######## gen_pipe_rx ########
==> gen_pipe_rx/final_placement.png <==
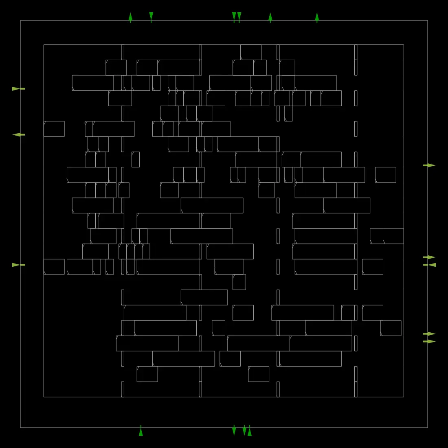
==> gen_pipe_rx/wire_density.png <==
Scale: 4 px per µm. The die is cut into 14 by 14 equal tiles; dark purple is low, yellow is high, scaled to the fullest tile. Values are wire area over tile area, all layers added.
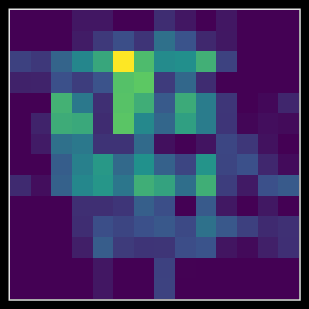
`config.mk`:
```
export PLATFORM = sky130hd
export DESIGN_NAME = gen_pipe_rx
export DESIGN_NICKNAME = d
export VERILOG_FILES = /design/src/rtl/gen_pipe_rx.sv
export SDC_FILE = /design/constraint.sdc
export NUM_CORES = 1
export LEC_CHECK = 0
export CAP_MARGIN = 20
export CORE_MARGIN = 4
export CORE_UTILIZATION = 30
export DETAILED_ROUTE_END_ITERATION = 12
export GPL_TIMING_DRIVEN = 0
export HOLD_SLACK_MARGIN = 0.06
export MAX_ROUTING_LAYER = met4
export PLACE_DENSITY = 0.47
export RECOVER_POWER = 100
export SLEW_MARGIN = 20
export SYNTH_ARGS = -nofsm -noshare
export SYNTH_HDL_FRONTEND = slang
export SYNTH_SLANG_ARGS = --single-unit
```
`constraint.sdc`:
```
create_clock -name clk -period 4.3 [get_ports clk]
set_clock_uncertainty 0.15 [all_clocks]
set_input_delay 0.86 -clock clk [delete_from_list [all_inputs] [get_ports clk]]
set_output_delay 0.86 -clock clk [all_outputs]
set_load 0.02 [all_outputs]
```
`src/rtl/gen_pipe_rx.sv`:
```
// rtl/gen_pipe_rx.sv - credit-returning receive buffer for a non-stallable valid-only pipe
//
// Purpose: absorbs words from an upstream pipe that cannot be back-pressured,
// presents them first-word fall-through to a ready/valid consumer, and returns
// one credit pulse per word consumed. Words arriving while full with no pop
// are dropped and flagged by a sticky overflow bit.
//
// Ports:
//   clk      in   clock, rising edge
//   rst_n    in   synchronous active-low reset
//   dat_in   in   [DAT_W] upstream data
//   vld_in   in   upstream valid (no back-pressure)
//   dat_out  out  [DAT_W] head-of-buffer data (0 when empty)
//   vld_out  out  buffer non-empty
//   rdy_in   in   downstream ready
//   crd_ret  out  one-cycle pulse at the edge after each pop
//   cnt      out  [$clog2(DEPTH+1)] occupancy
//   ovf      out  sticky overflow flag
//   ovf_cnt  out  [8] saturating drop count (only with GEN_PIPE_RX_OVF_CNT_EN)
//
// Build option: define GEN_PIPE_RX_OVF_CNT_EN to add the ovf_cnt port and counter.

module gen_pipe_rx #(
  parameter int DEPTH = 4,
  parameter int DAT_W = 4
) (
  input  logic                       clk,
  input  logic                       rst_n,
  input  logic [DAT_W-1:0]           dat_in,
  input  logic                       vld_in,
  output logic [DAT_W-1:0]           dat_out,
  output logic                       vld_out,
  input  logic                       rdy_in,
  output logic                       crd_ret,
  output logic [$clog2(DEPTH+1)-1:0] cnt,
  output logic                       ovf
`ifdef GEN_PIPE_RX_OVF_CNT_EN
  ,
  output logic [7:0]                 ovf_cnt
`endif
);

  localparam int PTR_W = $clog2(DEPTH);
  localparam int CNT_W = $clog2(DEPTH + 1);

  logic [DAT_W-1:0] mem [DEPTH];
  logic [PTR_W-1:0] wr_ptr;
  logic [PTR_W-1:0] rd_ptr;

  logic full;
  logic push;
  logic pop;
  logic drop;

  assign full    = (cnt == CNT_W'(DEPTH));
  assign vld_out = (cnt != '0);
  // Output is read straight from storage; forced to 0 when empty so the
  // reset/empty value is defined without resetting the array itself.
  assign dat_out = vld_out ? mem[rd_ptr] : '0;

  assign pop  = vld_out && rdy_in;
  // A full buffer still accepts a word when the head leaves in the same cycle.
  assign push = vld_in && (!full || pop);
  assign drop = vld_in && full && !pop;

  // Storage needs no reset: entries are only visible once counted in cnt.
  always_ff @(posedge clk) begin
    if (rst_n && push) begin
      mem[wr_ptr] <= dat_in;
    end
  end

  always_ff @(posedge clk) begin
    if (!rst_n) begin
      wr_ptr  <= '0;
      rd_ptr  <= '0;
      cnt     <= '0;
      crd_ret <= 1'b0;
      ovf     <= 1'b0;
    end else begin
      // DEPTH is a power of two, so pointers wrap naturally at DEPTH-1.
      if (push) wr_ptr <= wr_ptr + PTR_W'(1);
      if (pop)  rd_ptr <= rd_ptr + PTR_W'(1);
      case ({push, pop})
        2'b10:   cnt <= cnt + CNT_W'(1);
        2'b01:   cnt <= cnt - CNT_W'(1);
        default: cnt <= cnt;
      endcase
      crd_ret <= pop;
      if (drop) ovf <= 1'b1;
    end
  end

`ifdef GEN_PIPE_RX_OVF_CNT_EN
  always_ff @(posedge clk) begin
    if (!rst_n) begin
      ovf_cnt <= '0;
    end else if (drop && (ovf_cnt != 8'hFF)) begin
      ovf_cnt <= ovf_cnt + 8'd1;
    end
  end
`endif

endmodule

```
==> qor.csv <==
stage;metric;value;unit
detailed_routing;DRC errors left;0;
layout;most numerous logic cells after layout;16 x dlygate4sd3_1, 16 x edfxtp_1, 12 x nor2_1;
layout;layout cells sized above 1;9.84;%
clock_network;post-CTS setup buffers;0;
worst_setup_path;Worst path max stage delay;0.65;ns
worst_setup_path;CP top delay family;buffers and inverters;
sta;Slew Limit Headroom;67.9;%
synthesis;yosys cell count;101;
placed_design;port buffer count;17;
synthesis;most common cell in the netlist;edfxtp_1;
clock_network;Root Buffer;clkbuf_8;
layout;# clk buffers;4;
status;outcome;finished, final reports clean;
synthesis;Yosys Chip Area;1240;µm²
synthesis;#FFs+latches synth;27;
floorplan;Die X;72.3;µm
clock_network;CTS tree;done;
placed_design;DP Wirelength;1.70;mm
synthesis;EDFF count, synth;16;
sta;RSZ-0062 raised after global routing;false;
detailed_routing;Final ANT Viol Nets;0;
clock_network;Worst-path clk slew;0.09;ns
synthesis;syn avg cell area;12.3;µm²
detailed_routing;final WL;2.31;mm
sta;fin crit period;3.13;ns
pwr;Tot Pwr;0.577;mW
clock_network;hold-fix buffers at CTS;0;
clock_network;Num Clock Sinks;27;
clock_network;htree depth;1;
synthesis;Synth Cell Area;1240;µm²
synthesis;Basic Gates by Area;13.5;%
About gen_pipe_rx/final_placement.png:
registers: 27
Well Taps: 50
post-layout util: 37.6%
Rows: 23

About gen_pipe_rx/wire_density.png:
11% of the tiles are over half the peak. 35% of the tiles are nearly empty. The fullest tile reaches 0.39.
via count: 772
GRT Total Usage: 9.70%

==> registers in the layout (all words and copies together) (netlist names), named ones only <==
register  count
crd_ret       1
ovf           1
wr_ptr        2
cnt           3
mem          16
rd_ptr        2
==> through the flow <==
| stage | worst slack, ns | utilization, % | instance area [µm²] | hold WS (ns) | cells |
|---|---|---|---|---|---|
| 3_3_place_gp | 1.23 | 36.8 | 1470 | 0.311 | 168 |
| 6_report | 1.17 | 37.6 | 1500 | 0.336 | 172 |
| 4_1_cts | 1.23 | 38.0 | 1520 | 0.348 | 172 |
| 3_5_place_dp | 1.21 | 36.8 | 1470 | 0.320 | 168 |
| 2_1_floorplan | 1.86 | - | 1240 | 0.334 | 101 |
| 5_1_grt | 1.08 | 37.6 | 1500 | 0.386 | 172 |
==> where the power goes <==
group          switching [mW]  internal, mW  total [mW]  leakage (nW)
sequential             0.0104         0.288       0.299         0.235
combinational          0.0716        0.0639       0.135         0.291
clock                  0.0763        0.0663       0.143        0.0228
total                   0.158         0.418       0.577         0.549
==> worst min-delay path, cell delays in order, from the launching register on <==
cell and delay (ns):
dfxtp_1 0.35, a21oi_1 0.04, nor2_1 0.07

######## cla_addsub_pipe_flat ########
`config.mk`:
```
export PLATFORM = sky130hd
export DESIGN_NAME = cla_addsub_pipe_flat
export DESIGN_NICKNAME = d
export VERILOG_FILES = /design/src/rtl/cla_addsub_pipe_if.sv /design/src/rtl/cla_addsub_pipe.sv /design/src/flat_wrapper.sv
export SDC_FILE = /design/constraint.sdc
export NUM_CORES = 1
export LEC_CHECK = 0
export CAP_MARGIN = 0
export CORE_ASPECT_RATIO = 0.75
export CORE_UTILIZATION = 51
export CTS_CLUSTER_DIAMETER = 30
export DETAILED_ROUTE_END_ITERATION = 10
export PLACE_DENSITY = 0.81
export SKIP_CTS_REPAIR_TIMING = 1
export SYNTH_ARGS = -nofsm -noshare
export SYNTH_HDL_FRONTEND = slang
export SYNTH_SLANG_ARGS = --single-unit
export TNS_END_PERCENT = 1
```
`constraint.sdc`:
```
create_clock -name clk -period 3.4 [get_ports clk]
set_clock_uncertainty 0.05 [all_clocks]
set_input_delay 1.02 -clock clk [delete_from_list [all_inputs] [get_ports clk]]
set_output_delay 1.02 -clock clk [all_outputs]
set_load 0.03 [all_outputs]
```
`src/rtl/cla_addsub_pipe_if.sv`:
```
// ---------------------------------------------------------------------------
// cla_addsub_pipe_if
//   Bundles the operand-side and result-side valid/ready handshakes of the
//   pipelined carry-lookahead adder/subtractor.
//
//   Operand side : in_valid, in_ready, op (0 add / 1 sub), A, B, Cin
//   Result side  : out_valid, out_ready, S, Cout (carry / borrow), Ovf, Zero
//
//   master : upstream/downstream environment (drives operands and out_ready)
//   slave  : the adder/subtractor itself
// ---------------------------------------------------------------------------
interface cla_addsub_pipe_if #(
    parameter int WIDTH = 32
);
    logic             in_valid;
    logic             in_ready;
    logic             op;
    logic [WIDTH-1:0] A;
    logic [WIDTH-1:0] B;
    logic             Cin;

    logic             out_valid;
    logic             out_ready;
    logic [WIDTH-1:0] S;
    logic             Cout;
    logic             Ovf;
    logic             Zero;

    modport master (
        output in_valid, op, A, B, Cin, out_ready,
        input  in_ready, out_valid, S, Cout, Ovf, Zero
    );

    modport slave (
        input  in_valid, op, A, B, Cin, out_ready,
        output in_ready, out_valid, S, Cout, Ovf, Zero
    );
endinterface

```
`src/rtl/cla_addsub_pipe.sv`:
```
// ---------------------------------------------------------------------------
// cla_addsub_pipe
//   Pipelined carry-lookahead adder/subtractor for the ALU datapath.
//   The WIDTH-bit carry chain is cut into STAGES segments of WIDTH/STAGES
//   bits; each segment is built from BLOCK-bit lookahead groups and is
//   resolved in its own pipeline stage. The carry between segments is
//   registered, so the result appears STAGES cycles after acceptance.
//
// Ports
//   clk    : rising-edge clock
//   rst_n  : asynchronous active-low reset (clears every stage valid bit)
//   bus    : slave modport of cla_addsub_pipe_if
//            in_valid/in_ready  operand handshake, op 0=add 1=sub, A, B, Cin
//            out_valid/out_ready result handshake, S, Cout, Ovf, Zero
//
// Arithmetic
//   add : {Cout,S} = A + B + Cin
//   sub : S = A + ~B + ~Cin, Cout = ~raw carry (1 = borrow)
//   Ovf = carry into MSB ^ raw carry out of MSB, Zero = ~|S
//
// Flow control
//   Stage k loads when it is empty or stage k+1 loads; the last stage loads
//   when it is empty or out_ready is high. in_ready is the stage-0 load
//   condition, so out_ready reaches in_ready combinationally and empty
//   stages fill even while later stages are stalled.
// ---------------------------------------------------------------------------
module cla_addsub_pipe #(
    parameter int WIDTH  = 32,
    parameter int BLOCK  = 4,
    parameter int STAGES = 2
) (
    input  logic                clk,
    input  logic                rst_n,
    cla_addsub_pipe_if.slave    bus
);

    localparam int SEG  = WIDTH / STAGES;   // bits resolved per stage
    localparam int NGRP = SEG / BLOCK;      // lookahead groups per stage

    // Lookahead sum of one segment. Inside a group every bit carry is the
    // flattened generate/propagate expression of the group carry-in; the
    // group carry-out uses group G/P so groups chain without bit ripple.
    // Returns {carry out of segment, segment sum}.
    function automatic logic [SEG:0] cla_seg(
        input logic [SEG-1:0] a,
        input logic [SEG-1:0] b,
        input logic           cin
    );
        logic [SEG-1:0] g;
        logic [SEG-1:0] p;
        logic [SEG:0]   c;
        logic           cg;
        logic           gg;
        logic           pg;
        logic           t;
        g  = a & b;
        p  = a ^ b;
        c  = '0;
        cg = cin;
        for (int grp = 0; grp < NGRP; grp++) begin
            for (int i = 0; i < BLOCK; i++) begin
                t = cg;
                for (int j = 0; j < i; j++) t = t & p[grp*BLOCK + j];
                c[grp*BLOCK + i] = t;
                for (int j = 0; j < i; j++) begin
                    t = g[grp*BLOCK + j];
                    for (int m = j + 1; m < i; m++) t = t & p[grp*BLOCK + m];
                    c[grp*BLOCK + i] = c[grp*BLOCK + i] | t;
                end
            end
            gg = 1'b0;
            pg = 1'b1;
            for (int j = 0; j < BLOCK; j++) begin
                t = g[grp*BLOCK + j];
                for (int m = j + 1; m < BLOCK; m++) t = t & p[grp*BLOCK + m];
                gg = gg | t;
                pg = pg & p[grp*BLOCK + j];
            end
            cg = gg | (pg & cg);
            c[(grp + 1)*BLOCK] = cg;
        end
        return {c[SEG], p ^ c[SEG-1:0]};
    endfunction

    // ld[k] : stage k captures its source this cycle; ld[STAGES] is the sink
    logic ld [STAGES+1];

    assign ld[STAGES] = bus.out_ready;

    for (genvar k = 0; k < STAGES; k++) begin : g_stg
        // operand bits still unresolved when entering stage k
        localparam int REM = WIDTH - k*SEG;

        logic                  src_vld;
        logic [REM-1:0]        src_a;
        logic [REM-1:0]        src_b;    // already inverted for subtract
        logic                  src_c;    // raw carry into this segment
        logic                  src_op;
        logic [SEG:0]          seg_r;
        logic [(k+1)*SEG-1:0]  s_nxt;

        logic                  vld_p;
        logic [(k+1)*SEG-1:0]  s_p;      // resolved low sum bits so far
        logic                  c_p;      // raw carry out of this segment
        logic                  op_p;

        // ---- stage k input: operands from the bus or from stage k-1 ----
        if (k == 0) begin : g_head
            assign src_vld = bus.in_valid;
            assign src_a   = bus.A;
            assign src_b   = bus.B ^ {WIDTH{bus.op}};
            assign src_c   = bus.Cin ^ bus.op;
            assign src_op  = bus.op;
            assign s_nxt   = seg_r[SEG-1:0];
        end else begin : g_body
            assign src_vld = g_stg[k-1].vld_p;
            assign src_a   = g_stg[k-1].g_fwd.a_p;
            assign src_b   = g_stg[k-1].g_fwd.b_p;
            assign src_c   = g_stg[k-1].c_p;
            assign src_op  = g_stg[k-1].op_p;
            assign s_nxt   = {seg_r[SEG-1:0], g_stg[k-1].s_p};
        end

        assign ld[k] = !vld_p || ld[k+1];
        assign seg_r = cla_seg(src_a[SEG-1:0], src_b[SEG-1:0], src_c);

        // ---- stage k register ----
        always_ff @(posedge clk or negedge rst_n) begin
            if (!rst_n) begin
                vld_p <= 1'b0;
            end else if (ld[k]) begin
                vld_p <= src_vld;
            end
        end

        // Data captures only a real beat, so empty stages stay quiet.
        always_ff @(posedge clk) begin
            if (ld[k] && src_vld) begin
                s_p  <= s_nxt;
                c_p  <= seg_r[SEG];
                op_p <= src_op;
            end
        end

        if (k < STAGES-1) begin : g_fwd
            logic [REM-SEG-1:0] a_p;
            logic [REM-SEG-1:0] b_p;

            always_ff @(posedge clk) begin
                if (ld[k] && src_vld) begin
                    a_p <= src_a[REM-1:SEG];
                    b_p <= src_b[REM-1:SEG];
                end
            end
        end else begin : g_tail
            logic ovf_p;

            // Carry into the MSB is recovered as sum ^ a ^ b at that bit.
            always_ff @(posedge clk) begin
                if (ld[k] && src_vld) begin
                    ovf_p <= seg_r[SEG] ^ seg_r[SEG-1] ^ src_a[SEG-1] ^ src_b[SEG-1];
                end
            end
        end
    end

    // ---- output: last stage, masked to zero while empty ----
    logic last_vld;

    assign last_vld      = g_stg[STAGES-1].vld_p;
    assign bus.in_ready  = ld[0];
    assign bus.out_valid = last_vld;
    assign bus.S         = last_vld ? g_stg[STAGES-1].s_p : '0;
    assign bus.Cout      = last_vld & (g_stg[STAGES-1].c_p ^ g_stg[STAGES-1].op_p);
    assign bus.Ovf       = last_vld & g_stg[STAGES-1].g_tail.ovf_p;
    assign bus.Zero      = last_vld & ~|g_stg[STAGES-1].s_p;

endmodule

```
`src/flat_wrapper.sv`:
```
// flat-port wrapper written by rule: the top's interface ports become plain ports
module cla_addsub_pipe_flat 
#(
    parameter int WIDTH  = 32,
    parameter int BLOCK  = 4,
    parameter int STAGES = 2
)
  (clk, rst_n, bus_in_valid, bus_op, bus_A, bus_B, bus_Cin, bus_out_ready, bus_in_ready, bus_out_valid, bus_S, bus_Cout, bus_Ovf, bus_Zero);
  cla_addsub_pipe_if #(.WIDTH(WIDTH)) bus_i ();
  input  logic clk;
  input  logic rst_n;
  input wire logic [$bits(bus_i.in_valid)-1:0] bus_in_valid;
  input wire logic [$bits(bus_i.op)-1:0] bus_op;
  input wire logic [$bits(bus_i.A)-1:0] bus_A;
  input wire logic [$bits(bus_i.B)-1:0] bus_B;
  input wire logic [$bits(bus_i.Cin)-1:0] bus_Cin;
  input wire logic [$bits(bus_i.out_ready)-1:0] bus_out_ready;
  output wire logic [$bits(bus_i.in_ready)-1:0] bus_in_ready;
  output wire logic [$bits(bus_i.out_valid)-1:0] bus_out_valid;
  output wire logic [$bits(bus_i.S)-1:0] bus_S;
  output wire logic [$bits(bus_i.Cout)-1:0] bus_Cout;
  output wire logic [$bits(bus_i.Ovf)-1:0] bus_Ovf;
  output wire logic [$bits(bus_i.Zero)-1:0] bus_Zero;
  assign bus_i.in_valid = bus_in_valid;
  assign bus_i.op = bus_op;
  assign bus_i.A = bus_A;
  assign bus_i.B = bus_B;
  assign bus_i.Cin = bus_Cin;
  assign bus_i.out_ready = bus_out_ready;
  assign bus_in_ready = bus_i.in_ready;
  assign bus_out_valid = bus_i.out_valid;
  assign bus_S = bus_i.S;
  assign bus_Cout = bus_i.Cout;
  assign bus_Ovf = bus_i.Ovf;
  assign bus_Zero = bus_i.Zero;
  cla_addsub_pipe #(.WIDTH(WIDTH), .BLOCK(BLOCK), .STAGES(STAGES)) u_core (.clk(clk), .rst_n(rst_n), .bus(bus_i));
endmodule
```
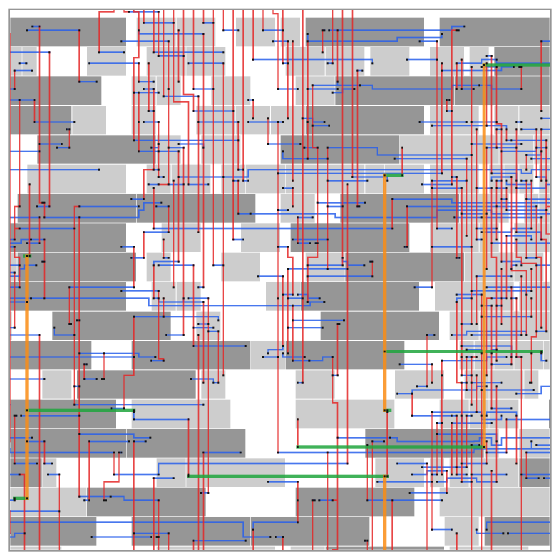
(cla_addsub_pipe_flat/zoom.png)
Region (32, 35) to (82, 85) µm. Cells in gray, sequential cells in the stronger gray; small squares are vias.
Key: green = met3; blue = met1; red = met2; orange = met4
127 logic cells have their middle in the window. Netlist names of flops here include u_core.g_stg.s_p (20), u_core.g_stg.g_fwd.b_p (8), u_core.g_stg.g_fwd.a_p (6). Most frequent: edfxtp_1 (35), clkdlybuf4s50_1 (21), ha_1 (10). Sequential cells in the window: 35.

==> qor.csv <==
stage;metric;value;unit
detailed_routing;final WL;9.41;mm
placed_design;Post-Place Cells;600;
synthesis;most common cell in the netlist;edfxtp_1;
clock_network;Root Buffer;clkbuf_16;
layout;most numerous logic cells after layout;99 x clkdlybuf4s50_1, 85 x edfxtp_1, 39 x ha_1;
sta;setup TNS;0;ns
floorplan;starting density of the core;52.4;%
floorplan;Die X;113;µm
synthesis;post-synth cell types;36;
pwr;Sw Ratio;27.0;%
sta;Max Slew Vio Count;0;
status;outcome;finished, final reports clean;
global_route;global route hottest layer;met2;
detailed_routing;top layer in use;met4;
sta;Slew Limit Headroom;59.8;%
synthesis;Area leader share;54.1;%
layout;post-route cell area;6530;µm²
global_route;vias in the first global route;3322;
synthesis;#FFs+latches synth;87;
worst_setup_path;critical path capture point;u_core.g_stg[0].s_p[15];
detailed_routing;metal3 WL;391;µm
pwr;Power Dens Cells;512;nW/µm²
worst_setup_path;Bufs and invs on worst path;2;
detailed_routing;via count;3198;
worst_setup_path;most used cell, CP;o21a_1;
layout;most instantiated logic cell after routing;clkdlybuf4s50_1;
synthesis;Top FF cell, synth;edfxtp_1;
## logic make-up after synthesis
kind of cell,after synthesis,synth area share [%]
compound gates,48,7.08
xor+xnor,54,10.2
fa+ha+maj,48,14.0
buf+inv,28,2.39
flops,87,55.1
simple gates,97,11.2
## cell type report
cell class              count  area [µm²]
clock buffers               9         225
well taps                 112         140
repair buffers            139        1350
fillers                   626        2480
inverters                  21        78.8
multi-input cells         247        2050
flip-flops and latches     87        2600
clock inverters             6        85.1
## sequential cells by signal (all words and copies together), names as in the netlist
register,flops
u_core.g_stg.g_tail.ovf_p,1
u_core.g_stg.g_fwd.b_p,16
u_core.g_stg.op_p,2
u_core.g_stg.c_p,2
u_core.g_stg.s_p,48
u_core.bus.out_valid,1
u_core.g_stg.vld_p,1
u_core.g_stg.g_fwd.a_p,16
## worst register-to-register path, stage by stage, from the launching register on
cell and delay (ns):
edfxtp_1 0.39, ha_1 0.33, a211oi_1 0.34, o21ai_0 0.16, a21oi_1 0.25, o21bai_1 0.16, ha_1 0.24, o211ai_1 0.19
nand2_1 0.09, xor2_1 0.20, xnor2_1 0.11, xnor2_1 0.12

######## mem_responder ########
==> mem_responder/pdn.png <==
Scale: 1 px per µm. Pins as bars on the die edge.
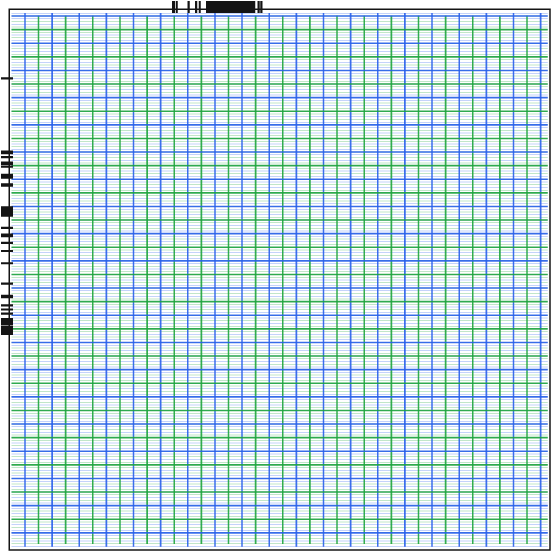
$ cat src/rtl/mem_responder.sv
// mem_responder: memory-side responder for the shared instruction/data port.
// Accepts one word request at a time, waits LATENCY cycles, then commits the
// write or returns registered read data along with a one-cycle MemReady pulse.
//
// Parameters:
//   DEPTH_LOG2 - log2 of storage depth in 32-bit words
//   LATENCY    - wait cycles from acceptance to response (1..15)
// Ports:
//   clk        - system clock, rising edge
//   reset      - asynchronous active-low reset
//   MemReq     - request valid, held until MemReady
//   MemWrite   - 1 = write, 0 = read, sampled with MemReq
//   Adr        - word-aligned byte address
//   WriteData  - store data, sampled with MemReq
//   ReadData   - registered read data, valid while MemReady=1 for a read
//   MemReady   - one-cycle response pulse
//   AdrErr     - request was rejected (misaligned or out of range)
module mem_responder #(
   parameter int unsigned DEPTH_LOG2 = 6,
   parameter int unsigned LATENCY    = 2
) (
   input  logic        clk,
   input  logic        reset,
   input  logic        MemReq,
   input  logic        MemWrite,
   input  logic [31:0] Adr,
   input  logic [31:0] WriteData,
   output logic [31:0] ReadData,
   output logic        MemReady,
   output logic        AdrErr
);

   localparam int unsigned DEPTH = 2 ** DEPTH_LOG2;
   localparam int unsigned AW    = DEPTH_LOG2 + 2;
   localparam int unsigned CNT_W = 4;

   typedef enum logic [1:0] {
      S_IDLE = 2'd0,
      S_BUSY = 2'd1,
      S_RESP = 2'd2
   } state_e;

   state_e                  state_q, state_d;
   logic [CNT_W-1:0]        cnt_q, cnt_d;
   logic                    we_q, we_d;
   logic [DEPTH_LOG2-1:0]   idx_q, idx_d;
   logic [31:0]             wdata_q, wdata_d;
   logic                    err_q, err_d;
   logic                    rdy_q, rdy_d;
   logic                    aerr_q, aerr_d;
   logic [31:0]             rdata_q, rdata_d;
   logic                    mem_we_c;
   logic                    adr_err_c;

   // Storage has no reset; contents undefined until written.
   logic [31:0] mem_q [DEPTH];

   // Reject misaligned addresses and anything beyond the array (no aliasing).
   assign adr_err_c = (Adr[1:0] != 2'b00) || ((Adr >> AW) != 32'd0);

   // State and request registers.
   always_ff @(posedge clk or negedge reset) begin
      if (!reset) begin
         state_q <= S_IDLE;
         cnt_q   <= '0;
         we_q    <= 1'b0;
         idx_q   <= '0;
         wdata_q <= '0;
         err_q   <= 1'b0;
         rdy_q   <= 1'b0;
         aerr_q  <= 1'b0;
         rdata_q <= '0;
      end else begin
         state_q <= state_d;
         cnt_q   <= cnt_d;
         we_q    <= we_d;
         idx_q   <= idx_d;
         wdata_q <= wdata_d;
         err_q   <= err_d;
         rdy_q   <= rdy_d;
         aerr_q  <= aerr_d;
         rdata_q <= rdata_d;
      end
   end

   // Next-state logic; the access and the response flags are produced on the
   // BUSY->RESP edge so MemReady/AdrErr/ReadData are all registered in RESP.
   always_comb begin
      state_d  = state_q;
      cnt_d    = cnt_q;
      we_d     = we_q;
      idx_d    = idx_q;
      wdata_d  = wdata_q;
      err_d    = err_q;
      rdy_d    = 1'b0;
      aerr_d   = 1'b0;
      rdata_d  = rdata_q;
      mem_we_c = 1'b0;
      unique case (state_q)
         S_IDLE: begin
            if (MemReq) begin
               state_d = S_BUSY;
               cnt_d   = CNT_W'(LATENCY - 1);
               we_d    = MemWrite;
               idx_d   = Adr[AW-1:2];
               wdata_d = WriteData;
               err_d   = adr_err_c;
            end
         end
         S_BUSY: begin
            if (cnt_q != '0) begin
               cnt_d = cnt_q - CNT_W'(1);
            end else begin
               state_d = S_RESP;
               rdy_d   = 1'b1;
               aerr_d  = err_q;
               if (err_q) begin
                  rdata_d = '0;
               end else if (we_q) begin
                  mem_we_c = 1'b1;
               end else begin
                  rdata_d = mem_q[idx_q];
               end
            end
         end
         S_RESP: begin
            state_d = S_IDLE;
         end
         default: begin
            state_d = S_IDLE;
         end
      endcase
   end

   // Array write port; gated by state so a reset before the commit edge drops the write.
   always_ff @(posedge clk) begin
      if (mem_we_c) begin
         mem_q[idx_q] <= wdata_q;
      end
   end

   assign ReadData = rdata_q;
   assign MemReady = rdy_q;
   assign AdrErr   = aerr_q;

endmodule
$ cat config.mk
export PLATFORM = sky130hd
export DESIGN_NAME = mem_responder
export DESIGN_NICKNAME = d
export VERILOG_FILES = /design/src/rtl/mem_responder.sv
export SDC_FILE = /design/constraint.sdc
export NUM_CORES = 2
export LEC_CHECK = 0
export ABC_AREA = 0
export CAP_MARGIN = 20
export CORE_UTILIZATION = 28
export CTS_CLUSTER_SIZE = 28
export DETAILED_ROUTE_END_ITERATION = 10
export PLACE_DENSITY = 0.41
export REMOVE_ABC_BUFFERS = 1
export SLEW_MARGIN = 15
export SYNTH_ARGS = -nofsm -noshare
export SYNTH_HDL_FRONTEND = slang
export SYNTH_SLANG_ARGS = --single-unit
$ cat constraint.sdc
create_clock -name clk -period 3.38 [get_ports clk]
set_clock_uncertainty 0.2 [all_clocks]
set_input_delay 1.014 -clock clk [delete_from_list [all_inputs] [get_ports clk]]
set_output_delay 1.014 -clock clk [all_outputs]
set_load 0.005 [all_outputs]
==> qor.csv <==
stage;metric;value;unit
status;outcome;finished, violations left;
placed_design;port buffer count;101;
pwr;top power group;registers;
flow_run;maxcap violations;0;
sta;setup violators final;4;
pwr;Pint;57.2;mW
clock_network;CTS buffer count;224;
layout;most instantiated logic cell after routing;edfxtp_1;
pwr;Logic pwr share;32.4;%
layout;Largest register FFs;2048;
pwr;Comb. pwr;28.6;mW
sta;RSZ-0062 raised after global routing;true;
layout;Non-Filler Instances;8803;
sta;slack of the critical path;-0.0641;ns
placed_design;placed cell areas;91100;µm²
worst_setup_path;Critical Path Source Type;register;
synthesis;yosys cell count;4286;
detailed_routing;DRC errors left;0;
pwr;Seq pwr share;41.0;%
synthesis;syn avg cell area;18.9;µm²
pwr;Switch Pwr;30.9;mW
worst_setup_path;reg2reg start;idx_q[0];
placed_design;GP Congestion;0.808;
synthesis;Top FF cell, synth;edfxtp_1;
hold_path;Min-Delay Path Class;reg2reg;
global_route;GR Util met2;29.9;%
global_route;first-pass GRT wire length;379;mm
worst_setup_path;critical path arrival;4.00;ns
placed_design;DP Wirelength;165;mm
sta;Slew Limit Headroom;23.9;%
status;failing checks;setup timing;
synthesis;Synth Cell Area;80800;µm²
global_route;GRT Total Usage;18.7;%
synthesis;Yosys Chip Area;80800;µm²
global_route;largest net degree at the start of global routing;94;
About mem_responder/pdn.png:
Key: green = VDD; blue = VSS
The core has 196 rows. 197 met1 rails follow the rows. 39 straps on met4. 39 straps on met5.
Die X: 539 µm
Die Y: 539 µm

-- worst max-delay path, cell delays in order, from the launching register on --
cell	delay [ns]
dfrtp_4	0.54
buf_12	0.15
buf_12	0.12
and2_4	0.20
buf_4	0.17
a22oi_1	0.14
o221ai_1	0.17
buf_4	0.22
nor3_2	0.36
nand4_1	0.52
buf_4	0.32
o221a_4	0.20
-- per-layer routing --
metal / wire length (µm) / up-vias
met4: 5010 / 0
met5: 0 / -
met3: 16000 / 267
met1: 127000 / 24500
li1: - / 19100
met2: 131000 / 1180
-- cell families after synthesis --
family	Yosys count	share of synthesized area, %
multiplexers	556	8.99
flip-flops	2128	78.6
adder cells (fa/ha/maj)	2	0.0310
buffers and inverters	300	1.83
AND/OR/NAND/NOR	358	2.10
XOR/XNOR	2	0.0217
AND-OR/OR-AND	940	8.43
-- layout make-up --
cell class | count | area, µm² | share of cell area, %
multi-input combinational | 1859 | 16800 | 16.9
tap | 3762 | 4710 | 4.73
sequential | 2128 | 63600 | 63.8
antenna | 7 | 17.5 | 0.0176
clock inverter | 105 | 793 | 0.797
timing repair buffer | 622 | 7560 | 7.59
inverter | 6 | 22.5 | 0.0226
clock buffer | 314 | 6100 | 6.12

######## fetch_stage ########
$ cat src/rtl/fetch_stage.sv
// fetch_stage
//   Instruction-fetch stage. Owns the program counter, drives it to the
//   instruction ROM as a word index, and registers the returned instruction
//   plus its PC into the IF/ID pipeline register. Handles start/halt
//   sequencing, decode stalls, branch redirects, flushes and out-of-range
//   redirect faults.
//
// Ports
//   clk, rst            clock, asynchronous active-high reset
//   start               one-cycle pulse; (re)start fetching from PC 0
//   stall               hold PC and IF/ID (decode back-pressure)
//   flush               replace IF/ID contents with a bubble
//   branch_taken        redirect fetch to branch_target
//   branch_target [N]   word index of redirect target
//   pc [N]              registered fetch address to the ROM
//   instruction [N]     combinational ROM read data for pc
//   if_id_instruction   registered instruction to decode
//   if_id_pc            PC of if_id_instruction
//   if_id_valid         IF/ID holds a real instruction
//   done                program end reached, fetching stopped
//   pc_fault            sticky; a redirect targeted PC >= INS

module fetch_stage #(
  parameter int unsigned N   = 32,
  parameter int unsigned INS = 10
) (
  input  logic         clk,
  input  logic         rst,
  input  logic         start,
  input  logic         stall,
  input  logic         flush,
  input  logic         branch_taken,
  input  logic [N-1:0] branch_target,
  output logic [N-1:0] pc,
  input  logic [N-1:0] instruction,
  output logic [N-1:0] if_id_instruction,
  output logic [N-1:0] if_id_pc,
  output logic         if_id_valid,
  output logic         done,
  output logic         pc_fault
);

  typedef enum logic [1:0] {
    IDLE = 2'd0,
    RUN  = 2'd1,
    DONE = 2'd2
  } state_e;

  localparam logic [N-1:0] INS_W   = N'(INS);
  localparam logic [N-1:0] LAST_PC = N'(INS - 1);
  localparam logic [N-1:0] ONE     = N'(1);

  state_e       state_q, state_d;
  logic [N-1:0] pc_q, pc_d;
  logic [N-1:0] if_id_instruction_q, if_id_instruction_d;
  logic [N-1:0] if_id_pc_q, if_id_pc_d;
  logic         if_id_valid_q, if_id_valid_d;
  logic         done_q, done_d;
  logic         pc_fault_q, pc_fault_d;

  logic target_ok;
  logic at_last;
  logic advance;

  assign target_ok = (branch_target < INS_W);
  assign at_last   = (pc_q == LAST_PC);
  // A flush advances the PC exactly like a normal fetch; only the IF/ID
  // capture is replaced by a bubble. Stall holds only when neither applies.
  assign advance   = flush || !stall;

  // State register and datapath registers
  always_ff @(posedge clk or posedge rst) begin
    if (rst) begin
      state_q             <= IDLE;
      pc_q                <= '0;
      if_id_instruction_q <= '0;
      if_id_pc_q          <= '0;
      if_id_valid_q       <= 1'b0;
      done_q              <= 1'b0;
      pc_fault_q          <= 1'b0;
    end else begin
      state_q             <= state_d;
      pc_q                <= pc_d;
      if_id_instruction_q <= if_id_instruction_d;
      if_id_pc_q          <= if_id_pc_d;
      if_id_valid_q       <= if_id_valid_d;
      done_q              <= done_d;
      pc_fault_q          <= pc_fault_d;
    end
  end

  // Next-state logic
  always_comb begin
    state_d = state_q;
    if (start) begin
      state_d = RUN;
    end else begin
      unique case (state_q)
        IDLE: state_d = IDLE;
        RUN: begin
          if (branch_taken) begin
            state_d = target_ok ? RUN : DONE;
          end else if (advance && at_last) begin
            state_d = DONE;
          end
        end
        DONE:    state_d = DONE;
        default: state_d = IDLE;
      endcase
    end
  end

  // Output / datapath next values
  always_comb begin
    pc_d                = pc_q;
    if_id_instruction_d = if_id_instruction_q;
    if_id_pc_d          = if_id_pc_q;
    if_id_valid_d       = if_id_valid_q;
    done_d              = done_q;
    pc_fault_d          = pc_fault_q;

    if (start) begin
      pc_d                = '0;
      if_id_instruction_d = '0;
      if_id_pc_d          = '0;
      if_id_valid_d       = 1'b0;
      done_d              = 1'b0;
      pc_fault_d          = 1'b0;
    end else begin
      unique case (state_q)
        IDLE: ;
        RUN: begin
          if (branch_taken) begin
            if_id_instruction_d = '0;
            if_id_pc_d          = '0;
            if_id_valid_d       = 1'b0;
            if (target_ok) begin
              pc_d = branch_target;
            end else begin
              pc_fault_d = 1'b1;
              done_d     = 1'b1;
            end
          end else if (advance) begin
            if (flush) begin
              if_id_instruction_d = '0;
              if_id_pc_d          = '0;
              if_id_valid_d       = 1'b0;
            end else begin
              if_id_instruction_d = instruction;
              if_id_pc_d          = pc_q;
              if_id_valid_d       = 1'b1;
            end
            if (at_last) begin
              done_d = 1'b1;
            end else begin
              pc_d = pc_q + ONE;
            end
          end
        end
        DONE: begin
          if_id_instruction_d = '0;
          if_id_pc_d          = '0;
          if_id_valid_d       = 1'b0;
          done_d              = 1'b1;
        end
        default: ;
      endcase
    end
  end

  assign pc                = pc_q;
  assign if_id_instruction = if_id_instruction_q;
  assign if_id_pc          = if_id_pc_q;
  assign if_id_valid       = if_id_valid_q;
  assign done              = done_q;
  assign pc_fault          = pc_fault_q;

endmodule

$ cat config.mk
export PLATFORM = sky130hd
export DESIGN_NAME = fetch_stage
export DESIGN_NICKNAME = d
export VERILOG_FILES = /design/src/rtl/fetch_stage.sv
export SDC_FILE = /design/constraint.sdc
export NUM_CORES = 1
export LEC_CHECK = 0
export CAP_MARGIN = 25
export CORE_MARGIN = 10
export CORE_UTILIZATION = 49
export DETAILED_ROUTE_END_ITERATION = 12
export GPL_TIMING_DRIVEN = 0
export PLACE_DENSITY = 0.92
export SYNTH_ARGS = -nofsm -noshare
export SYNTH_HDL_FRONTEND = slang
export SYNTH_SLANG_ARGS = --single-unit
$ cat constraint.sdc
create_clock -name clk -period 5 [get_ports clk]
set_clock_uncertainty 0.05 [all_clocks]
set_input_delay 0.5 -clock clk [delete_from_list [all_inputs] [get_ports clk]]
set_output_delay 0.5 -clock clk [all_outputs]
set_load 0.02 [all_outputs]
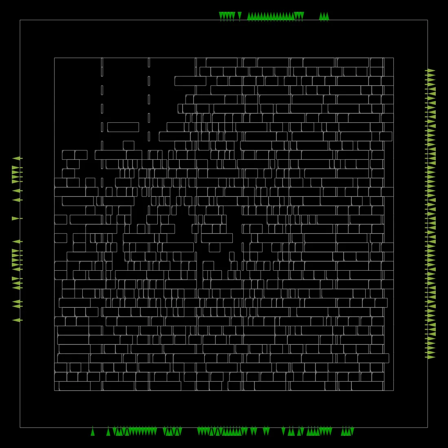
(fetch_stage/final_placement.png)
flop share of the area: 36.1%
registers: 101
core area: 9770 µm²
Non-Filler Instances: 785

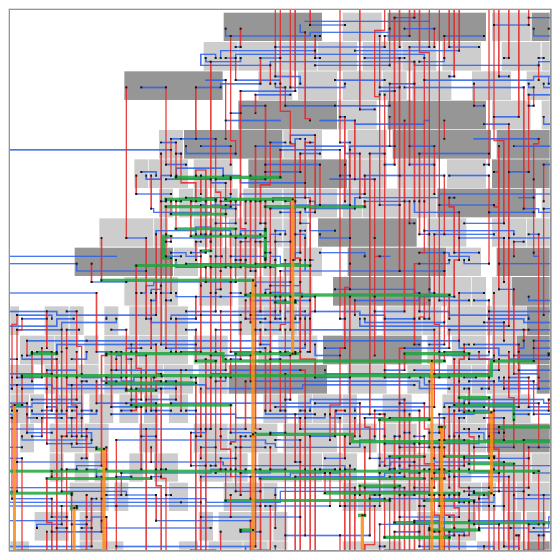
(fetch_stage/zoom.png)
Region (35, 59) to (85, 109) µm. Cells in gray, sequential cells in the stronger gray; small squares are vias.
Key: green = met3; red = met2; orange = met4; blue = met1
Netlist names of flops here include pc (10), if_id_pc (7), if_id_instruction (2). 185 logic cells have their middle in the window. Sequential cells in the window: 19. Most frequent: clkdlybuf4s50_1 (28), dfrtp_1 (19), nand2_1 (16).

==> qor.csv <==
stage;metric;value;unit
clock_network;Root Buffer;clkbuf_8;
clock_network;post-CTS setup buffers;0;
hold_path;WHS Endpoint;if_id_valid;
sta;Max Slew Vio Count;0;
synthesis;#FFs+latches synth;101;
layout;Area growth, synth to finish;43.1;%
sta;setup TNS;0;ns
status;outcome;finished, final reports clean;
detailed_routing;WL/cell;24.5;µm
flow_run;tool warnings;28;
floorplan;Top-Level Pins;169;
sta;Slew Limit Headroom;44.4;%
floorplan;die area;14400;µm²
layout;Non-clk invs;12;
global_route;GR Util met2;42.1;%
clock_network;Worst-path clk slew;0.10;ns
synthesis;Synth area leader;dfrtp_1;
layout;Comb gates;315;
flow_run;maxcap violations;0;
detailed_routing;metal2 WL;9.16;mm
floorplan;Die X;120;µm
global_route;initial antenna violation count;0;
detailed_routing;top layer in use;met4;
synthesis;EDFF count, synth;0;
worst_setup_path;RR Endpoint;if_id_pc[16];
clock_network;hold-fix buffers at CTS;0;
synthesis;Cells after Synth;467;
global_route;gr ovfl total;0;
placed_design;Post-Place Cells;769;
worst_setup_path;R2R depth;9;
synthesis;Net Count, Synth;541;
layout;Ant. Diodes;0;
sta;cycle use final;60.7;%
placed_design;DP Wirelength;14.1;mm
layout;Non-clock buffers;208;
[logic make-up (layout without fill, tap and decap cells)]
group	count (synthesis)	after routing	synth area share (%)
compound gates	173	173	27.5
fa+ha+maj	4	4	1.02
buf+inv	51	236	4.27
flops	101	101	51.6
simple gates	138	138	15.6
[metrics by stage]
stage,worst slack (ns),utilization (%),instance area (µm²)
6_report,1.96,71.7,7000
3_5_place_dp,1.65,69.3,6770
4_1_cts,2.04,71.7,7000
3_3_place_gp,0.423,69.0,6740
5_1_grt,1.90,71.7,7000
2_1_floorplan,1.80,-,4890
[worst register-to-register path: stages, from the launching register on]
cell and delay [ns]:
dfrtp_1 0.41, inv_1 0.06, ha_1 0.25, nor2_1 0.09, a31oi_1 0.14, nor2_1 0.12, nor4b_1 0.55, clkbuf_1 0.57
buf_2 0.36, a22o_1 0.21
[power by group]
| group | switching [mW] | internal [mW] | leakage, nW |
|---|---|---|---|
| logic | 0.160 | 0.125 | 1.43 |
| registers | 0.0229 | 0.837 | 1.39 |
| clock network | 0.304 | 0.299 | 0.113 |
| total | 0.486 | 1.26 | 2.93 |

######## hour_display_scanner_flat ########
<file path="src/rtl/hour_display_scanner_if.sv">
// hour_display_scanner_if: digit/control inputs and pin-side outputs of the display scanner
// Signals:
//   bcd_in      packed BCD digits, hour pair in the top two slots
//   mode_12h    show hours in 12h format
//   blank_lz    blank a zero hour-tens digit
//   blink_en    per-digit blink enable
//   seg         segment bus {a,b,c,d,e,f,g}
//   an          anode select
//   pm          PM indicator (12h mode only)
//   frame_start one-cycle pulse when digit 0 is selected
// master = timekeeping/set-mode side, slave = scanner.
interface hour_display_scanner_if #(
    parameter int NUM_DIGITS = 4
);
    logic [4*NUM_DIGITS-1:0] bcd_in;
    logic                    mode_12h;
    logic                    blank_lz;
    logic [NUM_DIGITS-1:0]   blink_en;
    logic [6:0]              seg;
    logic [NUM_DIGITS-1:0]   an;
    logic                    pm;
    logic                    frame_start;

    modport master (
        output bcd_in, mode_12h, blank_lz, blink_en,
        input  seg, an, pm, frame_start
    );

    modport slave (
        input  bcd_in, mode_12h, blank_lz, blink_en,
        output seg, an, pm, frame_start
    );
endinterface

</file>
<file path="src/rtl/hour_display_scanner.sv">
// hour_display_scanner: time-multiplexed 7-segment driver for an HH:MM(:SS) clock display
// Ports:
//   clk    system clock
//   reset  synchronous active-high reset
//   bus    hour_display_scanner_if.slave (bcd_in, mode_12h, blank_lz, blink_en in;
//          seg, an, pm, frame_start out, all outputs registered)
// One digit is selected per refresh tick. Inputs are snapshotted when the scan wraps to
// digit 0 so a frame never mixes old and new values; blink_en is used live.
module hour_display_scanner #(
    parameter int NUM_DIGITS     = 4,
    parameter int REFRESH_DIV    = 100000,
    parameter int BLINK_DIV      = 250,
    parameter bit SEG_ACTIVE_LOW = 1'b1,
    parameter bit AN_ACTIVE_LOW  = 1'b1
) (
    input logic                   clk,
    input logic                   reset,
    hour_display_scanner_if.slave bus
);
    localparam int IW = NUM_DIGITS > 1 ? $clog2(NUM_DIGITS) : 1;
    localparam int CW = $clog2(REFRESH_DIV);
    localparam int BW = BLINK_DIV > 1 ? $clog2(BLINK_DIV) : 1;
    localparam logic [NUM_DIGITS-1:0] AN_OFF = {NUM_DIGITS{AN_ACTIVE_LOW}};
    localparam logic [6:0] SEG_OFF = {7{SEG_ACTIVE_LOW}};

    logic [CW-1:0]           cnt;
    logic [IW-1:0]           idx, nidx;
    logic [BW-1:0]           bcnt;
    logic                    phase;
    logic [4*NUM_DIGITS-1:0] snap_bcd, src_bcd;
    logic                    snap_12h, snap_blz, src_12h, src_blz;
    logic                    tick, wrap;
    logic [3:0]              ht, hu, dt, du, nib;
    logic                    h_valid, is_pm, h_zero, teen;
    logic                    hr_tens, hr_units, lz, blink_off;
    logic [6:0]              dec, seg_raw;
    logic [NUM_DIGITS-1:0]   onehot;

    always_comb begin
        tick      = cnt == CW'(REFRESH_DIV - 1);
        wrap      = idx == IW'(NUM_DIGITS - 1);
        nidx      = wrap ? '0 : idx + IW'(1);
        // The slot selected on a wrapping tick must already see the new snapshot.
        src_bcd   = wrap ? bus.bcd_in : snap_bcd;
        src_12h   = wrap ? bus.mode_12h : snap_12h;
        src_blz   = wrap ? bus.blank_lz : snap_blz;
        ht        = src_bcd[4*NUM_DIGITS-1 -: 4];
        hu        = src_bcd[4*NUM_DIGITS-5 -: 4];
        h_valid   = ht <= 4'd2 && hu <= 4'd9 && !(ht == 4'd2 && hu > 4'd3);
        is_pm     = ht == 4'd2 || (ht == 4'd1 && hu >= 4'd2);
        h_zero    = ht == 4'd0 && hu == 4'd0;
        teen      = ht == 4'd1 && hu >= 4'd3;
        // BCD-domain 12h mapping: 00->12, 13-19->01-07, 20-21->08-09, 22-23->10-11.
        dt        = !src_12h ? ht : h_zero ? 4'd1 : teen ? 4'd0 :
                    ht == 4'd2 ? (hu < 4'd2 ? 4'd0 : 4'd1) : ht;
        du        = !src_12h ? hu : h_zero ? 4'd2 : teen ? hu - 4'd2 :
                    ht == 4'd2 ? (hu < 4'd2 ? hu + 4'd8 : hu - 4'd2) : hu;
        hr_tens   = nidx == IW'(NUM_DIGITS - 1);
        hr_units  = nidx == IW'(NUM_DIGITS - 2);
        nib       = hr_tens ? dt : hr_units ? du : src_bcd[{nidx, 2'b00} +: 4];
        case (nib)
            4'd0:    dec = 7'b1111110;
            4'd1:    dec = 7'b0110000;
            4'd2:    dec = 7'b1101101;
            4'd3:    dec = 7'b1111001;
            4'd4:    dec = 7'b0110011;
            4'd5:    dec = 7'b1011011;
            4'd6:    dec = 7'b1011111;
            4'd7:    dec = 7'b1110000;
            4'd8:    dec = 7'b1111111;
            4'd9:    dec = 7'b1111011;
            default: dec = 7'b0000001;
        endcase
        lz        = src_blz && h_valid && hr_tens && dt == 4'd0;
        blink_off = phase && bus.blink_en[nidx];
        seg_raw   = (blink_off || lz) ? 7'd0 :
                    ((hr_tens || hr_units) && !h_valid) ? 7'b0000001 : dec;
        onehot    = blink_off ? '0 : NUM_DIGITS'(1) << nidx;
    end

    always_ff @(posedge clk) begin
        if (reset) begin
            cnt             <= '0;
            idx             <= IW'(NUM_DIGITS - 1);
            bcnt            <= '0;
            phase           <= 1'b0;
            snap_bcd        <= '0;
            snap_12h        <= 1'b0;
            snap_blz        <= 1'b0;
            bus.an          <= AN_OFF;
            bus.seg         <= SEG_OFF;
            bus.pm          <= 1'b0;
            bus.frame_start <= 1'b0;
        end else begin
            cnt             <= tick ? '0 : cnt + CW'(1);
            bus.frame_start <= tick && wrap;
            if (tick) begin
                idx     <= nidx;
                bcnt    <= bcnt == BW'(BLINK_DIV - 1) ? '0 : bcnt + BW'(1);
                phase   <= bcnt == BW'(BLINK_DIV - 1) ? !phase : phase;
                bus.an  <= AN_ACTIVE_LOW ? ~onehot : onehot;
                bus.seg <= SEG_ACTIVE_LOW ? ~seg_raw : seg_raw;
                bus.pm  <= src_12h && h_valid && is_pm;
                if (wrap) begin
                    snap_bcd <= bus.bcd_in;
                    snap_12h <= bus.mode_12h;
                    snap_blz <= bus.blank_lz;
                end
            end
        end
    end
endmodule

</file>
<file path="src/flat_wrapper.sv">
// flat-port wrapper written by rule: the top's interface ports become plain ports
module hour_display_scanner_flat 
#(
    parameter int NUM_DIGITS     = 4,
    parameter int REFRESH_DIV    = 100000,
    parameter int BLINK_DIV      = 250,
    parameter bit SEG_ACTIVE_LOW = 1'b1,
    parameter bit AN_ACTIVE_LOW  = 1'b1
)
  (clk, reset, bus_bcd_in, bus_mode_12h, bus_blank_lz, bus_blink_en, bus_seg, bus_an, bus_pm, bus_frame_start);
  hour_display_scanner_if #(.NUM_DIGITS(NUM_DIGITS)) bus_i ();
  input logic clk;
  input logic reset;
  input wire logic [$bits(bus_i.bcd_in)-1:0] bus_bcd_in;
  input wire logic [$bits(bus_i.mode_12h)-1:0] bus_mode_12h;
  input wire logic [$bits(bus_i.blank_lz)-1:0] bus_blank_lz;
  input wire logic [$bits(bus_i.blink_en)-1:0] bus_blink_en;
  output wire logic [$bits(bus_i.seg)-1:0] bus_seg;
  output wire logic [$bits(bus_i.an)-1:0] bus_an;
  output wire logic [$bits(bus_i.pm)-1:0] bus_pm;
  output wire logic [$bits(bus_i.frame_start)-1:0] bus_frame_start;
  assign bus_i.bcd_in = bus_bcd_in;
  assign bus_i.mode_12h = bus_mode_12h;
  assign bus_i.blank_lz = bus_blank_lz;
  assign bus_i.blink_en = bus_blink_en;
  assign bus_seg = bus_i.seg;
  assign bus_an = bus_i.an;
  assign bus_pm = bus_i.pm;
  assign bus_frame_start = bus_i.frame_start;
  hour_display_scanner #(.NUM_DIGITS(NUM_DIGITS), .REFRESH_DIV(REFRESH_DIV), .BLINK_DIV(BLINK_DIV), .SEG_ACTIVE_LOW(SEG_ACTIVE_LOW), .AN_ACTIVE_LOW(AN_ACTIVE_LOW)) u_core (.clk(clk), .reset(reset), .bus(bus_i));
endmodule
</file>
<file path="config.mk">
export PLATFORM = sky130hd
export DESIGN_NAME = hour_display_scanner_flat
export DESIGN_NICKNAME = d
export VERILOG_FILES = /design/src/rtl/hour_display_scanner_if.sv /design/src/rtl/hour_display_scanner.sv /design/src/flat_wrapper.sv
export SDC_FILE = /design/constraint.sdc
export NUM_CORES = 1
export LEC_CHECK = 0
export ABC_CLOCK_PERIOD_IN_PS = 5800
export CAP_MARGIN = 0
export CORE_ASPECT_RATIO = 1.4
export CORE_UTILIZATION = 35
export CTS_CLUSTER_DIAMETER = 200
export CTS_CLUSTER_SIZE = 12
export DETAILED_ROUTE_END_ITERATION = 10
export GPL_TIMING_DRIVEN = 0
export PLACE_DENSITY = 0.54
export RECOVER_POWER = 100
export SYNTH_ARGS = -nofsm -noshare
export SYNTH_HDL_FRONTEND = slang
export SYNTH_SLANG_ARGS = --single-unit
</file>
<file path="constraint.sdc">
create_clock -name clk -period 5.8 [get_ports clk]
set_input_delay 1.16 -clock clk [delete_from_list [all_inputs] [get_ports clk]]
set_output_delay 1.16 -clock clk [all_outputs]
set_load 0.005 [all_outputs]
</file>
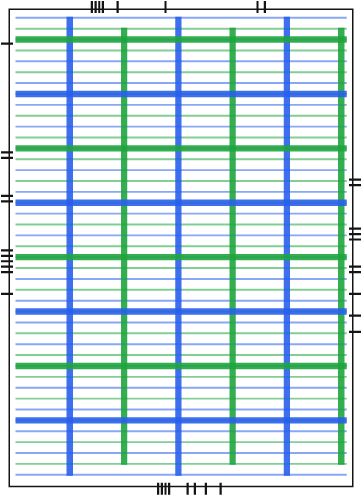
(hour_display_scanner_flat/pdn.png)
Scale: 4 px per µm. Pins as bars on the die edge.
Key: blue = VSS; green = VDD
8 straps on met5. 6 straps on met4. The core has 42 rows.
Die Y: 119 µm
Die X: 85.5 µm

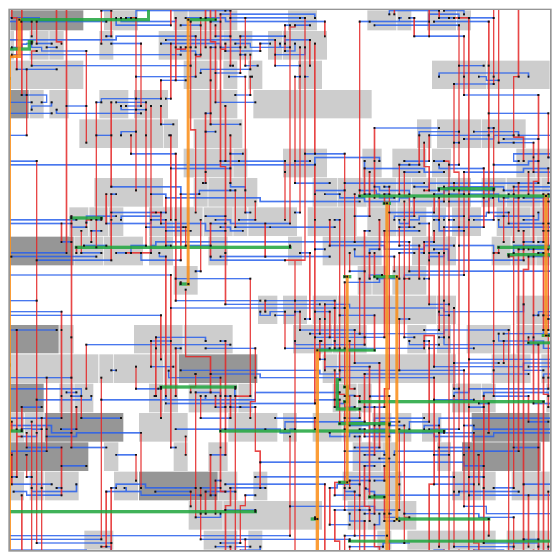
(hour_display_scanner_flat/zoom.png)
Region (18, 58) to (68, 108) µm. Cells in gray, sequential cells in the stronger gray; small squares are vias.
Key: blue = met1; red = met2; green = met3; orange = met4
Most frequent: nor2_1 (21), a211oi_1 (13). Netlist names of flops here include u_core.bus.seg (2), u_core.cnt (2), u_core.idx (2). Sequential cells in the window: 9. 166 logic cells have their middle in the window.

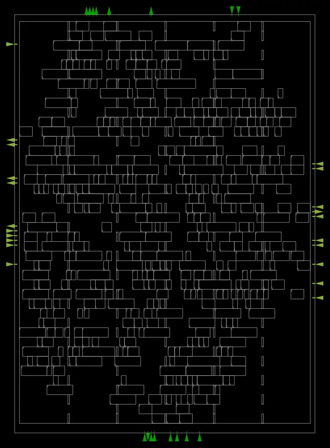
(hour_display_scanner_flat/final_placement.png)
Well Taps: 110
Non-Filler Instances: 569
Filler Cell Count: 960

==> qor.csv <==
stage;metric;value;unit
clock_network;CTS tree;done;
synthesis;#FFs+latches synth;59;
layout;Ant. Diodes;0;
synthesis;Basic Gates by Area;25.5;%
floorplan;core area;9460;µm²
pwr;clock-net power;0.547;mW
placed_design;port buffer count;35;
clock_network;htree depth;3;
worst_setup_path;crit path launch;u_core.idx[0];
layout;layout cells sized above 1;7.63;%
pwr;Flop+latch power;0.410;mW
worst_setup_path;sequence of cells on the critical path;ha_1 > buf_4 > clkbuf_1 > buf_6 > clkbuf_1 > clkbuf_1 > mux2i_1 > mux2i_1 > o21ai_0 > mux2_1 > ha_1 > inv_1 > a211oi_1 > a2111oi_0 > nor3_1;
status;outcome;finished, final reports clean;
sta;RSZ-0062 raised after global routing;false;
global_route;GRT Total Usage;19.5;%
pwr;top power group;clock;
synthesis;Cells after Synth;410;
synthesis;adder share;4.76;%
sta;Max Slew Vio Count;0;
-- cell type report --
class | count | share of cell area, %
inverter | 14 | 1.26
clock inverter | 3 | 1.56
sequential | 59 | 28.3
clock buffer | 11 | 5.57
buffer | 21 | 2.19
tap | 110 | 3.30
timing repair buffer | 35 | 8.39
multi-input combinational | 316 | 49.4
-- metrics by stage --
| stage | area (µm²) | hold WS (ns) | std cells | total power, mW |
|---|---|---|---|---|
| 3_3_place_gp | 3910 | 0.434 | 555 | 0.486 |
| 5_1_grt | 4180 | 0.470 | 569 | 1.06 |
| 2_1_floorplan | 3420 | 0.427 | 410 | 0.455 |
| 3_5_place_dp | 3910 | 0.442 | 555 | 0.486 |
| 4_1_cts | 4200 | 0.449 | 569 | 1.04 |
| 6_report | 4180 | 0.447 | 569 | 1.02 |
-- flip-flops by register name (all words and copies together), names as in the netlist --
name / count
u_core.snap_bcd: 16
u_core.bcnt: 8
u_core.idx: 2
u_core.phase: 1
u_core.snap_blz: 1
u_core.cnt: 17
u_core.bus.pm: 1
u_core.bus.an: 4
u_core.bus.seg: 7
u_core.bus.frame_start: 1
u_core.snap_12h: 1

######## fifo_uart_tx ########
==> fifo_uart_tx/wire_density.png <==
Scale: 8 px per µm. The die is cut into 11 by 11 equal tiles; dark purple is low, yellow is high, scaled to the fullest tile. Values are wire area over tile area, all layers added.
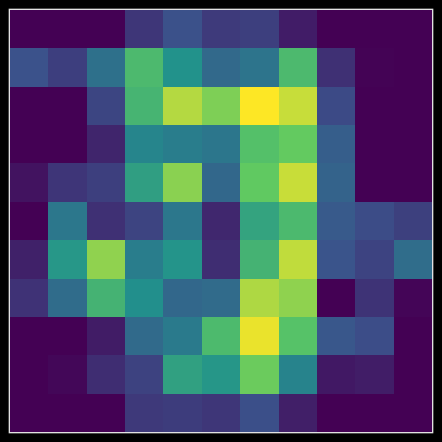
==> fifo_uart_tx/drive_strength.png <==
Scale: 4 px per µm.
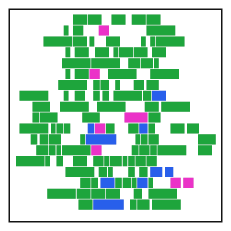
===== config.mk =====
export PLATFORM = sky130hd
export DESIGN_NAME = fifo_uart_tx
export DESIGN_NICKNAME = d
export VERILOG_FILES = /design/src/rtl/fifo_tx_pkg.sv /design/src/rtl/tx_bit_timer.sv /design/src/rtl/fifo_uart_tx.sv
export SDC_FILE = /design/constraint.sdc
export NUM_CORES = 1
export LEC_CHECK = 0
export ABC_CLOCK_PERIOD_IN_PS = 1800
export CAP_MARGIN = 20
export CORE_UTILIZATION = 40
export CTS_CLUSTER_DIAMETER = 30
export DETAILED_ROUTE_END_ITERATION = 6
export PLACE_DENSITY = 0.74
export SYNTH_ARGS = -nofsm -noshare
export SYNTH_HDL_FRONTEND = slang
export SYNTH_SLANG_ARGS = --single-unit

===== constraint.sdc =====
create_clock -name clk -period 1.8 [get_ports clk]
set_clock_uncertainty 0.05 [all_clocks]
set_input_delay 0.36 -clock clk [delete_from_list [all_inputs] [get_ports clk]]
set_output_delay 0.36 -clock clk [all_outputs]
set_load 0.01 [all_outputs]

===== src/rtl/fifo_tx_pkg.sv =====
// Shared types and line levels for the FIFO-fed serial transmitter.
package fifo_tx_pkg;

    typedef enum logic [2:0] {IDLE, WAIT, START, DATA, STOP} tx_state_t;

    localparam logic TX_IDLE_LEVEL = 1'b1;
    localparam logic START_LEVEL   = 1'b0;
    localparam logic STOP_LEVEL    = 1'b1;

endpackage


===== src/rtl/tx_bit_timer.sv =====
// Bit-period timer: bit_end is a registered one-cycle pulse on the last
// clk cycle of every CLKS_PER_BIT-long bit period while run is held high.
module tx_bit_timer #(
    parameter int CLKS_PER_BIT = 16
) (
    input  logic clk,
    input  logic rst,
    input  logic run,
    output logic bit_end
);

    localparam int CW = (CLKS_PER_BIT > 1) ? $clog2(CLKS_PER_BIT) : 1;
    localparam logic [CW-1:0] LAST     = CW'(CLKS_PER_BIT - 1);
    localparam logic [CW-1:0] PRE_LAST = CW'(CLKS_PER_BIT - 2);

    logic [CW-1:0] count;

    // bit_end is set one cycle ahead so that it lines up with count == LAST.
    always_ff @(posedge clk) begin
        if (rst || !run) begin
            count   <= '0;
            bit_end <= 1'b0;
        end else begin
            count   <= (count == LAST) ? '0 : count + 1'b1;
            bit_end <= (count == PRE_LAST);
        end
    end

endmodule


===== src/rtl/fifo_uart_tx.sv =====
// Pops bytes from a synchronous FIFO and sends each as start bit, LSB-first
// data bits and stop bit.
//
// Handshake with the FIFO: fifo_rd_en is a one-cycle strobe issued only from
// IDLE after fifo_empty was seen low; the FIFO presents fifo_data the next
// cycle (WAIT), where it is captured into the shift register.
module fifo_uart_tx
    import fifo_tx_pkg::*;
#(
    parameter int DATA_WIDTH   = 8,
    parameter int CLKS_PER_BIT = 16
) (
    input  logic                  clk,
    input  logic                  rst,
    input  logic                  fifo_empty,
    input  logic [DATA_WIDTH-1:0] fifo_data,
    output logic                  fifo_rd_en,
    output logic                  tx,
    output logic                  busy,
    output logic                  tx_done,
    output tx_state_t             dbg_state
);

    localparam int BW = $clog2(DATA_WIDTH) + 1;
    localparam logic [BW-1:0] LAST_BIT = BW'(DATA_WIDTH - 1);

    tx_state_t             state;
    tx_state_t             next_state;
    logic [DATA_WIDTH-1:0] shift;
    logic [DATA_WIDTH-1:0] next_shift;
    logic [BW-1:0]         bit_idx;
    logic [BW-1:0]         next_bit_idx;
    logic                  next_rd_en;
    logic                  next_tx;
    logic                  next_busy;
    logic                  run;
    logic                  bit_end;

    assign run       = (state == START) || (state == DATA) || (state == STOP);
    assign dbg_state = state;
    assign tx_done   = (state == STOP) && bit_end;

    tx_bit_timer #(.CLKS_PER_BIT(CLKS_PER_BIT)) u_timer (
        .clk     (clk),
        .rst     (rst),
        .run     (run),
        .bit_end (bit_end)
    );

    always_comb begin
        next_state   = state;
        next_shift   = shift;
        next_bit_idx = bit_idx;
        case (state)
            IDLE:  if (fifo_rd_en) next_state = WAIT;
            WAIT: begin
                next_shift   = fifo_data;
                next_bit_idx = '0;
                next_state   = START;
            end
            START: if (bit_end) next_state = DATA;
            DATA: begin
                if (bit_end) begin
                    if (bit_idx == LAST_BIT) begin
                        next_state = STOP;
                    end else begin
                        next_bit_idx = bit_idx + 1'b1;
                        next_shift   = shift >> 1;
                    end
                end
            end
            STOP:  if (bit_end) next_state = IDLE;
            default: next_state = IDLE;
        endcase

        // Outputs are registered, so they are decoded from the state being entered.
        next_rd_en = (next_state == IDLE) && !fifo_empty;
        next_busy  = (next_state != IDLE) || next_rd_en;
        case (next_state)
            START:   next_tx = START_LEVEL;
            DATA:    next_tx = next_shift[0];
            STOP:    next_tx = STOP_LEVEL;
            default: next_tx = TX_IDLE_LEVEL;
        endcase
    end

    always_ff @(posedge clk) begin
        if (rst) begin
            state      <= IDLE;
            shift      <= '0;
            bit_idx    <= '0;
            fifo_rd_en <= 1'b0;
            tx         <= TX_IDLE_LEVEL;
            busy       <= 1'b0;
        end else begin
            state      <= next_state;
            shift      <= next_shift;
            bit_idx    <= next_bit_idx;
            fifo_rd_en <= next_rd_en;
            tx         <= next_tx;
            busy       <= next_busy;
        end
    end

endmodule


==> qor.csv <==
stage;metric;value;unit
status;outcome;finished, final reports clean;
hold_path;min-delay src;u_timer.count[3];
sta;Min Hold Slack;0.444;ns
global_route;first-pass GRT wire length;3.28;mm
synthesis;Basic Gates by Area;25.3;%
sta;Slew Limit Headroom;77.8;%
global_route;GRT Total Usage;16.1;%
placed_design;placed cell areas;1210;µm²
global_route;GR met3 Demand/Resource;2.03;%
sta;fin crit period;1.69;ns
worst_setup_path;critical path class;reg2out;
synthesis;Area leader share;44.7;%
global_route;grt met1 use;19.7;%
clock_network;Worst-path clk slew;0.13;ns
worst_setup_path;CP top delay family;buffers and inverters;
synthesis;EDFF count, synth;0;
synthesis;Net Count, Synth;122;
placed_design;port buffer count;17;
floorplan;starting density of the core;41.9;%
worst_setup_path;critical path capture point;dbg_state[2];
layout;most numerous logic cells after layout;21 x dfxtp_1, 14 x clkdlybuf4s50_1, 13 x nor2_1;
global_route;initial antenna violation count;0;
About fifo_uart_tx/wire_density.png:
The fullest tile reaches 0.37. The mean over all tiles is 0.11. The emptiest ninth of the die: bottom left. 25% of the tiles are over half the peak.
via count: 852
final WL: 1.97 mm
WL/cell: 12.5 µm

About fifo_uart_tx/drive_strength.png:
Key: magenta = drive 3 to 4 [cells 7, share 5.5%]; blue = drive 2 [cells 9, share 7.1%]; green = drive 1 or less [cells 111, share 87%, most used dfxtp_1]
post-route cell area: 1240 µm²
Non-clock buffers: 20
Area growth, synth to finish: 20.9%
slack of the critical path: 0.113 ns

-- sequential cells by signal (all words and copies together), names as in the netlist --
register	count
u_timer.count	4
tx	1
u_timer.bit_end	1
shift	8
fifo_rd_en	1
dbg_state	3
busy	1
bit_idx	4
-- stage by stage --
stage / setup slack, ns / utilization [%]
final: 0.113 / 50.7
after global routing: 0.0666 / 50.7
after CTS: 0.0228 / 50.6
after detailed placement: 0.132 / 49.4
after global placement: 0.212 / 49.4
after floorplan: 0.382 / -
-- worst min-delay path, delay by kind of cell (launching register included) --
kind,cells,cell delay (ns)
flops,1,0.35
simple gates,2,0.13
-- power breakdown --
part           internal, mW  switching [mW]  total, mW
sequential            0.524         0.00789      0.532
combinational        0.0575          0.0473      0.105
clock                0.0830           0.157      0.240
total                 0.664           0.212      0.876
-- area by class of cell --
cell class,count,area [µm²]
Fill cell,237,1210
Clock inverter,1,5.00
Timing Repair Buffer,20,193
Multi-Input combinational cell,76,509
Sequential cell,23,463
Clock buffer,3,22.5
Inverter,4,15.0
Tap cell,30,37.5
-- what timing repair did --
action | in CTS | in global routing
hold buffers | 0 | 0
endpoints found under the setup margin | 2 | 1
resized | 5 | 1

######## lc4_div_scheduler_flat ########
==> lc4_div_scheduler_flat/zoom.png <==
Region (44, 48) to (94, 98) µm. Cells in gray, sequential cells in the stronger gray; small squares are vias.
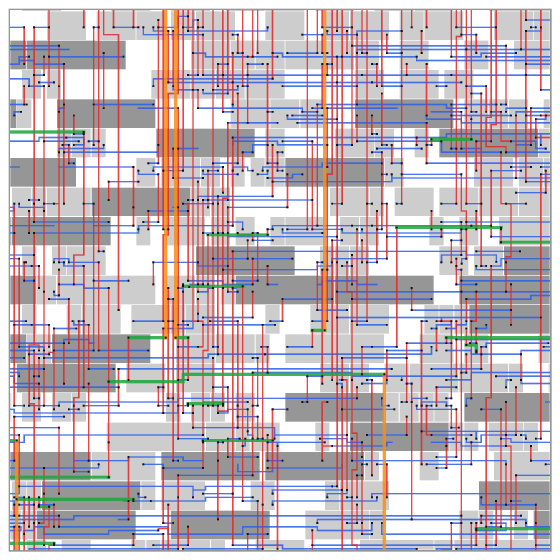
==> lc4_div_scheduler_flat/final_placement.png <==
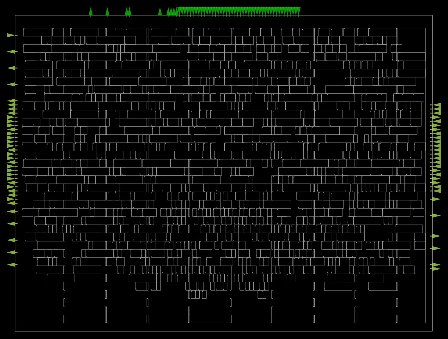
`src/rtl/lc4_div_pkg.sv`:
```
// Shared types and widths for the LC4 shared-divider scheduler.
package lc4_div_pkg;

    localparam int XLEN  = 16;
    localparam int TAG_W = 3;

    typedef enum logic [1:0] {
        IDLE = 2'd0,
        RUN  = 2'd1,
        DONE = 2'd2
    } div_state_e;

    typedef enum logic {
        OWNER_A = 1'b0,
        OWNER_B = 1'b1
    } div_owner_e;

endpackage

```
`src/rtl/lc4_div_scheduler_if.sv`:
```
// Request/grant/result bundle between the two issue pipes and the shared divider.
interface lc4_div_scheduler_if;
    import lc4_div_pkg::*;

    logic             gwe;
    logic             i_flush;
    logic             i_req_a;
    logic             i_req_b;
    logic [XLEN-1:0]  i_dividend_a;
    logic [XLEN-1:0]  i_dividend_b;
    logic [XLEN-1:0]  i_divisor_a;
    logic [XLEN-1:0]  i_divisor_b;
    logic [TAG_W-1:0] i_tag_a;
    logic [TAG_W-1:0] i_tag_b;
    logic             o_gnt_a;
    logic             o_gnt_b;
    logic             o_busy;
    logic             o_done;
    logic [XLEN-1:0]  o_quotient;
    logic [XLEN-1:0]  o_remainder;
    logic [TAG_W-1:0] o_tag;
    logic             o_owner;

    modport master (
        output gwe, i_flush, i_req_a, i_req_b,
        output i_dividend_a, i_dividend_b, i_divisor_a, i_divisor_b, i_tag_a, i_tag_b,
        input  o_gnt_a, o_gnt_b, o_busy, o_done, o_quotient, o_remainder, o_tag, o_owner
    );

    modport slave (
        input  gwe, i_flush, i_req_a, i_req_b,
        input  i_dividend_a, i_dividend_b, i_divisor_a, i_divisor_b, i_tag_a, i_tag_b,
        output o_gnt_a, o_gnt_b, o_busy, o_done, o_quotient, o_remainder, o_tag, o_owner
    );

endinterface

```
`src/rtl/lc4_div_step.sv`:
```
// One combinational restoring-division step: shift in the next dividend bit, subtract if it fits.
module lc4_div_step
    import lc4_div_pkg::*;
(
    input  logic [XLEN-1:0] rem_i,
    input  logic [XLEN-1:0] dvd_i,
    input  logic [XLEN-1:0] divisor_i,
    output logic [XLEN-1:0] rem_o,
    output logic [XLEN-1:0] dvd_o,
    output logic            q_bit_o
);

    logic [XLEN:0]   shifted;
    logic [XLEN-1:0] diff;

    // One extra bit so divisors with the MSB set still compare correctly.
    assign shifted = {rem_i, dvd_i[XLEN-1]};
    assign diff    = shifted[XLEN-1:0] - divisor_i;
    assign q_bit_o = (shifted >= {1'b0, divisor_i});
    assign rem_o   = q_bit_o ? diff : shifted[XLEN-1:0];
    assign dvd_o   = {dvd_i[XLEN-2:0], 1'b0};

endmodule

```
`src/rtl/lc4_div_scheduler.sv`:
```
// Shares one iterative restoring divider between LC4 issue pipes A and B (A has priority).
// Define LC4_DIV_EARLY_OUT_EN to complete zero-divisor / dividend<divisor operations without RUN.
module lc4_div_scheduler
    import lc4_div_pkg::*;
#(
    parameter int BITS_PER_CYCLE = 1
) (
    input  logic              clk,
    input  logic              rst,
    lc4_div_scheduler_if.slave div
);

    localparam int N     = XLEN / BITS_PER_CYCLE;
    localparam int CNT_W = $clog2(N) + 1;

    div_state_e       state_q;
    logic [CNT_W-1:0] cnt_q;
    logic [XLEN-1:0]  rem_q;
    logic [XLEN-1:0]  dvd_q;
    logic [XLEN-1:0]  dvs_q;
    logic [XLEN-1:0]  quo_q;
    logic [TAG_W-1:0] op_tag_q;
    div_owner_e       op_owner_q;
    logic             busy_q;
    logic [XLEN-1:0]  quotient_q;
    logic [XLEN-1:0]  remainder_q;
    logic [TAG_W-1:0] tag_q;
    div_owner_e       owner_q;

    logic             can_accept;
    logic             gnt_a;
    logic             gnt_b;
    logic             accept;
    logic [XLEN-1:0]  in_dvd;
    logic [XLEN-1:0]  in_dvs;
    logic [TAG_W-1:0] in_tag;

    assign can_accept = ((state_q == IDLE) || (state_q == DONE)) && div.gwe && !div.i_flush;
    assign gnt_a      = can_accept && div.i_req_a;
    assign gnt_b      = can_accept && div.i_req_b && !div.i_req_a;
    assign accept     = gnt_a || gnt_b;

    assign in_dvd = gnt_b ? div.i_dividend_b : div.i_dividend_a;
    assign in_dvs = gnt_b ? div.i_divisor_b  : div.i_divisor_a;
    assign in_tag = gnt_b ? div.i_tag_b      : div.i_tag_a;

    logic [XLEN-1:0]           rem_chain [BITS_PER_CYCLE+1];
    logic [XLEN-1:0]           dvd_chain [BITS_PER_CYCLE+1];
    logic [BITS_PER_CYCLE-1:0] q_bits;
    logic [XLEN-1:0]           quo_d;
    logic                      dvs_zero;

    assign rem_chain[0] = rem_q;
    assign dvd_chain[0] = dvd_q;

    generate
        for (genvar gi = 0; gi < BITS_PER_CYCLE; gi++) begin : g_step
            lc4_div_step u_step (
                .rem_i     (rem_chain[gi]),
                .dvd_i     (dvd_chain[gi]),
                .divisor_i (dvs_q),
                .rem_o     (rem_chain[gi+1]),
                .dvd_o     (dvd_chain[gi+1]),
                .q_bit_o   (q_bits[BITS_PER_CYCLE-1-gi])
            );
        end
    endgenerate

    assign quo_d    = {quo_q[XLEN-BITS_PER_CYCLE-1:0], q_bits};
    assign dvs_zero = (dvs_q == '0);

    always_ff @(posedge clk or posedge rst) begin
        if (rst) begin
            state_q     <= IDLE;
            cnt_q       <= '0;
            rem_q       <= '0;
            dvd_q       <= '0;
            dvs_q       <= '0;
            quo_q       <= '0;
            op_tag_q    <= '0;
            op_owner_q  <= OWNER_A;
            busy_q      <= 1'b0;
            quotient_q  <= '0;
            remainder_q <= '0;
            tag_q       <= '0;
            owner_q     <= OWNER_A;
        end else if (div.gwe) begin
            if (accept) begin
                state_q    <= RUN;
                busy_q     <= 1'b1;
                cnt_q      <= CNT_W'(N);
                rem_q      <= '0;
                quo_q      <= '0;
                dvd_q      <= in_dvd;
                dvs_q      <= in_dvs;
                op_tag_q   <= in_tag;
                op_owner_q <= gnt_b ? OWNER_B : OWNER_A;
`ifdef LC4_DIV_EARLY_OUT_EN
                // Result is known at accept time: skip the iterations entirely.
                if ((in_dvs == '0) || (in_dvd < in_dvs)) begin
                    state_q     <= DONE;
                    busy_q      <= 1'b0;
                    quotient_q  <= '0;
                    remainder_q <= (in_dvs == '0) ? '0 : in_dvd;
                    tag_q       <= in_tag;
                    owner_q     <= gnt_b ? OWNER_B : OWNER_A;
                end
`endif
            end else begin
                case (state_q)
                    RUN: begin
                        if (div.i_flush) begin
                            state_q <= IDLE;
                            busy_q  <= 1'b0;
                        end else begin
                            rem_q <= rem_chain[BITS_PER_CYCLE];
                            dvd_q <= dvd_chain[BITS_PER_CYCLE];
                            quo_q <= quo_d;
                            if (cnt_q == CNT_W'(1)) begin
                                state_q     <= DONE;
                                busy_q      <= 1'b0;
                                // A zero divisor yields all-ones from the datapath; LC4 defines 0/0.
                                quotient_q  <= dvs_zero ? '0 : quo_d;
                                remainder_q <= dvs_zero ? '0 : rem_chain[BITS_PER_CYCLE];
                                tag_q       <= op_tag_q;
                                owner_q     <= op_owner_q;
                            end else begin
                                cnt_q <= cnt_q - CNT_W'(1);
                            end
                        end
                    end
                    DONE:    state_q <= IDLE;
                    default: state_q <= IDLE;
                endcase
            end
        end
    end

    assign div.o_gnt_a     = gnt_a;
    assign div.o_gnt_b     = gnt_b;
    assign div.o_busy      = busy_q;
    assign div.o_done      = (state_q == DONE) && !div.i_flush && div.gwe;
    assign div.o_quotient  = quotient_q;
    assign div.o_remainder = remainder_q;
    assign div.o_tag       = tag_q;
    assign div.o_owner     = owner_q;

endmodule

```
`src/flat_wrapper.sv`:
```
// flat-port wrapper written by rule: the top's interface ports become plain ports
module lc4_div_scheduler_flat import lc4_div_pkg::*;
#(
    parameter int BITS_PER_CYCLE = 1
)
  (clk, rst, div_gwe, div_i_flush, div_i_req_a, div_i_req_b, div_i_dividend_a, div_i_dividend_b, div_i_divisor_a, div_i_divisor_b, div_i_tag_a, div_i_tag_b, div_o_gnt_a, div_o_gnt_b, div_o_busy, div_o_done, div_o_quotient, div_o_remainder, div_o_tag, div_o_owner);
  lc4_div_scheduler_if div_i ();
  input  logic clk;
  input  logic rst;
  input wire logic [$bits(div_i.gwe)-1:0] div_gwe;
  input wire logic [$bits(div_i.i_flush)-1:0] div_i_flush;
  input wire logic [$bits(div_i.i_req_a)-1:0] div_i_req_a;
  input wire logic [$bits(div_i.i_req_b)-1:0] div_i_req_b;
  input wire logic [$bits(div_i.i_dividend_a)-1:0] div_i_dividend_a;
  input wire logic [$bits(div_i.i_dividend_b)-1:0] div_i_dividend_b;
  input wire logic [$bits(div_i.i_divisor_a)-1:0] div_i_divisor_a;
  input wire logic [$bits(div_i.i_divisor_b)-1:0] div_i_divisor_b;
  input wire logic [$bits(div_i.i_tag_a)-1:0] div_i_tag_a;
  input wire logic [$bits(div_i.i_tag_b)-1:0] div_i_tag_b;
  output wire logic [$bits(div_i.o_gnt_a)-1:0] div_o_gnt_a;
  output wire logic [$bits(div_i.o_gnt_b)-1:0] div_o_gnt_b;
  output wire logic [$bits(div_i.o_busy)-1:0] div_o_busy;
  output wire logic [$bits(div_i.o_done)-1:0] div_o_done;
  output wire logic [$bits(div_i.o_quotient)-1:0] div_o_quotient;
  output wire logic [$bits(div_i.o_remainder)-1:0] div_o_remainder;
  output wire logic [$bits(div_i.o_tag)-1:0] div_o_tag;
  output wire logic [$bits(div_i.o_owner)-1:0] div_o_owner;
  assign div_i.gwe = div_gwe;
  assign div_i.i_flush = div_i_flush;
  assign div_i.i_req_a = div_i_req_a;
  assign div_i.i_req_b = div_i_req_b;
  assign div_i.i_dividend_a = div_i_dividend_a;
  assign div_i.i_dividend_b = div_i_dividend_b;
  assign div_i.i_divisor_a = div_i_divisor_a;
  assign div_i.i_divisor_b = div_i_divisor_b;
  assign div_i.i_tag_a = div_i_tag_a;
  assign div_i.i_tag_b = div_i_tag_b;
  assign div_o_gnt_a = div_i.o_gnt_a;
  assign div_o_gnt_b = div_i.o_gnt_b;
  assign div_o_busy = div_i.o_busy;
  assign div_o_done = div_i.o_done;
  assign div_o_quotient = div_i.o_quotient;
  assign div_o_remainder = div_i.o_remainder;
  assign div_o_tag = div_i.o_tag;
  assign div_o_owner = div_i.o_owner;
  lc4_div_scheduler #(.BITS_PER_CYCLE(BITS_PER_CYCLE)) u_core (.clk(clk), .rst(rst), .div(div_i));
endmodule
```
`config.mk`:
```
export PLATFORM = sky130hd
export DESIGN_NAME = lc4_div_scheduler_flat
export DESIGN_NICKNAME = d
export VERILOG_FILES = /design/src/rtl/lc4_div_pkg.sv /design/src/rtl/lc4_div_scheduler_if.sv /design/src/rtl/lc4_div_step.sv /design/src/rtl/lc4_div_scheduler.sv /design/src/flat_wrapper.sv
export SDC_FILE = /design/constraint.sdc
export NUM_CORES = 1
export LEC_CHECK = 0
export ABC_AREA = 1
export ABC_CLOCK_PERIOD_IN_PS = 6700
export CORE_ASPECT_RATIO = 0.75
export CORE_MARGIN = 2
export CORE_UTILIZATION = 45
export CTS_CLUSTER_SIZE = 10
export DETAILED_ROUTE_END_ITERATION = 16
export MAX_ROUTING_LAYER = met4
export PLACE_DENSITY = 0.71
export SYNTH_ARGS = -nofsm -noshare
export SYNTH_HDL_FRONTEND = slang
export SYNTH_SLANG_ARGS = --single-unit
```
`constraint.sdc`:
```
create_clock -name clk -period 6.7 [get_ports clk]
set_input_delay 1.005 -clock clk [delete_from_list [all_inputs] [get_ports clk]]
set_output_delay 1.005 -clock clk [all_outputs]
set_load 0.01 [all_outputs]
```
==> qor.csv <==
stage;metric;value;unit
pwr;Pint;1.35;mW
pwr;top power group;registers;
layout;register area;2780;µm²
sta;worst slew pin tran;0.963;ns
status;outcome;finished, final reports clean;
placed_design;Post-Place Cells;1036;
worst_setup_path;CP top delay family;buffers and inverters;
global_route;GR met3 Demand/Resource;5.09;%
synthesis;most common cell in the netlist;nand2_1;
synthesis;top cells by count, synth;220 x nand2_1, 111 x dfrtp_1, 92 x inv_1;
worst_setup_path;crit path launch;div_i_flush;
worst_setup_path;critical path class;in2out;
sta;Min Hold Slack;0.487;ns
sta;Post-Route Skew;0.0177;ns
worst_setup_path;Bufs and invs on worst path;5;
flow_run;maxcap violations;0;
layout;Ant. Diodes;0;
global_route;gr ovfl total;0;
sta;setup TNS;0;ns
detailed_routing;initial drt markers;401;
About lc4_div_scheduler_flat/zoom.png:
Key: red = met2; green = met3; orange = met4; blue = met1
Netlist names of flops here include u_core.dvs_q (7), u_core.dvd_q (6), u_core.div.o_quotient (5). Most frequent: clkdlybuf4s50_1 (32), dfrtp_1 (26), nand2_1 (21). 179 logic cells have their middle in the window. Sequential cells in the window: 26.

About lc4_div_scheduler_flat/final_placement.png:
core area: 13100 µm²
flop share of the area: 36.3%
registers: 111
Non-Filler Instances: 1052
post-layout util: 58.3%

tightest hold or removal path: stages, from the launching register on:
cell and delay, ns:
dfrtp_1 0.35, nand2_1 0.05, nand2_1 0.05
how the worst min path moves through the flow:
stage | startpoint | endpoint | slack (ns) | cells past startpoint
2_1_floorplan | u_core.dvd_q[0] | u_core.dvd_q[0] | 0.45 | 2
3_3_place_gp | u_core.div.o_remainder[2] | u_core.div.o_remainder[2] | 0.47 | 2
3_5_place_dp | u_core.div.o_remainder[8] | u_core.div.o_remainder[8] | 0.46 | 2
4_1_cts | u_core.div.o_remainder[3] | u_core.div.o_remainder[3] | 0.49 | 2
5_1_grt | u_core.div.o_quotient[11] | u_core.div.o_quotient[11] | 0.51 | 2
6_report | u_core.div.o_remainder[3] | u_core.div.o_remainder[3] | 0.49 | 2
cell families after synthesis:
kind of cell / Yosys count / share of synthesized area, %
adder cells (fa/ha/maj): 19 / 4.02
AND-OR/OR-AND: 144 / 13.7
XOR/XNOR: 8 / 1.15
buffers and inverters: 132 / 8.90
AND/OR/NAND/NOR: 365 / 26.7
flip-flops: 111 / 45.5

######## arb_rr4 ########
==> arb_rr4/drive_strength.png <==
Scale: 6 px per µm.
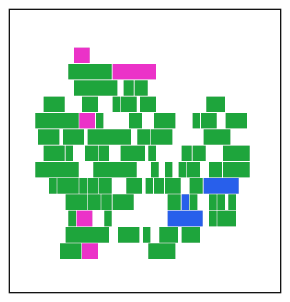
==> arb_rr4/registers.png <==
Scale: 8 px per µm.
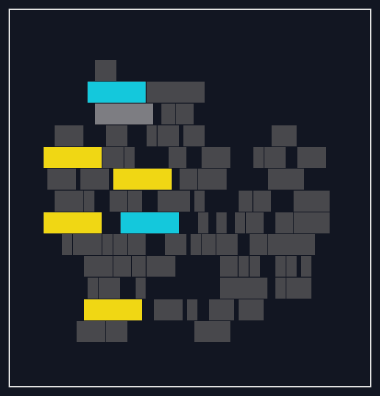
<file path="src/rtl/arb_pkg.sv">
// Shared types and constants for the four-way round-robin arbiter.
// Combinational helpers only; no state, no backpressure of its own.
package arb_pkg;

    localparam int NUM_REQ = 4;

    typedef logic [1:0] arb_idx_t;

    // Owner after reset, chosen so that requester 0 is searched first.
    localparam arb_idx_t RST_OWNER = 2'd3;

    function automatic logic [NUM_REQ-1:0] idx2oh(input arb_idx_t idx);
        idx2oh      = '0;
        idx2oh[idx] = 1'b1;
    endfunction

endpackage

</file>
<file path="src/rtl/rr_pick.sv">
// Round-robin find-first: first set request starting just after owner.
// Purely combinational (0 cycles); no flow control.
module rr_pick
    import arb_pkg::*;
(
    input  logic [NUM_REQ-1:0] req,
    input  arb_idx_t           owner,
    output logic               vld,
    output arb_idx_t           idx
);

    logic [NUM_REQ-1:0] rot;
    arb_idx_t           off;

    // Bit i of rot is the request at search position owner+1+i.
    always_comb begin
        rot = '0;
        for (int i = 0; i < NUM_REQ; i++) begin
            rot[i] = req[arb_idx_t'(owner + arb_idx_t'(i) + 2'd1)];
        end
    end

    always_comb begin
        vld = 1'b0;
        off = '0;
        for (int i = NUM_REQ - 1; i >= 0; i--) begin
            if (rot[i]) begin
                vld = 1'b1;
                off = arb_idx_t'(i);
            end
        end
        idx = arb_idx_t'(owner + off + 2'd1);
    end

endmodule

</file>
<file path="src/rtl/arb_rr4.sv">
// Four-requester round-robin arbiter, registered one-hot grants, zero-bubble handoff.
// Grant appears one edge after request; ARB_HOLD_LIMIT_EN bounds tenure to HOLD_MAX cycles.
// No backpressure: requests are level-held by masters until granted.
module arb_rr4
#(
    parameter int unsigned HOLD_MAX = 8
)
(
    input  logic Clk,
    input  logic Resetl,
    input  logic Req0,
    input  logic Req1,
    input  logic Req2,
    input  logic Req3,
    output logic Gnt0,
    output logic Gnt1,
    output logic Gnt2,
    output logic Gnt3
);
    import arb_pkg::*;

    logic [NUM_REQ-1:0] req;
    logic [NUM_REQ-1:0] pick_req;
    logic [NUM_REQ-1:0] gnt_q, gnt_d;
    arb_idx_t           owner_q, owner_d;
    logic               busy_q, busy_d;
    logic               keep;
    logic               limit_fire;
    logic               pick_vld;
    arb_idx_t           pick_idx;

    assign req = {Req3, Req2, Req1, Req0};

`ifdef ARB_HOLD_LIMIT_EN
    localparam logic [7:0] HOLD_LAST = 8'(HOLD_MAX - 1);

    logic [7:0]         hold_cnt_q, hold_cnt_d;
    logic [NUM_REQ-1:0] others;

    // At the limit the owner is masked out, but only if someone else is waiting.
    assign others     = req & ~idx2oh(owner_q);
    assign limit_fire = busy_q && (hold_cnt_q >= HOLD_LAST) && (|others);
    assign pick_req   = limit_fire ? others : req;

    always_comb begin
        hold_cnt_d = 8'd0;
        if (keep) begin
            hold_cnt_d = (hold_cnt_q == 8'hFF) ? hold_cnt_q : hold_cnt_q + 8'd1;
        end
    end

    always_ff @(posedge Clk) begin
        if (!Resetl) begin
            hold_cnt_q <= 8'd0;
        end else begin
            hold_cnt_q <= hold_cnt_d;
        end
    end
`else
    assign limit_fire = 1'b0;
    assign pick_req   = req;
`endif

    rr_pick u_pick (
        .req   (pick_req),
        .owner (owner_q),
        .vld   (pick_vld),
        .idx   (pick_idx)
    );

    assign keep = busy_q && req[owner_q] && !limit_fire;

    always_comb begin
        gnt_d   = gnt_q;
        owner_d = owner_q;
        busy_d  = busy_q;
        if (!keep) begin
            if (pick_vld) begin
                gnt_d   = idx2oh(pick_idx);
                owner_d = pick_idx;
                busy_d  = 1'b1;
            end else begin
                gnt_d  = '0;
                busy_d = 1'b0;
            end
        end
    end

    always_ff @(posedge Clk) begin
        if (!Resetl) begin
            gnt_q   <= '0;
            owner_q <= RST_OWNER;
            busy_q  <= 1'b0;
        end else begin
            gnt_q   <= gnt_d;
            owner_q <= owner_d;
            busy_q  <= busy_d;
        end
    end

    assign Gnt0 = gnt_q[0];
    assign Gnt1 = gnt_q[1];
    assign Gnt2 = gnt_q[2];
    assign Gnt3 = gnt_q[3];

endmodule

</file>
<file path="config.mk">
export PLATFORM = sky130hd
export DESIGN_NAME = arb_rr4
export DESIGN_NICKNAME = d
export VERILOG_FILES = /design/src/rtl/arb_pkg.sv /design/src/rtl/rr_pick.sv /design/src/rtl/arb_rr4.sv
export SDC_FILE = /design/constraint.sdc
export NUM_CORES = 1
export LEC_CHECK = 0
export CORE_AREA = 4 4 41 43
export CTS_BUF_LIST = sky130_fd_sc_hd__clkbuf_4 sky130_fd_sc_hd__clkbuf_8
export DETAILED_ROUTE_END_ITERATION = 8
export DIE_AREA = 0 0 45 47
export GPL_TIMING_DRIVEN = 0
export PLACE_DENSITY = 0.73
export REMOVE_ABC_BUFFERS = 1
export SLEW_MARGIN = 20
export SYNTH_ARGS = -nofsm -noshare
export SYNTH_HDL_FRONTEND = slang
export SYNTH_HIERARCHICAL = 1
export SYNTH_SLANG_ARGS = --single-unit
</file>
<file path="constraint.sdc">
create_clock -name Clk -period 2.6 [get_ports Clk]
set_clock_uncertainty 0.05 [all_clocks]
set_input_delay 0.26 -clock Clk [delete_from_list [all_inputs] [get_ports Clk]]
set_output_delay 0.26 -clock Clk [all_outputs]
set_load 0.005 [all_outputs]
</file>
==> qor.csv <==
stage;metric;value;unit
detailed_routing;initial drt markers;4;
floorplan;Rows;13;
synthesis;#FFs+latches synth;7;
global_route;first-pass GRT wire length;2.06;mm
layout;most numerous logic cells after layout;9 x nand2_1, 7 x dfxtp_1, 7 x nor2_1;
pwr;Logic pwr share;54.1;%
global_route;GR Util met2;21.2;%
status;outcome;finished, final reports clean;
floorplan;Well Taps;15;
worst_setup_path;critical-path maximum fanout;12;
clock_network;Worst-path clk slew;0.05;ns
layout;Comb area share;55.5;%
synthesis;syn avg cell area;8.16;µm²
global_route;GRT Total Usage;13.1;%
sta;worst slew pin tran;0.400;ns
detailed_routing;via count;528;
pwr;Sw Ratio;40.5;%
synthesis;Synth Cell Area;547;µm²
clock_network;CTS tree;done;
clock_network;CTS buffer count;3;
floorplan;Top-Level Pins;10;
About arb_rr4/drive_strength.png:
Key: blue = drive 2 [cells 3, share 3.8%]; green = drive 1 or less [cells 70, share 90%, most used nand2_1]; magenta = drive 3 to 4 [cells 5, share 6.4%, most used clkbuf_4]
post-route cell area: 677 µm²
slack of the critical path: 0.308 ns
Area growth, synth to finish: 23.8%
Non-clock buffers: 9

About arb_rr4/registers.png:
Key: cyan = owner_q [placed flops 2]; yellow = gnt_q [placed flops 4, where left middle]
Another 1 sequential cells are not colored.
post-layout util: 52.0%
register area: 140 µm²
Flop+latch power: 0.213 mW
flop share of the area: 20.7%

==> final timing paths <==
check / cells after the start / slack [ns] / from / to
setup / recovery: 10 / 0.31 / owner_q[0] / gnt_q[1]
hold / removal: 2 / 0.41 / gnt_q[0] / gnt_q[0]
setup reg to reg: 10 / 0.31 / owner_q[0] / gnt_q[1]
hold reg to reg: 2 / 0.41 / gnt_q[0] / gnt_q[0]
==> cells in the mapped netlist (all sizes together) <==
library cell / n
nand2: 9
dfxtp: 7
nor2: 7
mux2i: 6
inv: 4
nand3: 4
or2: 3
buf: 2
nand2b: 2
nand4: 2
nor2b: 2
o21a: 2
o32ai: 2
xnor2: 2
a211oi: 1
a311oi: 1
a31oi: 1
a32oi: 1
ha: 1
nor3: 1
nor3b: 1
nor4: 1
o2111a: 1
o211ai: 1
o21ai: 1
o22ai: 1
or2b: 1
==> repair_timing <==
action	4_1_cts	5_1_grt
setup buffers	0	0
setup endpoints to repair	0	5
endpoints found under the hold margin	0	0
resized	0	4
==> sequential cells by signal, summed over array words and instances (netlist names) <==
register	count
owner_q	2
busy_q	1
gnt_q	4

######## i2c_dac_target ########
$ cat src/rtl/i2c_dac_target_pkg.sv
// Shared types and constants for the I2C DAC fast-write target.
package i2c_dac_target_pkg;

  localparam int BYTE_W    = 8;
  localparam int BIT_CNT_W = 3;
  localparam int CH_W      = 12;
  localparam int NUM_CH    = 4;
  localparam int IDX_W     = 2;

  localparam logic [4:0] CMD_PREFIX = 5'b01000;

  localparam logic [IDX_W-1:0] CH_A = 2'd0;
  localparam logic [IDX_W-1:0] CH_B = 2'd1;
  localparam logic [IDX_W-1:0] CH_C = 2'd2;
  localparam logic [IDX_W-1:0] CH_D = 2'd3;

  typedef enum logic [3:0] {
    ST_IDLE,
    ST_ADDR,
    ST_ADDR_ACK,
    ST_CMD,
    ST_CMD_ACK,
    ST_HI,
    ST_HI_ACK,
    ST_LO,
    ST_LO_ACK,
    ST_IGNORE
  } state_t;

  // A STOP/START landing here leaves a channel write half-done.
  function automatic logic is_partial_write(input state_t s);
    return (s == ST_CMD_ACK) || (s == ST_HI) || (s == ST_HI_ACK) || (s == ST_LO);
  endfunction

  function automatic state_t ack_next(input state_t s);
    case (s)
      ST_ADDR_ACK: return ST_CMD;
      ST_CMD_ACK:  return ST_HI;
      ST_HI_ACK:   return ST_LO;
      ST_LO_ACK:   return ST_CMD;
      default:     return ST_IGNORE;
    endcase
  endfunction

endpackage

$ cat src/rtl/i2c_line_sync.sv
// Multi-flop synchronizer for one bus line, followed by a rise/fall detector.
module i2c_line_sync #(
  parameter int SYNC_STAGES = 2
) (
  input  logic clk,
  input  logic reset,
  input  logic line_in,
  output logic line,
  output logic rise,
  output logic fall
);

  logic [SYNC_STAGES-1:0] sync_reg;
  logic                   prev_reg;

  // Reset to the idle-high bus level so release of reset never fakes an edge.
  always_ff @(posedge clk) begin
    if (reset) begin
      sync_reg <= '1;
      prev_reg <= 1'b1;
    end else begin
      sync_reg <= {sync_reg[SYNC_STAGES-2:0], line_in};
      prev_reg <= sync_reg[SYNC_STAGES-1];
    end
  end

  assign line = sync_reg[SYNC_STAGES-1];
  assign rise = line & ~prev_reg;
  assign fall = ~line & prev_reg;

endmodule

$ cat src/rtl/i2c_dac_target.sv
// Write-only I2C target decoding address + repeated {cmd, hi, lo} channel writes
// into four 12-bit DAC channel registers.
module i2c_dac_target
  import i2c_dac_target_pkg::*;
#(
  parameter logic [6:0] I2C_ADDR    = 7'b1100000,
  parameter int         SYNC_STAGES = 2
) (
  input  logic                     clk,
  input  logic                     reset,
  input  logic                     scl_in,
  input  logic                     sda_in,
  output logic                     sda_oe,
  output logic [NUM_CH*CH_W-1:0]   ch_values,
  output logic [NUM_CH-1:0]        ch_update,
  output logic                     busy,
  output logic                     frame_err
);

  logic scl, scl_rise, scl_fall;
  logic sda, sda_rise, sda_fall;

  i2c_line_sync #(.SYNC_STAGES(SYNC_STAGES)) u_scl_sync (
    .clk     (clk),
    .reset   (reset),
    .line_in (scl_in),
    .line    (scl),
    .rise    (scl_rise),
    .fall    (scl_fall)
  );

  i2c_line_sync #(.SYNC_STAGES(SYNC_STAGES)) u_sda_sync (
    .clk     (clk),
    .reset   (reset),
    .line_in (sda_in),
    .line    (sda),
    .rise    (sda_rise),
    .fall    (sda_fall)
  );

  // SCL must have been high before and after this cycle; a simultaneous
  // SCL edge makes the SDA change plain data.
  logic scl_steady_high;
  logic start_evt;
  logic stop_evt;

  assign scl_steady_high = scl & ~scl_rise & ~scl_fall;
  assign start_evt       = scl_steady_high & sda_fall;
  assign stop_evt        = scl_steady_high & sda_rise;

  state_t                 state_reg;
  logic [BIT_CNT_W-1:0]   bit_cnt_reg;
  logic [BYTE_W-1:0]      shift_reg;
  logic [IDX_W-1:0]       idx_reg;
  logic [3:0]             hi_reg;
  logic [CH_W-1:0]        ch_reg [NUM_CH];
  logic                   sda_oe_reg;
  logic                   busy_reg;
  logic                   frame_err_reg;
  logic [NUM_CH-1:0]      ch_update_reg;

  logic [BYTE_W-1:0]      byte_next;
  logic                   byte_last_bit;

  assign byte_next     = {shift_reg[BYTE_W-2:0], sda};
  assign byte_last_bit = (bit_cnt_reg == '1);

  always_ff @(posedge clk) begin
    if (reset) begin
      state_reg     <= ST_IDLE;
      bit_cnt_reg   <= '0;
      shift_reg     <= '0;
      idx_reg       <= '0;
      hi_reg        <= '0;
      sda_oe_reg    <= 1'b0;
      busy_reg      <= 1'b0;
      frame_err_reg <= 1'b0;
      ch_update_reg <= '0;
      for (int i = 0; i < NUM_CH; i++) begin
        ch_reg[i] <= '0;
      end
    end else begin
      ch_update_reg <= '0;
      frame_err_reg <= 1'b0;

      if (start_evt || stop_evt) begin
        state_reg   <= start_evt ? ST_ADDR : ST_IDLE;
        bit_cnt_reg <= '0;
        sda_oe_reg  <= 1'b0;
        busy_reg    <= 1'b0;
        if (is_partial_write(state_reg)) begin
          frame_err_reg <= 1'b1;
        end
      end else begin
        case (state_reg)
          ST_ADDR, ST_CMD, ST_HI, ST_LO: begin
            if (scl_rise) begin
              shift_reg   <= byte_next;
              bit_cnt_reg <= bit_cnt_reg + 1'b1;
              if (byte_last_bit) begin
                case (state_reg)
                  ST_ADDR: begin
                    if (byte_next[7:1] == I2C_ADDR && !byte_next[0]) begin
                      state_reg <= ST_ADDR_ACK;
                      busy_reg  <= 1'b1;
                    end else begin
                      state_reg <= ST_IGNORE;
                    end
                  end
                  ST_CMD: begin
                    if (byte_next[7:3] == CMD_PREFIX && !byte_next[0]) begin
                      idx_reg   <= byte_next[2:1];
                      state_reg <= ST_CMD_ACK;
                    end else begin
                      frame_err_reg <= 1'b1;
                      state_reg     <= ST_IGNORE;
                    end
                  end
                  ST_HI: begin
                    hi_reg    <= byte_next[3:0];
                    state_reg <= ST_HI_ACK;
                  end
                  ST_LO: begin
                    ch_reg[idx_reg]        <= {hi_reg, byte_next};
                    ch_update_reg[idx_reg] <= 1'b1;
                    state_reg              <= ST_LO_ACK;
                  end
                  default: ;
                endcase
              end
            end
          end

          // First SCL fall after the 8th bit starts the ACK pulse, the next one ends it.
          ST_ADDR_ACK, ST_CMD_ACK, ST_HI_ACK, ST_LO_ACK: begin
            if (scl_fall) begin
              if (!sda_oe_reg) begin
                sda_oe_reg <= 1'b1;
              end else begin
                sda_oe_reg  <= 1'b0;
                bit_cnt_reg <= '0;
                state_reg   <= ack_next(state_reg);
              end
            end
          end

          default: ;
        endcase
      end
    end
  end

  generate
    for (genvar gi = 0; gi < NUM_CH; gi++) begin : g_ch_out
      assign ch_values[gi*CH_W +: CH_W] = ch_reg[gi];
    end
  endgenerate

  assign sda_oe    = sda_oe_reg;
  assign ch_update = ch_update_reg;
  assign busy      = busy_reg;
  assign frame_err = frame_err_reg;

endmodule

$ cat config.mk
export PLATFORM = sky130hd
export DESIGN_NAME = i2c_dac_target
export DESIGN_NICKNAME = d
export VERILOG_FILES = /design/src/rtl/i2c_dac_target_pkg.sv /design/src/rtl/i2c_line_sync.sv /design/src/rtl/i2c_dac_target.sv
export SDC_FILE = /design/constraint.sdc
export NUM_CORES = 1
export LEC_CHECK = 0
export CAP_MARGIN = 40
export CORE_ASPECT_RATIO = 1.4
export CORE_MARGIN = 1
export CORE_UTILIZATION = 56
export CTS_CLUSTER_DIAMETER = 40
export DETAILED_ROUTE_END_ITERATION = 12
export PLACE_DENSITY = 0.85
export SLEW_MARGIN = 0
export SYNTH_ARGS = -nofsm -noshare
export SYNTH_HDL_FRONTEND = slang
export SYNTH_SLANG_ARGS = --single-unit
$ cat constraint.sdc
create_clock -name clk -period 4.8 [get_ports clk]
set_input_delay 1.44 -clock clk [delete_from_list [all_inputs] [get_ports clk]]
set_output_delay 1.44 -clock clk [all_outputs]
set_load 0.01 [all_outputs]
==> qor.csv <==
stage;metric;value;unit
clock_network;clock latency (worst-skew pair);0.35;ns
synthesis;#FFs+latches synth;81;
synthesis;Yosys warnings;0;
pwr;Tot Pwr;1.28;mW
sta;Min Hold Slack;0.413;ns
worst_setup_path;R2R depth;5;
clock_network;htree depth;3;
detailed_routing;metal2 WL;2.99;mm
placed_design;Post-Place Cells;375;
global_route;vias in the first global route;2026;
synthesis;XORs/XNORs by Area;0.544;%
global_route;grt met1 use;24.6;%
global_route;initial antenna violation count;0;
layout;layout cells sized above 1;10.2;%
sta;slack of the critical path;1.69;ns
clock_network;hold-fix buffers at CTS;0;
pwr;Sw Ratio;22.7;%
global_route;global route hottest layer;met2;
synthesis;most common cell in the netlist;and2_1;
clock_network;CTS buffer count;9;
synthesis;Synth Cell Area;3220;µm²
synthesis;yosys cell count;262;
floorplan;Top-Level Pins;59;
status;outcome;finished, final reports clean;
floorplan;Rows;32;
sta;Final Hold Vio Count;0;
clock_network;Num Clock Sinks;81;
floorplan;die area;6060;µm²
clock_network;Worst-path clk slew;0.08;ns
synthesis;adder share;0.777;%
synthesis;Yosys Chip Area;3220;µm²
synthesis;aoi share;5.59;%
layout;Area growth, synth to finish;24.5;%
-- critical path, stage by stage --
cell             delay (ns)
clkdlybuf4s50_1        0.43
nand2b_1               0.32
nor4b_4                0.56
or2_2                  0.38
-- final cells by class --
type                            count  area [µm²]
Clock buffer                        9         124
Clock inverter                      7        52.6
Fill cell                         410        1510
Inverter                            4        15.0
Multi-Input combinational cell    162        1040
Sequential cell                    81        2100
Tap cell                           68        85.1
Timing Repair Buffer               60         596
-- path summary, 6_finish.rpt --
check / endpoint / start
max: ch_reg[2][4] / reset
min: u_scl_sync.sync_reg[1] / u_scl_sync.sync_reg[0]
max reg2reg: ch_reg[2][4] / state_reg[0]
min reg2reg: u_scl_sync.sync_reg[1] / u_scl_sync.sync_reg[0]
-- layout by cell type, fill, tap and decap left out, types with 2 or more instances in the layout --
cell and n:
nand2_1 17, nand2b_1 5, a21oi_1 19, clkdlybuf4s50_1 58, nor2_1 12, dfxtp_1 33
and3_1 2, and2_1 49, inv_1 4, nand3_1 7, edfxtp_1 48, ha_1 2
nand3b_1 2, nor3b_1 3, or2_2 9, o21ai_0 7, inv_6 2, clkbuf_8 9
nor4_4 2, xor2_1 2, mux2i_1 6, buf_4 2, clkinvlp_4 3
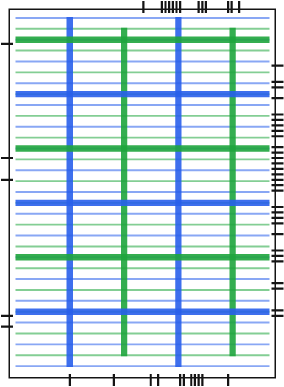
(i2c_dac_target/pdn.png)
Scale: 4 px per µm. Pins as bars on the die edge.
Key: green = VDD; blue = VSS
The core has 32 rows. 59 signal pins sit on the boundary. 6 straps on met5.
Die X: 66.1 µm
Die Y: 91.7 µm
core area: 5530 µm²
Peak VDD IR: 0.268 mV

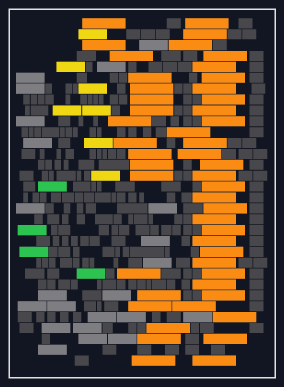
(i2c_dac_target/registers.png)
Scale: 4 px per µm.
Key: yellow = shift_reg [placed flops 7]; green = state_reg [placed flops 4]; orange = ch_reg [placed flops 48]
Flop+latch power: 0.765 mW
flop share of the area: 52.4%
post-layout util: 72.6%
register area: 2100 µm²


######## hazard_scoreboard_flat ########
==> hazard_scoreboard_flat/pdn.png <==
Scale: 4 px per µm. Pins as bars on the die edge.
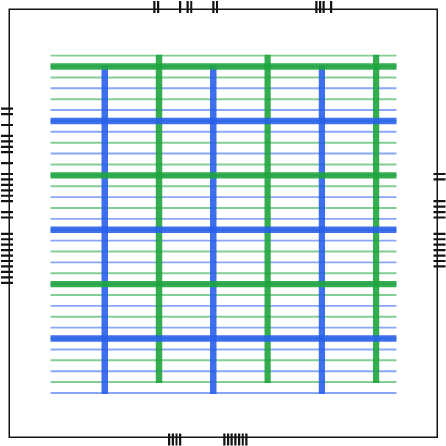
<file path="src/rtl/hazard_scoreboard_if.sv">
// Decode-side connection of the hazard scoreboard: the decoded
// instruction description going in, and the stall/flush/forward
// controls plus HI/LO busy and stall statistic coming back.
interface hazard_scoreboard_if #(
    parameter int NSRC   = 2,
    parameter int AW     = 5,
    parameter int TW     = 3,
    parameter int NSTAGE = 3,
    parameter int CW     = 16
);
    localparam int SW = $clog2(NSTAGE + 1);

    logic                 d_valid;
    logic [NSRC*AW-1:0]   d_src;
    logic [NSRC*TW-1:0]   d_tuse;
    logic                 d_wr;
    logic [AW-1:0]        d_dst;
    logic [TW-1:0]        d_tnew;
    logic [1:0]           d_md_start;
    logic                 d_md_use;
    logic                 stat_clr;

    logic                 stall_o;
    logic                 pc_en_o;
    logic                 d_en_o;
    logic                 e_flush_o;
    logic [NSRC*SW-1:0]   fwd_d_o;
    logic [NSRC*SW-1:0]   fwd_e_o;
    logic                 md_busy_o;
    logic [CW-1:0]        stall_cnt_o;

    // decode stage drives the instruction, receives the controls
    modport master (
        output d_valid, d_src, d_tuse, d_wr, d_dst, d_tnew,
               d_md_start, d_md_use, stat_clr,
        input  stall_o, pc_en_o, d_en_o, e_flush_o, fwd_d_o, fwd_e_o,
               md_busy_o, stall_cnt_o
    );

    // hazard unit consumes the instruction, produces the controls
    modport slave (
        input  d_valid, d_src, d_tuse, d_wr, d_dst, d_tnew,
               d_md_start, d_md_use, stat_clr,
        output stall_o, pc_en_o, d_en_o, e_flush_o, fwd_d_o, fwd_e_o,
               md_busy_o, stall_cnt_o
    );
endinterface

</file>
<file path="src/rtl/hazard_scoreboard.sv">
// Hazard-control unit beside the decode stage. It tracks in-flight
// register writes (dst, Tnew) for every post-decode stage itself and
// derives D stall / E flush and D/E forward selects from them. It also
// owns the HI/LO busy counter and a saturating stall-cycle counter.
// NSTAGE must be at least 2 (E plus at least one forwarding stage).
module hazard_scoreboard #(
    parameter int NSRC    = 2,
    parameter int AW      = 5,
    parameter int TW      = 3,
    parameter int NSTAGE  = 3,
    parameter int MUL_LAT = 5,
    parameter int DIV_LAT = 10,
    parameter int CW      = 16
) (
    input logic           clk,
    input logic           reset,
    hazard_scoreboard_if.slave bus
);
    localparam int SW     = $clog2(NSTAGE + 1);
    localparam int MD_MAX = (DIV_LAT > MUL_LAT) ? DIV_LAT : MUL_LAT;
    localparam int MW     = $clog2(MD_MAX + 1);

    // Scoreboard entry k describes the instruction now in stage k.
    logic [NSTAGE:1]              ent_valid_r;
    logic [NSTAGE:1]              ent_wr_r;
    logic [NSTAGE:1][AW-1:0]      ent_dst_r;
    logic [NSTAGE:1][TW-1:0]      ent_tnew_r;
    logic [NSRC*AW-1:0]           e_src_r;
    logic [MW-1:0]                md_cnt_r;
    logic [CW-1:0]                stall_cnt_r;

    logic                         data_stall_s;
    logic                         md_stall_s;
    logic                         stall_s;
    logic                         advance_s;
    logic [NSRC*SW-1:0]           fwd_d_s;
    logic [NSRC*SW-1:0]           fwd_e_s;

    // A stage produces the operand when it holds a real, writing
    // instruction whose non-zero destination equals the source.
    function automatic logic is_producer(
        input logic          valid,
        input logic          wr,
        input logic [AW-1:0] dst,
        input logic [AW-1:0] src
    );
        return valid & wr & (dst != {AW{1'b0}}) & (dst == src);
    endfunction

    // Tnew counts down one per stage and sticks at zero.
    function automatic logic [TW-1:0] tnew_step(input logic [TW-1:0] tnew);
        return (tnew == {TW{1'b0}}) ? {TW{1'b0}} : tnew - {{(TW-1){1'b0}}, 1'b1};
    endfunction

    // Data hazards and forward selects; stages scanned oldest to youngest
    // so the youngest producer's decision is the one left standing.
    always_comb begin
        data_stall_s = 1'b0;
        fwd_d_s      = '0;
        fwd_e_s      = '0;
        for (int i = 0; i < NSRC; i++) begin
            for (int k = NSTAGE; k >= 1; k--) begin
                if (is_producer(ent_valid_r[k], ent_wr_r[k], ent_dst_r[k],
                                bus.d_src[i*AW +: AW])) begin
                    data_stall_s = data_stall_s |
                                   (bus.d_tuse[i*TW +: TW] < ent_tnew_r[k]);
                    fwd_d_s[i*SW +: SW] = (ent_tnew_r[k] == {TW{1'b0}}) ?
                                          SW'(k) : {SW{1'b0}};
                end else begin
                    fwd_d_s[i*SW +: SW] = fwd_d_s[i*SW +: SW];
                end
            end
            for (int k = NSTAGE; k >= 2; k--) begin
                if (is_producer(ent_valid_r[k], ent_wr_r[k], ent_dst_r[k],
                                e_src_r[i*AW +: AW])) begin
                    fwd_e_s[i*SW +: SW] = (ent_tnew_r[k] == {TW{1'b0}}) ?
                                          SW'(k) : {SW{1'b0}};
                end else begin
                    fwd_e_s[i*SW +: SW] = fwd_e_s[i*SW +: SW];
                end
            end
        end
    end

    assign md_stall_s = bus.d_md_use & (md_cnt_r != {MW{1'b0}});
    assign stall_s    = bus.d_valid & (data_stall_s | md_stall_s);
    assign advance_s  = bus.d_valid & ~stall_s;

    assign bus.stall_o     = stall_s;
    assign bus.pc_en_o     = ~stall_s;
    assign bus.d_en_o      = ~stall_s;
    assign bus.e_flush_o   = stall_s;
    assign bus.fwd_d_o     = fwd_d_s;
    assign bus.fwd_e_o     = fwd_e_s;
    assign bus.md_busy_o   = (md_cnt_r != {MW{1'b0}});
    assign bus.stall_cnt_o = stall_cnt_r;

    // Advance the scoreboard: D enters E (or a bubble does), the rest shift.
    always_ff @(posedge clk or negedge reset) begin
        if (!reset) begin
            ent_valid_r <= '0;
            ent_wr_r    <= '0;
            ent_dst_r   <= '0;
            ent_tnew_r  <= '0;
            e_src_r     <= '0;
        end else begin
            ent_valid_r[1] <= advance_s;
            ent_wr_r[1]    <= advance_s & bus.d_wr;
            ent_dst_r[1]   <= advance_s ? bus.d_dst  : {AW{1'b0}};
            ent_tnew_r[1]  <= advance_s ? bus.d_tnew : {TW{1'b0}};
            e_src_r        <= advance_s ? bus.d_src  : {(NSRC*AW){1'b0}};
            for (int k = 2; k <= NSTAGE; k++) begin
                ent_valid_r[k] <= ent_valid_r[k-1];
                ent_wr_r[k]    <= ent_wr_r[k-1];
                ent_dst_r[k]   <= ent_dst_r[k-1];
                ent_tnew_r[k]  <= tnew_step(ent_tnew_r[k-1]);
            end
        end
    end

    // HI/LO busy counter: (re)loaded by a start entering E, else counts down.
    always_ff @(posedge clk or negedge reset) begin
        if (!reset) begin
            md_cnt_r <= {MW{1'b0}};
        end else if (advance_s & bus.d_md_start[1]) begin
            md_cnt_r <= MW'(DIV_LAT);
        end else if (advance_s & bus.d_md_start[0]) begin
            md_cnt_r <= MW'(MUL_LAT);
        end else if (md_cnt_r != {MW{1'b0}}) begin
            md_cnt_r <= md_cnt_r - {{(MW-1){1'b0}}, 1'b1};
        end else begin
            md_cnt_r <= md_cnt_r;
        end
    end

    // Saturating stall-cycle statistic; a clear beats an increment.
    always_ff @(posedge clk or negedge reset) begin
        if (!reset) begin
            stall_cnt_r <= {CW{1'b0}};
        end else if (bus.stat_clr) begin
            stall_cnt_r <= {CW{1'b0}};
        end else if (stall_s & (stall_cnt_r != {CW{1'b1}})) begin
            stall_cnt_r <= stall_cnt_r + {{(CW-1){1'b0}}, 1'b1};
        end else begin
            stall_cnt_r <= stall_cnt_r;
        end
    end
endmodule

</file>
<file path="src/flat_wrapper.sv">
// flat-port wrapper written by rule: the top's interface ports become plain ports
module hazard_scoreboard_flat 
#(
    parameter int NSRC    = 2,
    parameter int AW      = 5,
    parameter int TW      = 3,
    parameter int NSTAGE  = 3,
    parameter int MUL_LAT = 5,
    parameter int DIV_LAT = 10,
    parameter int CW      = 16
)
  (clk, reset, bus_d_valid, bus_d_src, bus_d_tuse, bus_d_wr, bus_d_dst, bus_d_tnew, bus_d_md_start, bus_d_md_use, bus_stat_clr, bus_stall_o, bus_pc_en_o, bus_d_en_o, bus_e_flush_o, bus_fwd_d_o, bus_fwd_e_o, bus_md_busy_o, bus_stall_cnt_o);
  hazard_scoreboard_if #(.NSRC(NSRC), .AW(AW), .TW(TW), .NSTAGE(NSTAGE), .CW(CW)) bus_i ();
  input logic clk;
  input logic reset;
  input wire logic [$bits(bus_i.d_valid)-1:0] bus_d_valid;
  input wire logic [$bits(bus_i.d_src)-1:0] bus_d_src;
  input wire logic [$bits(bus_i.d_tuse)-1:0] bus_d_tuse;
  input wire logic [$bits(bus_i.d_wr)-1:0] bus_d_wr;
  input wire logic [$bits(bus_i.d_dst)-1:0] bus_d_dst;
  input wire logic [$bits(bus_i.d_tnew)-1:0] bus_d_tnew;
  input wire logic [$bits(bus_i.d_md_start)-1:0] bus_d_md_start;
  input wire logic [$bits(bus_i.d_md_use)-1:0] bus_d_md_use;
  input wire logic [$bits(bus_i.stat_clr)-1:0] bus_stat_clr;
  output wire logic [$bits(bus_i.stall_o)-1:0] bus_stall_o;
  output wire logic [$bits(bus_i.pc_en_o)-1:0] bus_pc_en_o;
  output wire logic [$bits(bus_i.d_en_o)-1:0] bus_d_en_o;
  output wire logic [$bits(bus_i.e_flush_o)-1:0] bus_e_flush_o;
  output wire logic [$bits(bus_i.fwd_d_o)-1:0] bus_fwd_d_o;
  output wire logic [$bits(bus_i.fwd_e_o)-1:0] bus_fwd_e_o;
  output wire logic [$bits(bus_i.md_busy_o)-1:0] bus_md_busy_o;
  output wire logic [$bits(bus_i.stall_cnt_o)-1:0] bus_stall_cnt_o;
  assign bus_i.d_valid = bus_d_valid;
  assign bus_i.d_src = bus_d_src;
  assign bus_i.d_tuse = bus_d_tuse;
  assign bus_i.d_wr = bus_d_wr;
  assign bus_i.d_dst = bus_d_dst;
  assign bus_i.d_tnew = bus_d_tnew;
  assign bus_i.d_md_start = bus_d_md_start;
  assign bus_i.d_md_use = bus_d_md_use;
  assign bus_i.stat_clr = bus_stat_clr;
  assign bus_stall_o = bus_i.stall_o;
  assign bus_pc_en_o = bus_i.pc_en_o;
  assign bus_d_en_o = bus_i.d_en_o;
  assign bus_e_flush_o = bus_i.e_flush_o;
  assign bus_fwd_d_o = bus_i.fwd_d_o;
  assign bus_fwd_e_o = bus_i.fwd_e_o;
  assign bus_md_busy_o = bus_i.md_busy_o;
  assign bus_stall_cnt_o = bus_i.stall_cnt_o;
  hazard_scoreboard #(.NSRC(NSRC), .AW(AW), .TW(TW), .NSTAGE(NSTAGE), .MUL_LAT(MUL_LAT), .DIV_LAT(DIV_LAT), .CW(CW)) u_core (.clk(clk), .reset(reset), .bus(bus_i));
endmodule
</file>
<file path="config.mk">
export PLATFORM = sky130hd
export DESIGN_NAME = hazard_scoreboard_flat
export DESIGN_NICKNAME = d
export VERILOG_FILES = /design/src/rtl/hazard_scoreboard_if.sv /design/src/rtl/hazard_scoreboard.sv /design/src/flat_wrapper.sv
export SDC_FILE = /design/constraint.sdc
export NUM_CORES = 1
export LEC_CHECK = 0
export CORE_MARGIN = 10
export CORE_UTILIZATION = 48
export CTS_CLUSTER_DIAMETER = 50
export DETAILED_ROUTE_END_ITERATION = 10
export GPL_TIMING_DRIVEN = 1
export PLACE_DENSITY = 0.83
export SLEW_MARGIN = 25
export SYNTH_ARGS = -nofsm -noshare
export SYNTH_HDL_FRONTEND = slang
export SYNTH_SLANG_ARGS = --single-unit
</file>
<file path="constraint.sdc">
create_clock -name clk -period 2.67 [get_ports clk]
set_clock_uncertainty 0.15 [all_clocks]
set_input_delay 0.534 -clock clk [delete_from_list [all_inputs] [get_ports clk]]
set_output_delay 0.534 -clock clk [all_outputs]
set_load 0.01 [all_outputs]
</file>
==> qor.csv <==
stage;metric;value;unit
status;outcome;finished, violations left;
status;failing checks;setup timing;
sta;cycle use final;116;%
layout;Nets;521;
worst_setup_path;Worst path slowest cell;a2111oi_4;
global_route;largest net degree at the start of global routing;61;
synthesis;syn avg cell area;9.95;µm²
sta;slack of the critical path;-0.435;ns
pwr;Tot Pwr;2.74;mW
sta;worst slew pin tran;0.531;ns
synthesis;Net Count, Synth;413;
worst_setup_path;CP top delay family;simple AND/OR/NAND/NOR gates;
placed_design;port buffer count;60;
synthesis;Synth mux share;3.75;%
synthesis;Yosys warnings;0;
global_route;GRT Total Usage;17.8;%
synthesis;#FFs+latches synth;60;
global_route;global route hottest layer;met2;
worst_setup_path;critical path capture point;bus_pc_en_o;
worst_setup_path;sequence of cells on the critical path;buf_4 > buf_4 > xnor2_1 > nand4_1 > a2111oi_4 > a221oi_2 > nand4_1 > nand2_2 > buf_6 > buf_6;
synthesis;adder share;6.60;%
global_route;first-pass GRT wire length;16.4;mm
sta;setup violators final;31;
worst_setup_path;Worst path max stage delay;0.39;ns
placed_design;DP Worst Slack;-0.912;ns
worst_setup_path;Bufs and invs on worst path;4;
sta;fmax;322;MHz
placed_design;placed cell areas;4580;µm²
worst_setup_path;critical-path maximum fanout;3;
clock_network;Root Buffer;clkbuf_8;
sta;Min Hold Slack;0.0367;ns
synthesis;Yosys Chip Area;3600;µm²
## Picture notes: hazard_scoreboard_flat/pdn.png
Key: green = VDD; blue = VSS
The core has 31 rows. 61 signal pins sit on the boundary.
Die Y: 107 µm
Peak VDD IR: 0.372 mV
Die X: 107 µm
core area: 7290 µm²

[kinds of logic after synthesis]
kind of cell | after synthesis
AND/OR/NAND/NOR | 136
flip-flops | 60
XOR/XNOR | 52
AND-OR/OR-AND | 44
buffers and inverters | 39
adder cells (fa/ha/maj) | 19
multiplexers | 12
[power breakdown]
part           internal (mW)  switching, mW
sequential             0.996         0.0649
clock                  0.550          0.348
combinational          0.386          0.397
total                   1.93          0.809
[cell type report]
type / count / area (µm²) / area share [%]
clock buffers: 12 / 145 / 2.88
clock inverters: 4 / 72.6 / 1.44
inverters: 15 / 56.3 / 1.12
multi-input cells: 263 / 2100 / 41.6
flip-flops and latches: 60 / 1500 / 29.8
well taps: 99 / 124 / 2.46
repair buffers: 121 / 1050 / 20.7
[worst register-to-register path: stages (launching register included)]
cell and delay (ns):
dfrtp_1 0.38, buf_4 0.13, buf_4 0.14, xnor2_1 0.23, nand4_1 0.27, a2111oi_4 0.39, a221oi_2 0.07, and4_2 0.23
buf_12 0.17, or4_1 0.54, a21oi_2 0.16
[what timing repair did]
| action | 4_1_cts | 5_1_grt |
|---|---|---|
| pin swaps | 16 | 14 |
| setup endpoints to repair | 34 | 35 |
| buffers inserted | 9 | 1 |
| gates resized | 95 | 15 |

######## kamus_rf_wr_arbiter ########
==> kamus_rf_wr_arbiter/wire_density.png <==
Scale: 3 px per µm. The die is cut into 22 by 22 equal tiles; dark purple is low, yellow is high, scaled to the fullest tile. Values are wire area over tile area, all layers added.
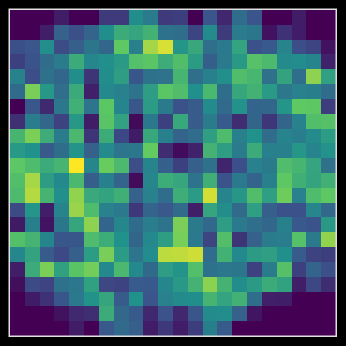
### src/rtl/kamus_rf_wr_arbiter.sv
// Register-file write-port arbiter: WB stage vs. buffered long-latency returns, with starvation forcing.
// Optional macro KAMUS_RF_ARB_BYPASS_EN lets a result write straight through when the port and FIFO are idle.
module kamus_rf_wr_arbiter #(
    parameter int FIFO_DEPTH   = 2,
    parameter int STARVE_LIMIT = 4
) (
    input  logic                          clk_i,
    input  logic                          rst_i,
    input  logic                          wb_wr_en_i,
    input  logic [4:0]                    wb_rd_addr_i,
    input  logic [31:0]                   wb_data_i,
    output logic                          wb_stall_o,
    input  logic                          lu_valid_i,
    output logic                          lu_ready_o,
    input  logic [4:0]                    lu_rd_addr_i,
    input  logic [31:0]                   lu_data_i,
    output logic                          rf_wr_en_o,
    output logic [4:0]                    rf_rd_addr_o,
    output logic [31:0]                   rf_wr_data_o,
    output logic                          pending_o,
    output logic [$clog2(FIFO_DEPTH):0]   pending_cnt_o
);
    localparam int AW = $clog2(FIFO_DEPTH);
    localparam int CW = AW + 1;

    logic [4:0]    rd_mem_q   [FIFO_DEPTH];
    logic [4:0]    rd_mem_d   [FIFO_DEPTH];
    logic [31:0]   data_mem_q [FIFO_DEPTH];
    logic [31:0]   data_mem_d [FIFO_DEPTH];
    logic [AW-1:0] wr_ptr_q, wr_ptr_d;
    logic [AW-1:0] rd_ptr_q, rd_ptr_d;
    logic [CW-1:0] cnt_q, cnt_d;
    logic [3:0]    starve_q, starve_d;

    logic          pending, full, force_grant;
    logic          push, pop, bypass;
    logic          rf_en, stall;
    logic [4:0]    rf_rd, head_rd;
    logic [31:0]   rf_data, head_data;

    assign pending     = (cnt_q != '0);
    assign full        = (cnt_q == CW'(FIFO_DEPTH));
    assign head_rd     = rd_mem_q[rd_ptr_q];
    assign head_data   = data_mem_q[rd_ptr_q];
    assign force_grant = pending && (starve_q == 4'(STARVE_LIMIT));

    // Port grant. Writes to x0 are consumed but never reach the regfile.
    always_comb begin
        rf_en   = 1'b0;
        rf_rd   = '0;
        rf_data = '0;
        stall   = 1'b0;
        pop     = 1'b0;
        bypass  = 1'b0;
        if (force_grant) begin
            rf_en   = (head_rd != 5'd0);
            rf_rd   = head_rd;
            rf_data = head_data;
            stall   = wb_wr_en_i;
            pop     = 1'b1;
        end else if (wb_wr_en_i) begin
            rf_en   = (wb_rd_addr_i != 5'd0);
            rf_rd   = wb_rd_addr_i;
            rf_data = wb_data_i;
            // Older buffered value to the same register is dead once WB writes it.
            if (pending && (head_rd == wb_rd_addr_i) && (wb_rd_addr_i != 5'd0)) begin
                pop = 1'b1;
            end
        end else if (pending) begin
            rf_en   = (head_rd != 5'd0);
            rf_rd   = head_rd;
            rf_data = head_data;
            pop     = 1'b1;
        end
`ifdef KAMUS_RF_ARB_BYPASS_EN
        else if (lu_valid_i) begin
            rf_en   = (lu_rd_addr_i != 5'd0);
            rf_rd   = lu_rd_addr_i;
            rf_data = lu_data_i;
            bypass  = 1'b1;
        end
`endif
    end

    assign push = lu_valid_i && !full && !bypass;

    always_comb begin
        rd_mem_d   = rd_mem_q;
        data_mem_d = data_mem_q;
        wr_ptr_d   = wr_ptr_q;
        rd_ptr_d   = rd_ptr_q;
        cnt_d      = cnt_q;
        starve_d   = starve_q;
        if (push) begin
            rd_mem_d[wr_ptr_q]   = lu_rd_addr_i;
            data_mem_d[wr_ptr_q] = lu_data_i;
            wr_ptr_d             = wr_ptr_q + AW'(1);
        end
        if (pop) begin
            rd_ptr_d = rd_ptr_q + AW'(1);
        end
        case ({push, pop})
            2'b10:   cnt_d = cnt_q + CW'(1);
            2'b01:   cnt_d = cnt_q - CW'(1);
            default: cnt_d = cnt_q;
        endcase
        // Counter restarts whenever the head changes, so a forced stall never repeats back to back.
        if (!pending || pop) begin
            starve_d = 4'd0;
        end else if (starve_q < 4'(STARVE_LIMIT)) begin
            starve_d = starve_q + 4'd1;
        end
    end

    always_ff @(posedge clk_i or posedge rst_i) begin
        if (rst_i) begin
            for (int i = 0; i < FIFO_DEPTH; i++) begin
                rd_mem_q[i]   <= '0;
                data_mem_q[i] <= '0;
            end
            wr_ptr_q <= '0;
            rd_ptr_q <= '0;
            cnt_q    <= '0;
            starve_q <= '0;
        end else begin
            rd_mem_q   <= rd_mem_d;
            data_mem_q <= data_mem_d;
            wr_ptr_q   <= wr_ptr_d;
            rd_ptr_q   <= rd_ptr_d;
            cnt_q      <= cnt_d;
            starve_q   <= starve_d;
        end
    end

    assign rf_wr_en_o    = rf_en && !rst_i;
    assign rf_rd_addr_o  = rf_rd;
    assign rf_wr_data_o  = rf_data;
    assign wb_stall_o    = stall && !rst_i;
    assign lu_ready_o    = !full && !rst_i;
    assign pending_o     = pending && !rst_i;
    assign pending_cnt_o = rst_i ? '0 : cnt_q;

endmodule
### config.mk
export PLATFORM = sky130hd
export DESIGN_NAME = kamus_rf_wr_arbiter
export DESIGN_NICKNAME = d
export VERILOG_FILES = /design/src/rtl/kamus_rf_wr_arbiter.sv
export SDC_FILE = /design/constraint.sdc
export NUM_CORES = 1
export LEC_CHECK = 0
export CORE_MARGIN = 3
export CORE_UTILIZATION = 40
export CTS_CLUSTER_SIZE = 12
export DETAILED_ROUTE_END_ITERATION = 6
export PLACE_DENSITY_LB_ADDON = 0.05
export SYNTH_ARGS = -nofsm -noshare
export SYNTH_HDL_FRONTEND = slang
export SYNTH_SLANG_ARGS = --single-unit
### constraint.sdc
create_clock -name clk_i -period 2.6 [get_ports clk_i]
set_clock_uncertainty 0.05 [all_clocks]
set_input_delay 0.39 -clock clk_i [delete_from_list [all_inputs] [get_ports clk_i]]
set_output_delay 0.39 -clock clk_i [all_outputs]
set_load 0.01 [all_outputs]
==> qor.csv <==
stage;metric;value;unit
worst_setup_path;critical path capture point;rf_wr_data_o[23];
synthesis;top cells by count, synth;82 x dfrtp_1, 74 x mux2_1, 40 x nand2_1;
pwr;Tot Pwr;5.94;mW
pwr;top power group;combinational logic;
hold_path;cell count of the worst hold path;1;
synthesis;yosys cell count;342;
clock_network;Worst-path clk slew;0.08;ns
placed_design;DP Wirelength;6.76;mm
sta;cycle use final;96.6;%
worst_setup_path;R2R depth;8;
status;outcome;finished, final reports clean;
detailed_routing;Final ANT Viol Nets;0;
worst_setup_path;Crit. End Element;output port;
layout;Comb gates;232;
synthesis;Cells after Synth;342;
sta;worst slew pin tran;1.01;ns
hold_path;WHS Endpoint;data_mem_q[60];
synthesis;Synth area leader;dfrtp_1;
clock_network;post-CTS sizing;43;
layout;# clk buffers;12;
synthesis;EDFF count, synth;0;
flow_run;maxcap violations;0;
synthesis;Main area contributors;dfrtp_1 49%, mux2_1 20%, mux2i_1 8.8%, o31ai_1 5.7%, nand2_1 3.6%;
pwr;clock-net power;0.849;mW
synthesis;register area share after synthesis;48.8;%
worst_setup_path;Worst path max stage delay;0.40;ns
worst_setup_path;RR Endpoint;cnt_q[1];
worst_setup_path;Worst EP required;2.16;ns
detailed_routing;DRC errors left;0;
global_route;vias in the first global route;3153;
pwr;Pint;3.78;mW
global_route;first-pass GRT wire length;15.4;mm
layout;Non-clk invs;5;
synthesis;Synth mux share;29.2;%
sta;Slew Limit Headroom;32.6;%
clock_network;post-CTS setup buffers;0;
worst_setup_path;critical-path maximum fanout;34;
sta;fin crit period;2.51;ns
synthesis;XORs/XNORs by Area;2.29;%
global_route;largest net degree at the start of global routing;83;
About kamus_rf_wr_arbiter/wire_density.png:
8.1% of the tiles are nearly empty. 33% of the tiles are over half the peak. The densest ninth of the die: left middle.
GRT Total Usage: 16.6%
via count: 3048
WL/cell: 15.4 µm

-- per-layer routing --
layer  global-route usage [%]  routed length (µm)  vias to the layer above
met4                     4.60                 102                        0
met3                     4.00                 535                        8
met1                     21.4                4130                     1492
met2                     27.8                4530                       75
met5                        0                   0                        -
li1                         -                   -                     1473
-- per-stage QoR --
step                      area [µm²]  hold slack, ns
after detailed placement        5600           0.424
after floorplan                 4210           0.407
after CTS                       5760           0.444
final                           5730           0.440
after global placement          5600           0.417
after global routing            5730           0.457
-- layout by cell type (no fill, tap or decap), types with 3 or more instances in the layout --
cell,instances
clkdlybuf4s50_1,82
dfrtp_1,81
mux2_1,74
nand2_1,40
mux2i_1,37
o31ai_1,31
dlygate4sd2_1,19
clkbuf_2,16
clkbuf_8,11
buf_4,11
xnor2_1,7
nor3_2,5
inv_1,4
xor2_1,4
o21ai_0,4
clkinvlp_4,4
buf_12,4
nor2_1,3
ha_1,3
-- state kept, by name, summed over array words and instances (netlist names) --
signal and cells:
cnt_q 2, data_mem_q 64, rd_mem_q 10, rd_ptr_q 1, starve_q 4, wr_ptr_q 1


==> notes/layouts.md <==
Pictures saved along the way, in no particular order.

Wiring heat map.
Plate I
Scale: 3 px per µm. The die is cut into 23 by 17 equal tiles; dark purple is low, yellow is high, scaled to the fullest tile. Values are wire area over tile area, all layers added.
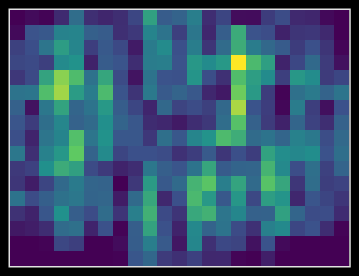
Plate II
Scale: 3 px per µm. The die is cut into 24 by 24 equal tiles; dark purple is low, yellow is high, scaled to the fullest tile. Values are wire area over tile area, all layers added.
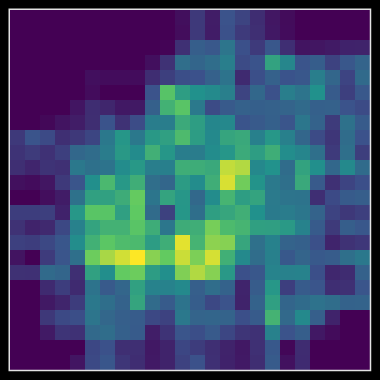
Plate III
Scale: 4 px per µm. The die is cut into 13 by 18 equal tiles; dark purple is low, yellow is high, scaled to the fullest tile. Values are wire area over tile area, all layers added.
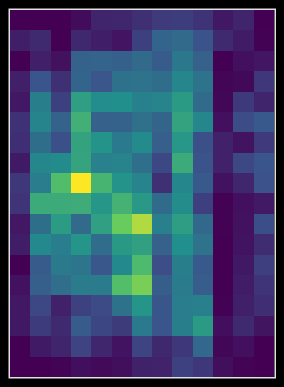
Plate IV
Scale: 3 px per µm. The die is cut into 28 by 21 equal tiles; dark purple is low, yellow is high, scaled to the fullest tile. Values are wire area over tile area, all layers added.
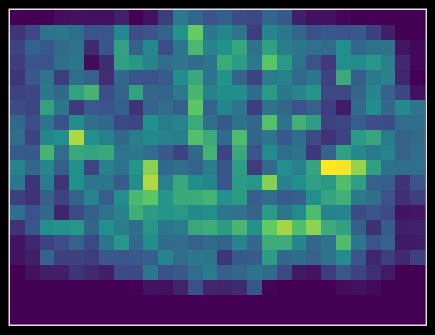
Plate V
Scale: 4 px per µm. The die is cut into 21 by 21 equal tiles; dark purple is low, yellow is high, scaled to the fullest tile. Values are wire area over tile area, all layers added.
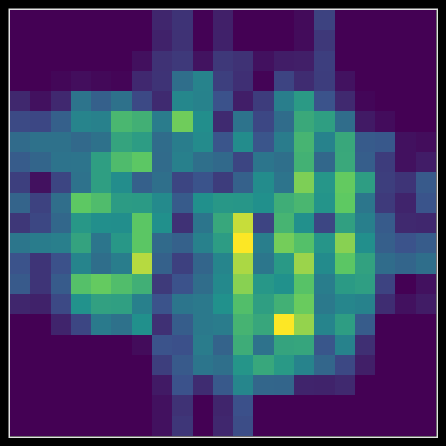
Plate VI
The die is cut into 27 by 27 equal tiles; dark purple is low, yellow is high, scaled to the fullest tile. Values are wire area over tile area, all layers added.
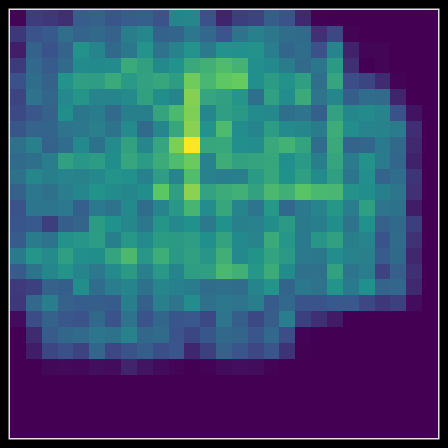
- largest die: Plate VI
| from | picture |
|---|---|
| mem_responder | Plate VI |
| fetch_stage | Plate II |
| hazard_scoreboard_flat | Plate V |
| cla_addsub_pipe_flat | Plate I |
| i2c_dac_target | Plate III |
| lc4_div_scheduler_flat | Plate IV |

Key to Plate I:
The fullest tile reaches 0.52. 15% of the tiles are over half the peak. The emptiest ninth of the die: bottom left. The densest ninth of the die: left middle. 8.7% of the tiles are nearly empty. The mean over all tiles is 0.15.


==> notes/layouts.md <==
Pictures saved along the way, in no particular order.

Cell placement.
shot_01.png
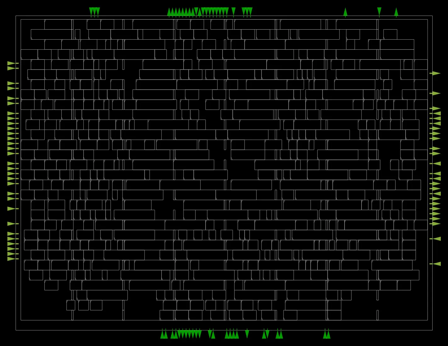
shot_02.png
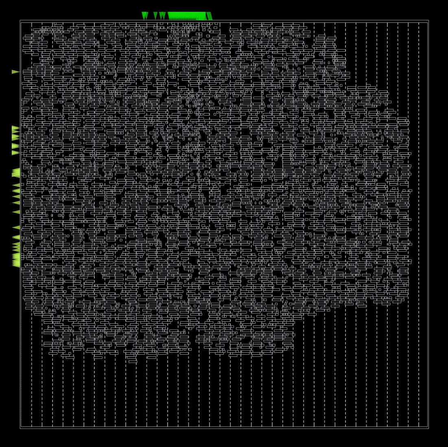
shot_03.png
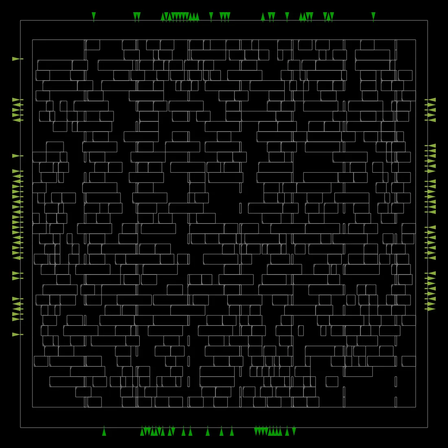
shot_04.png
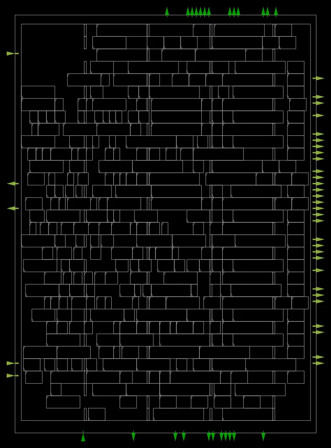
shot_05.png
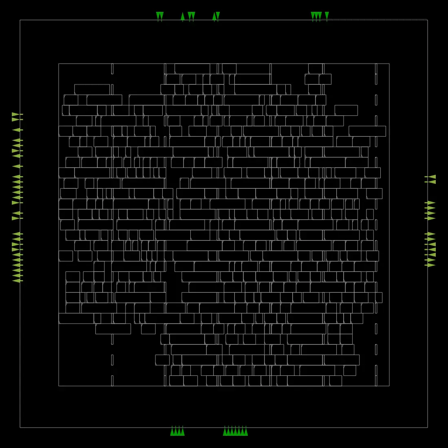
shot_06.png
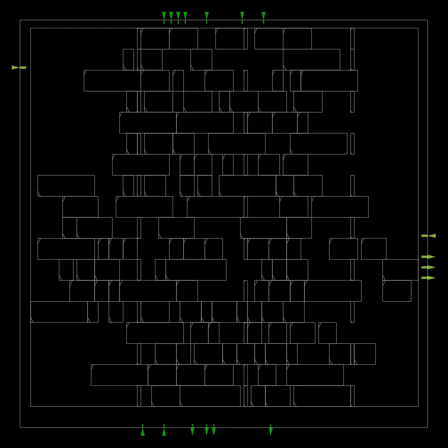
shot_03.png: kamus_rf_wr_arbiter
shot_01.png: cla_addsub_pipe_flat
shot_06.png: fifo_uart_tx
shot_04.png: i2c_dac_target
shot_05.png: hazard_scoreboard_flat
shot_02.png: mem_responder
- most sequential cells: shot_02.png
- most cells: shot_02.png

Power figures rest on the tool's default switching activity, not on a simulated workload.
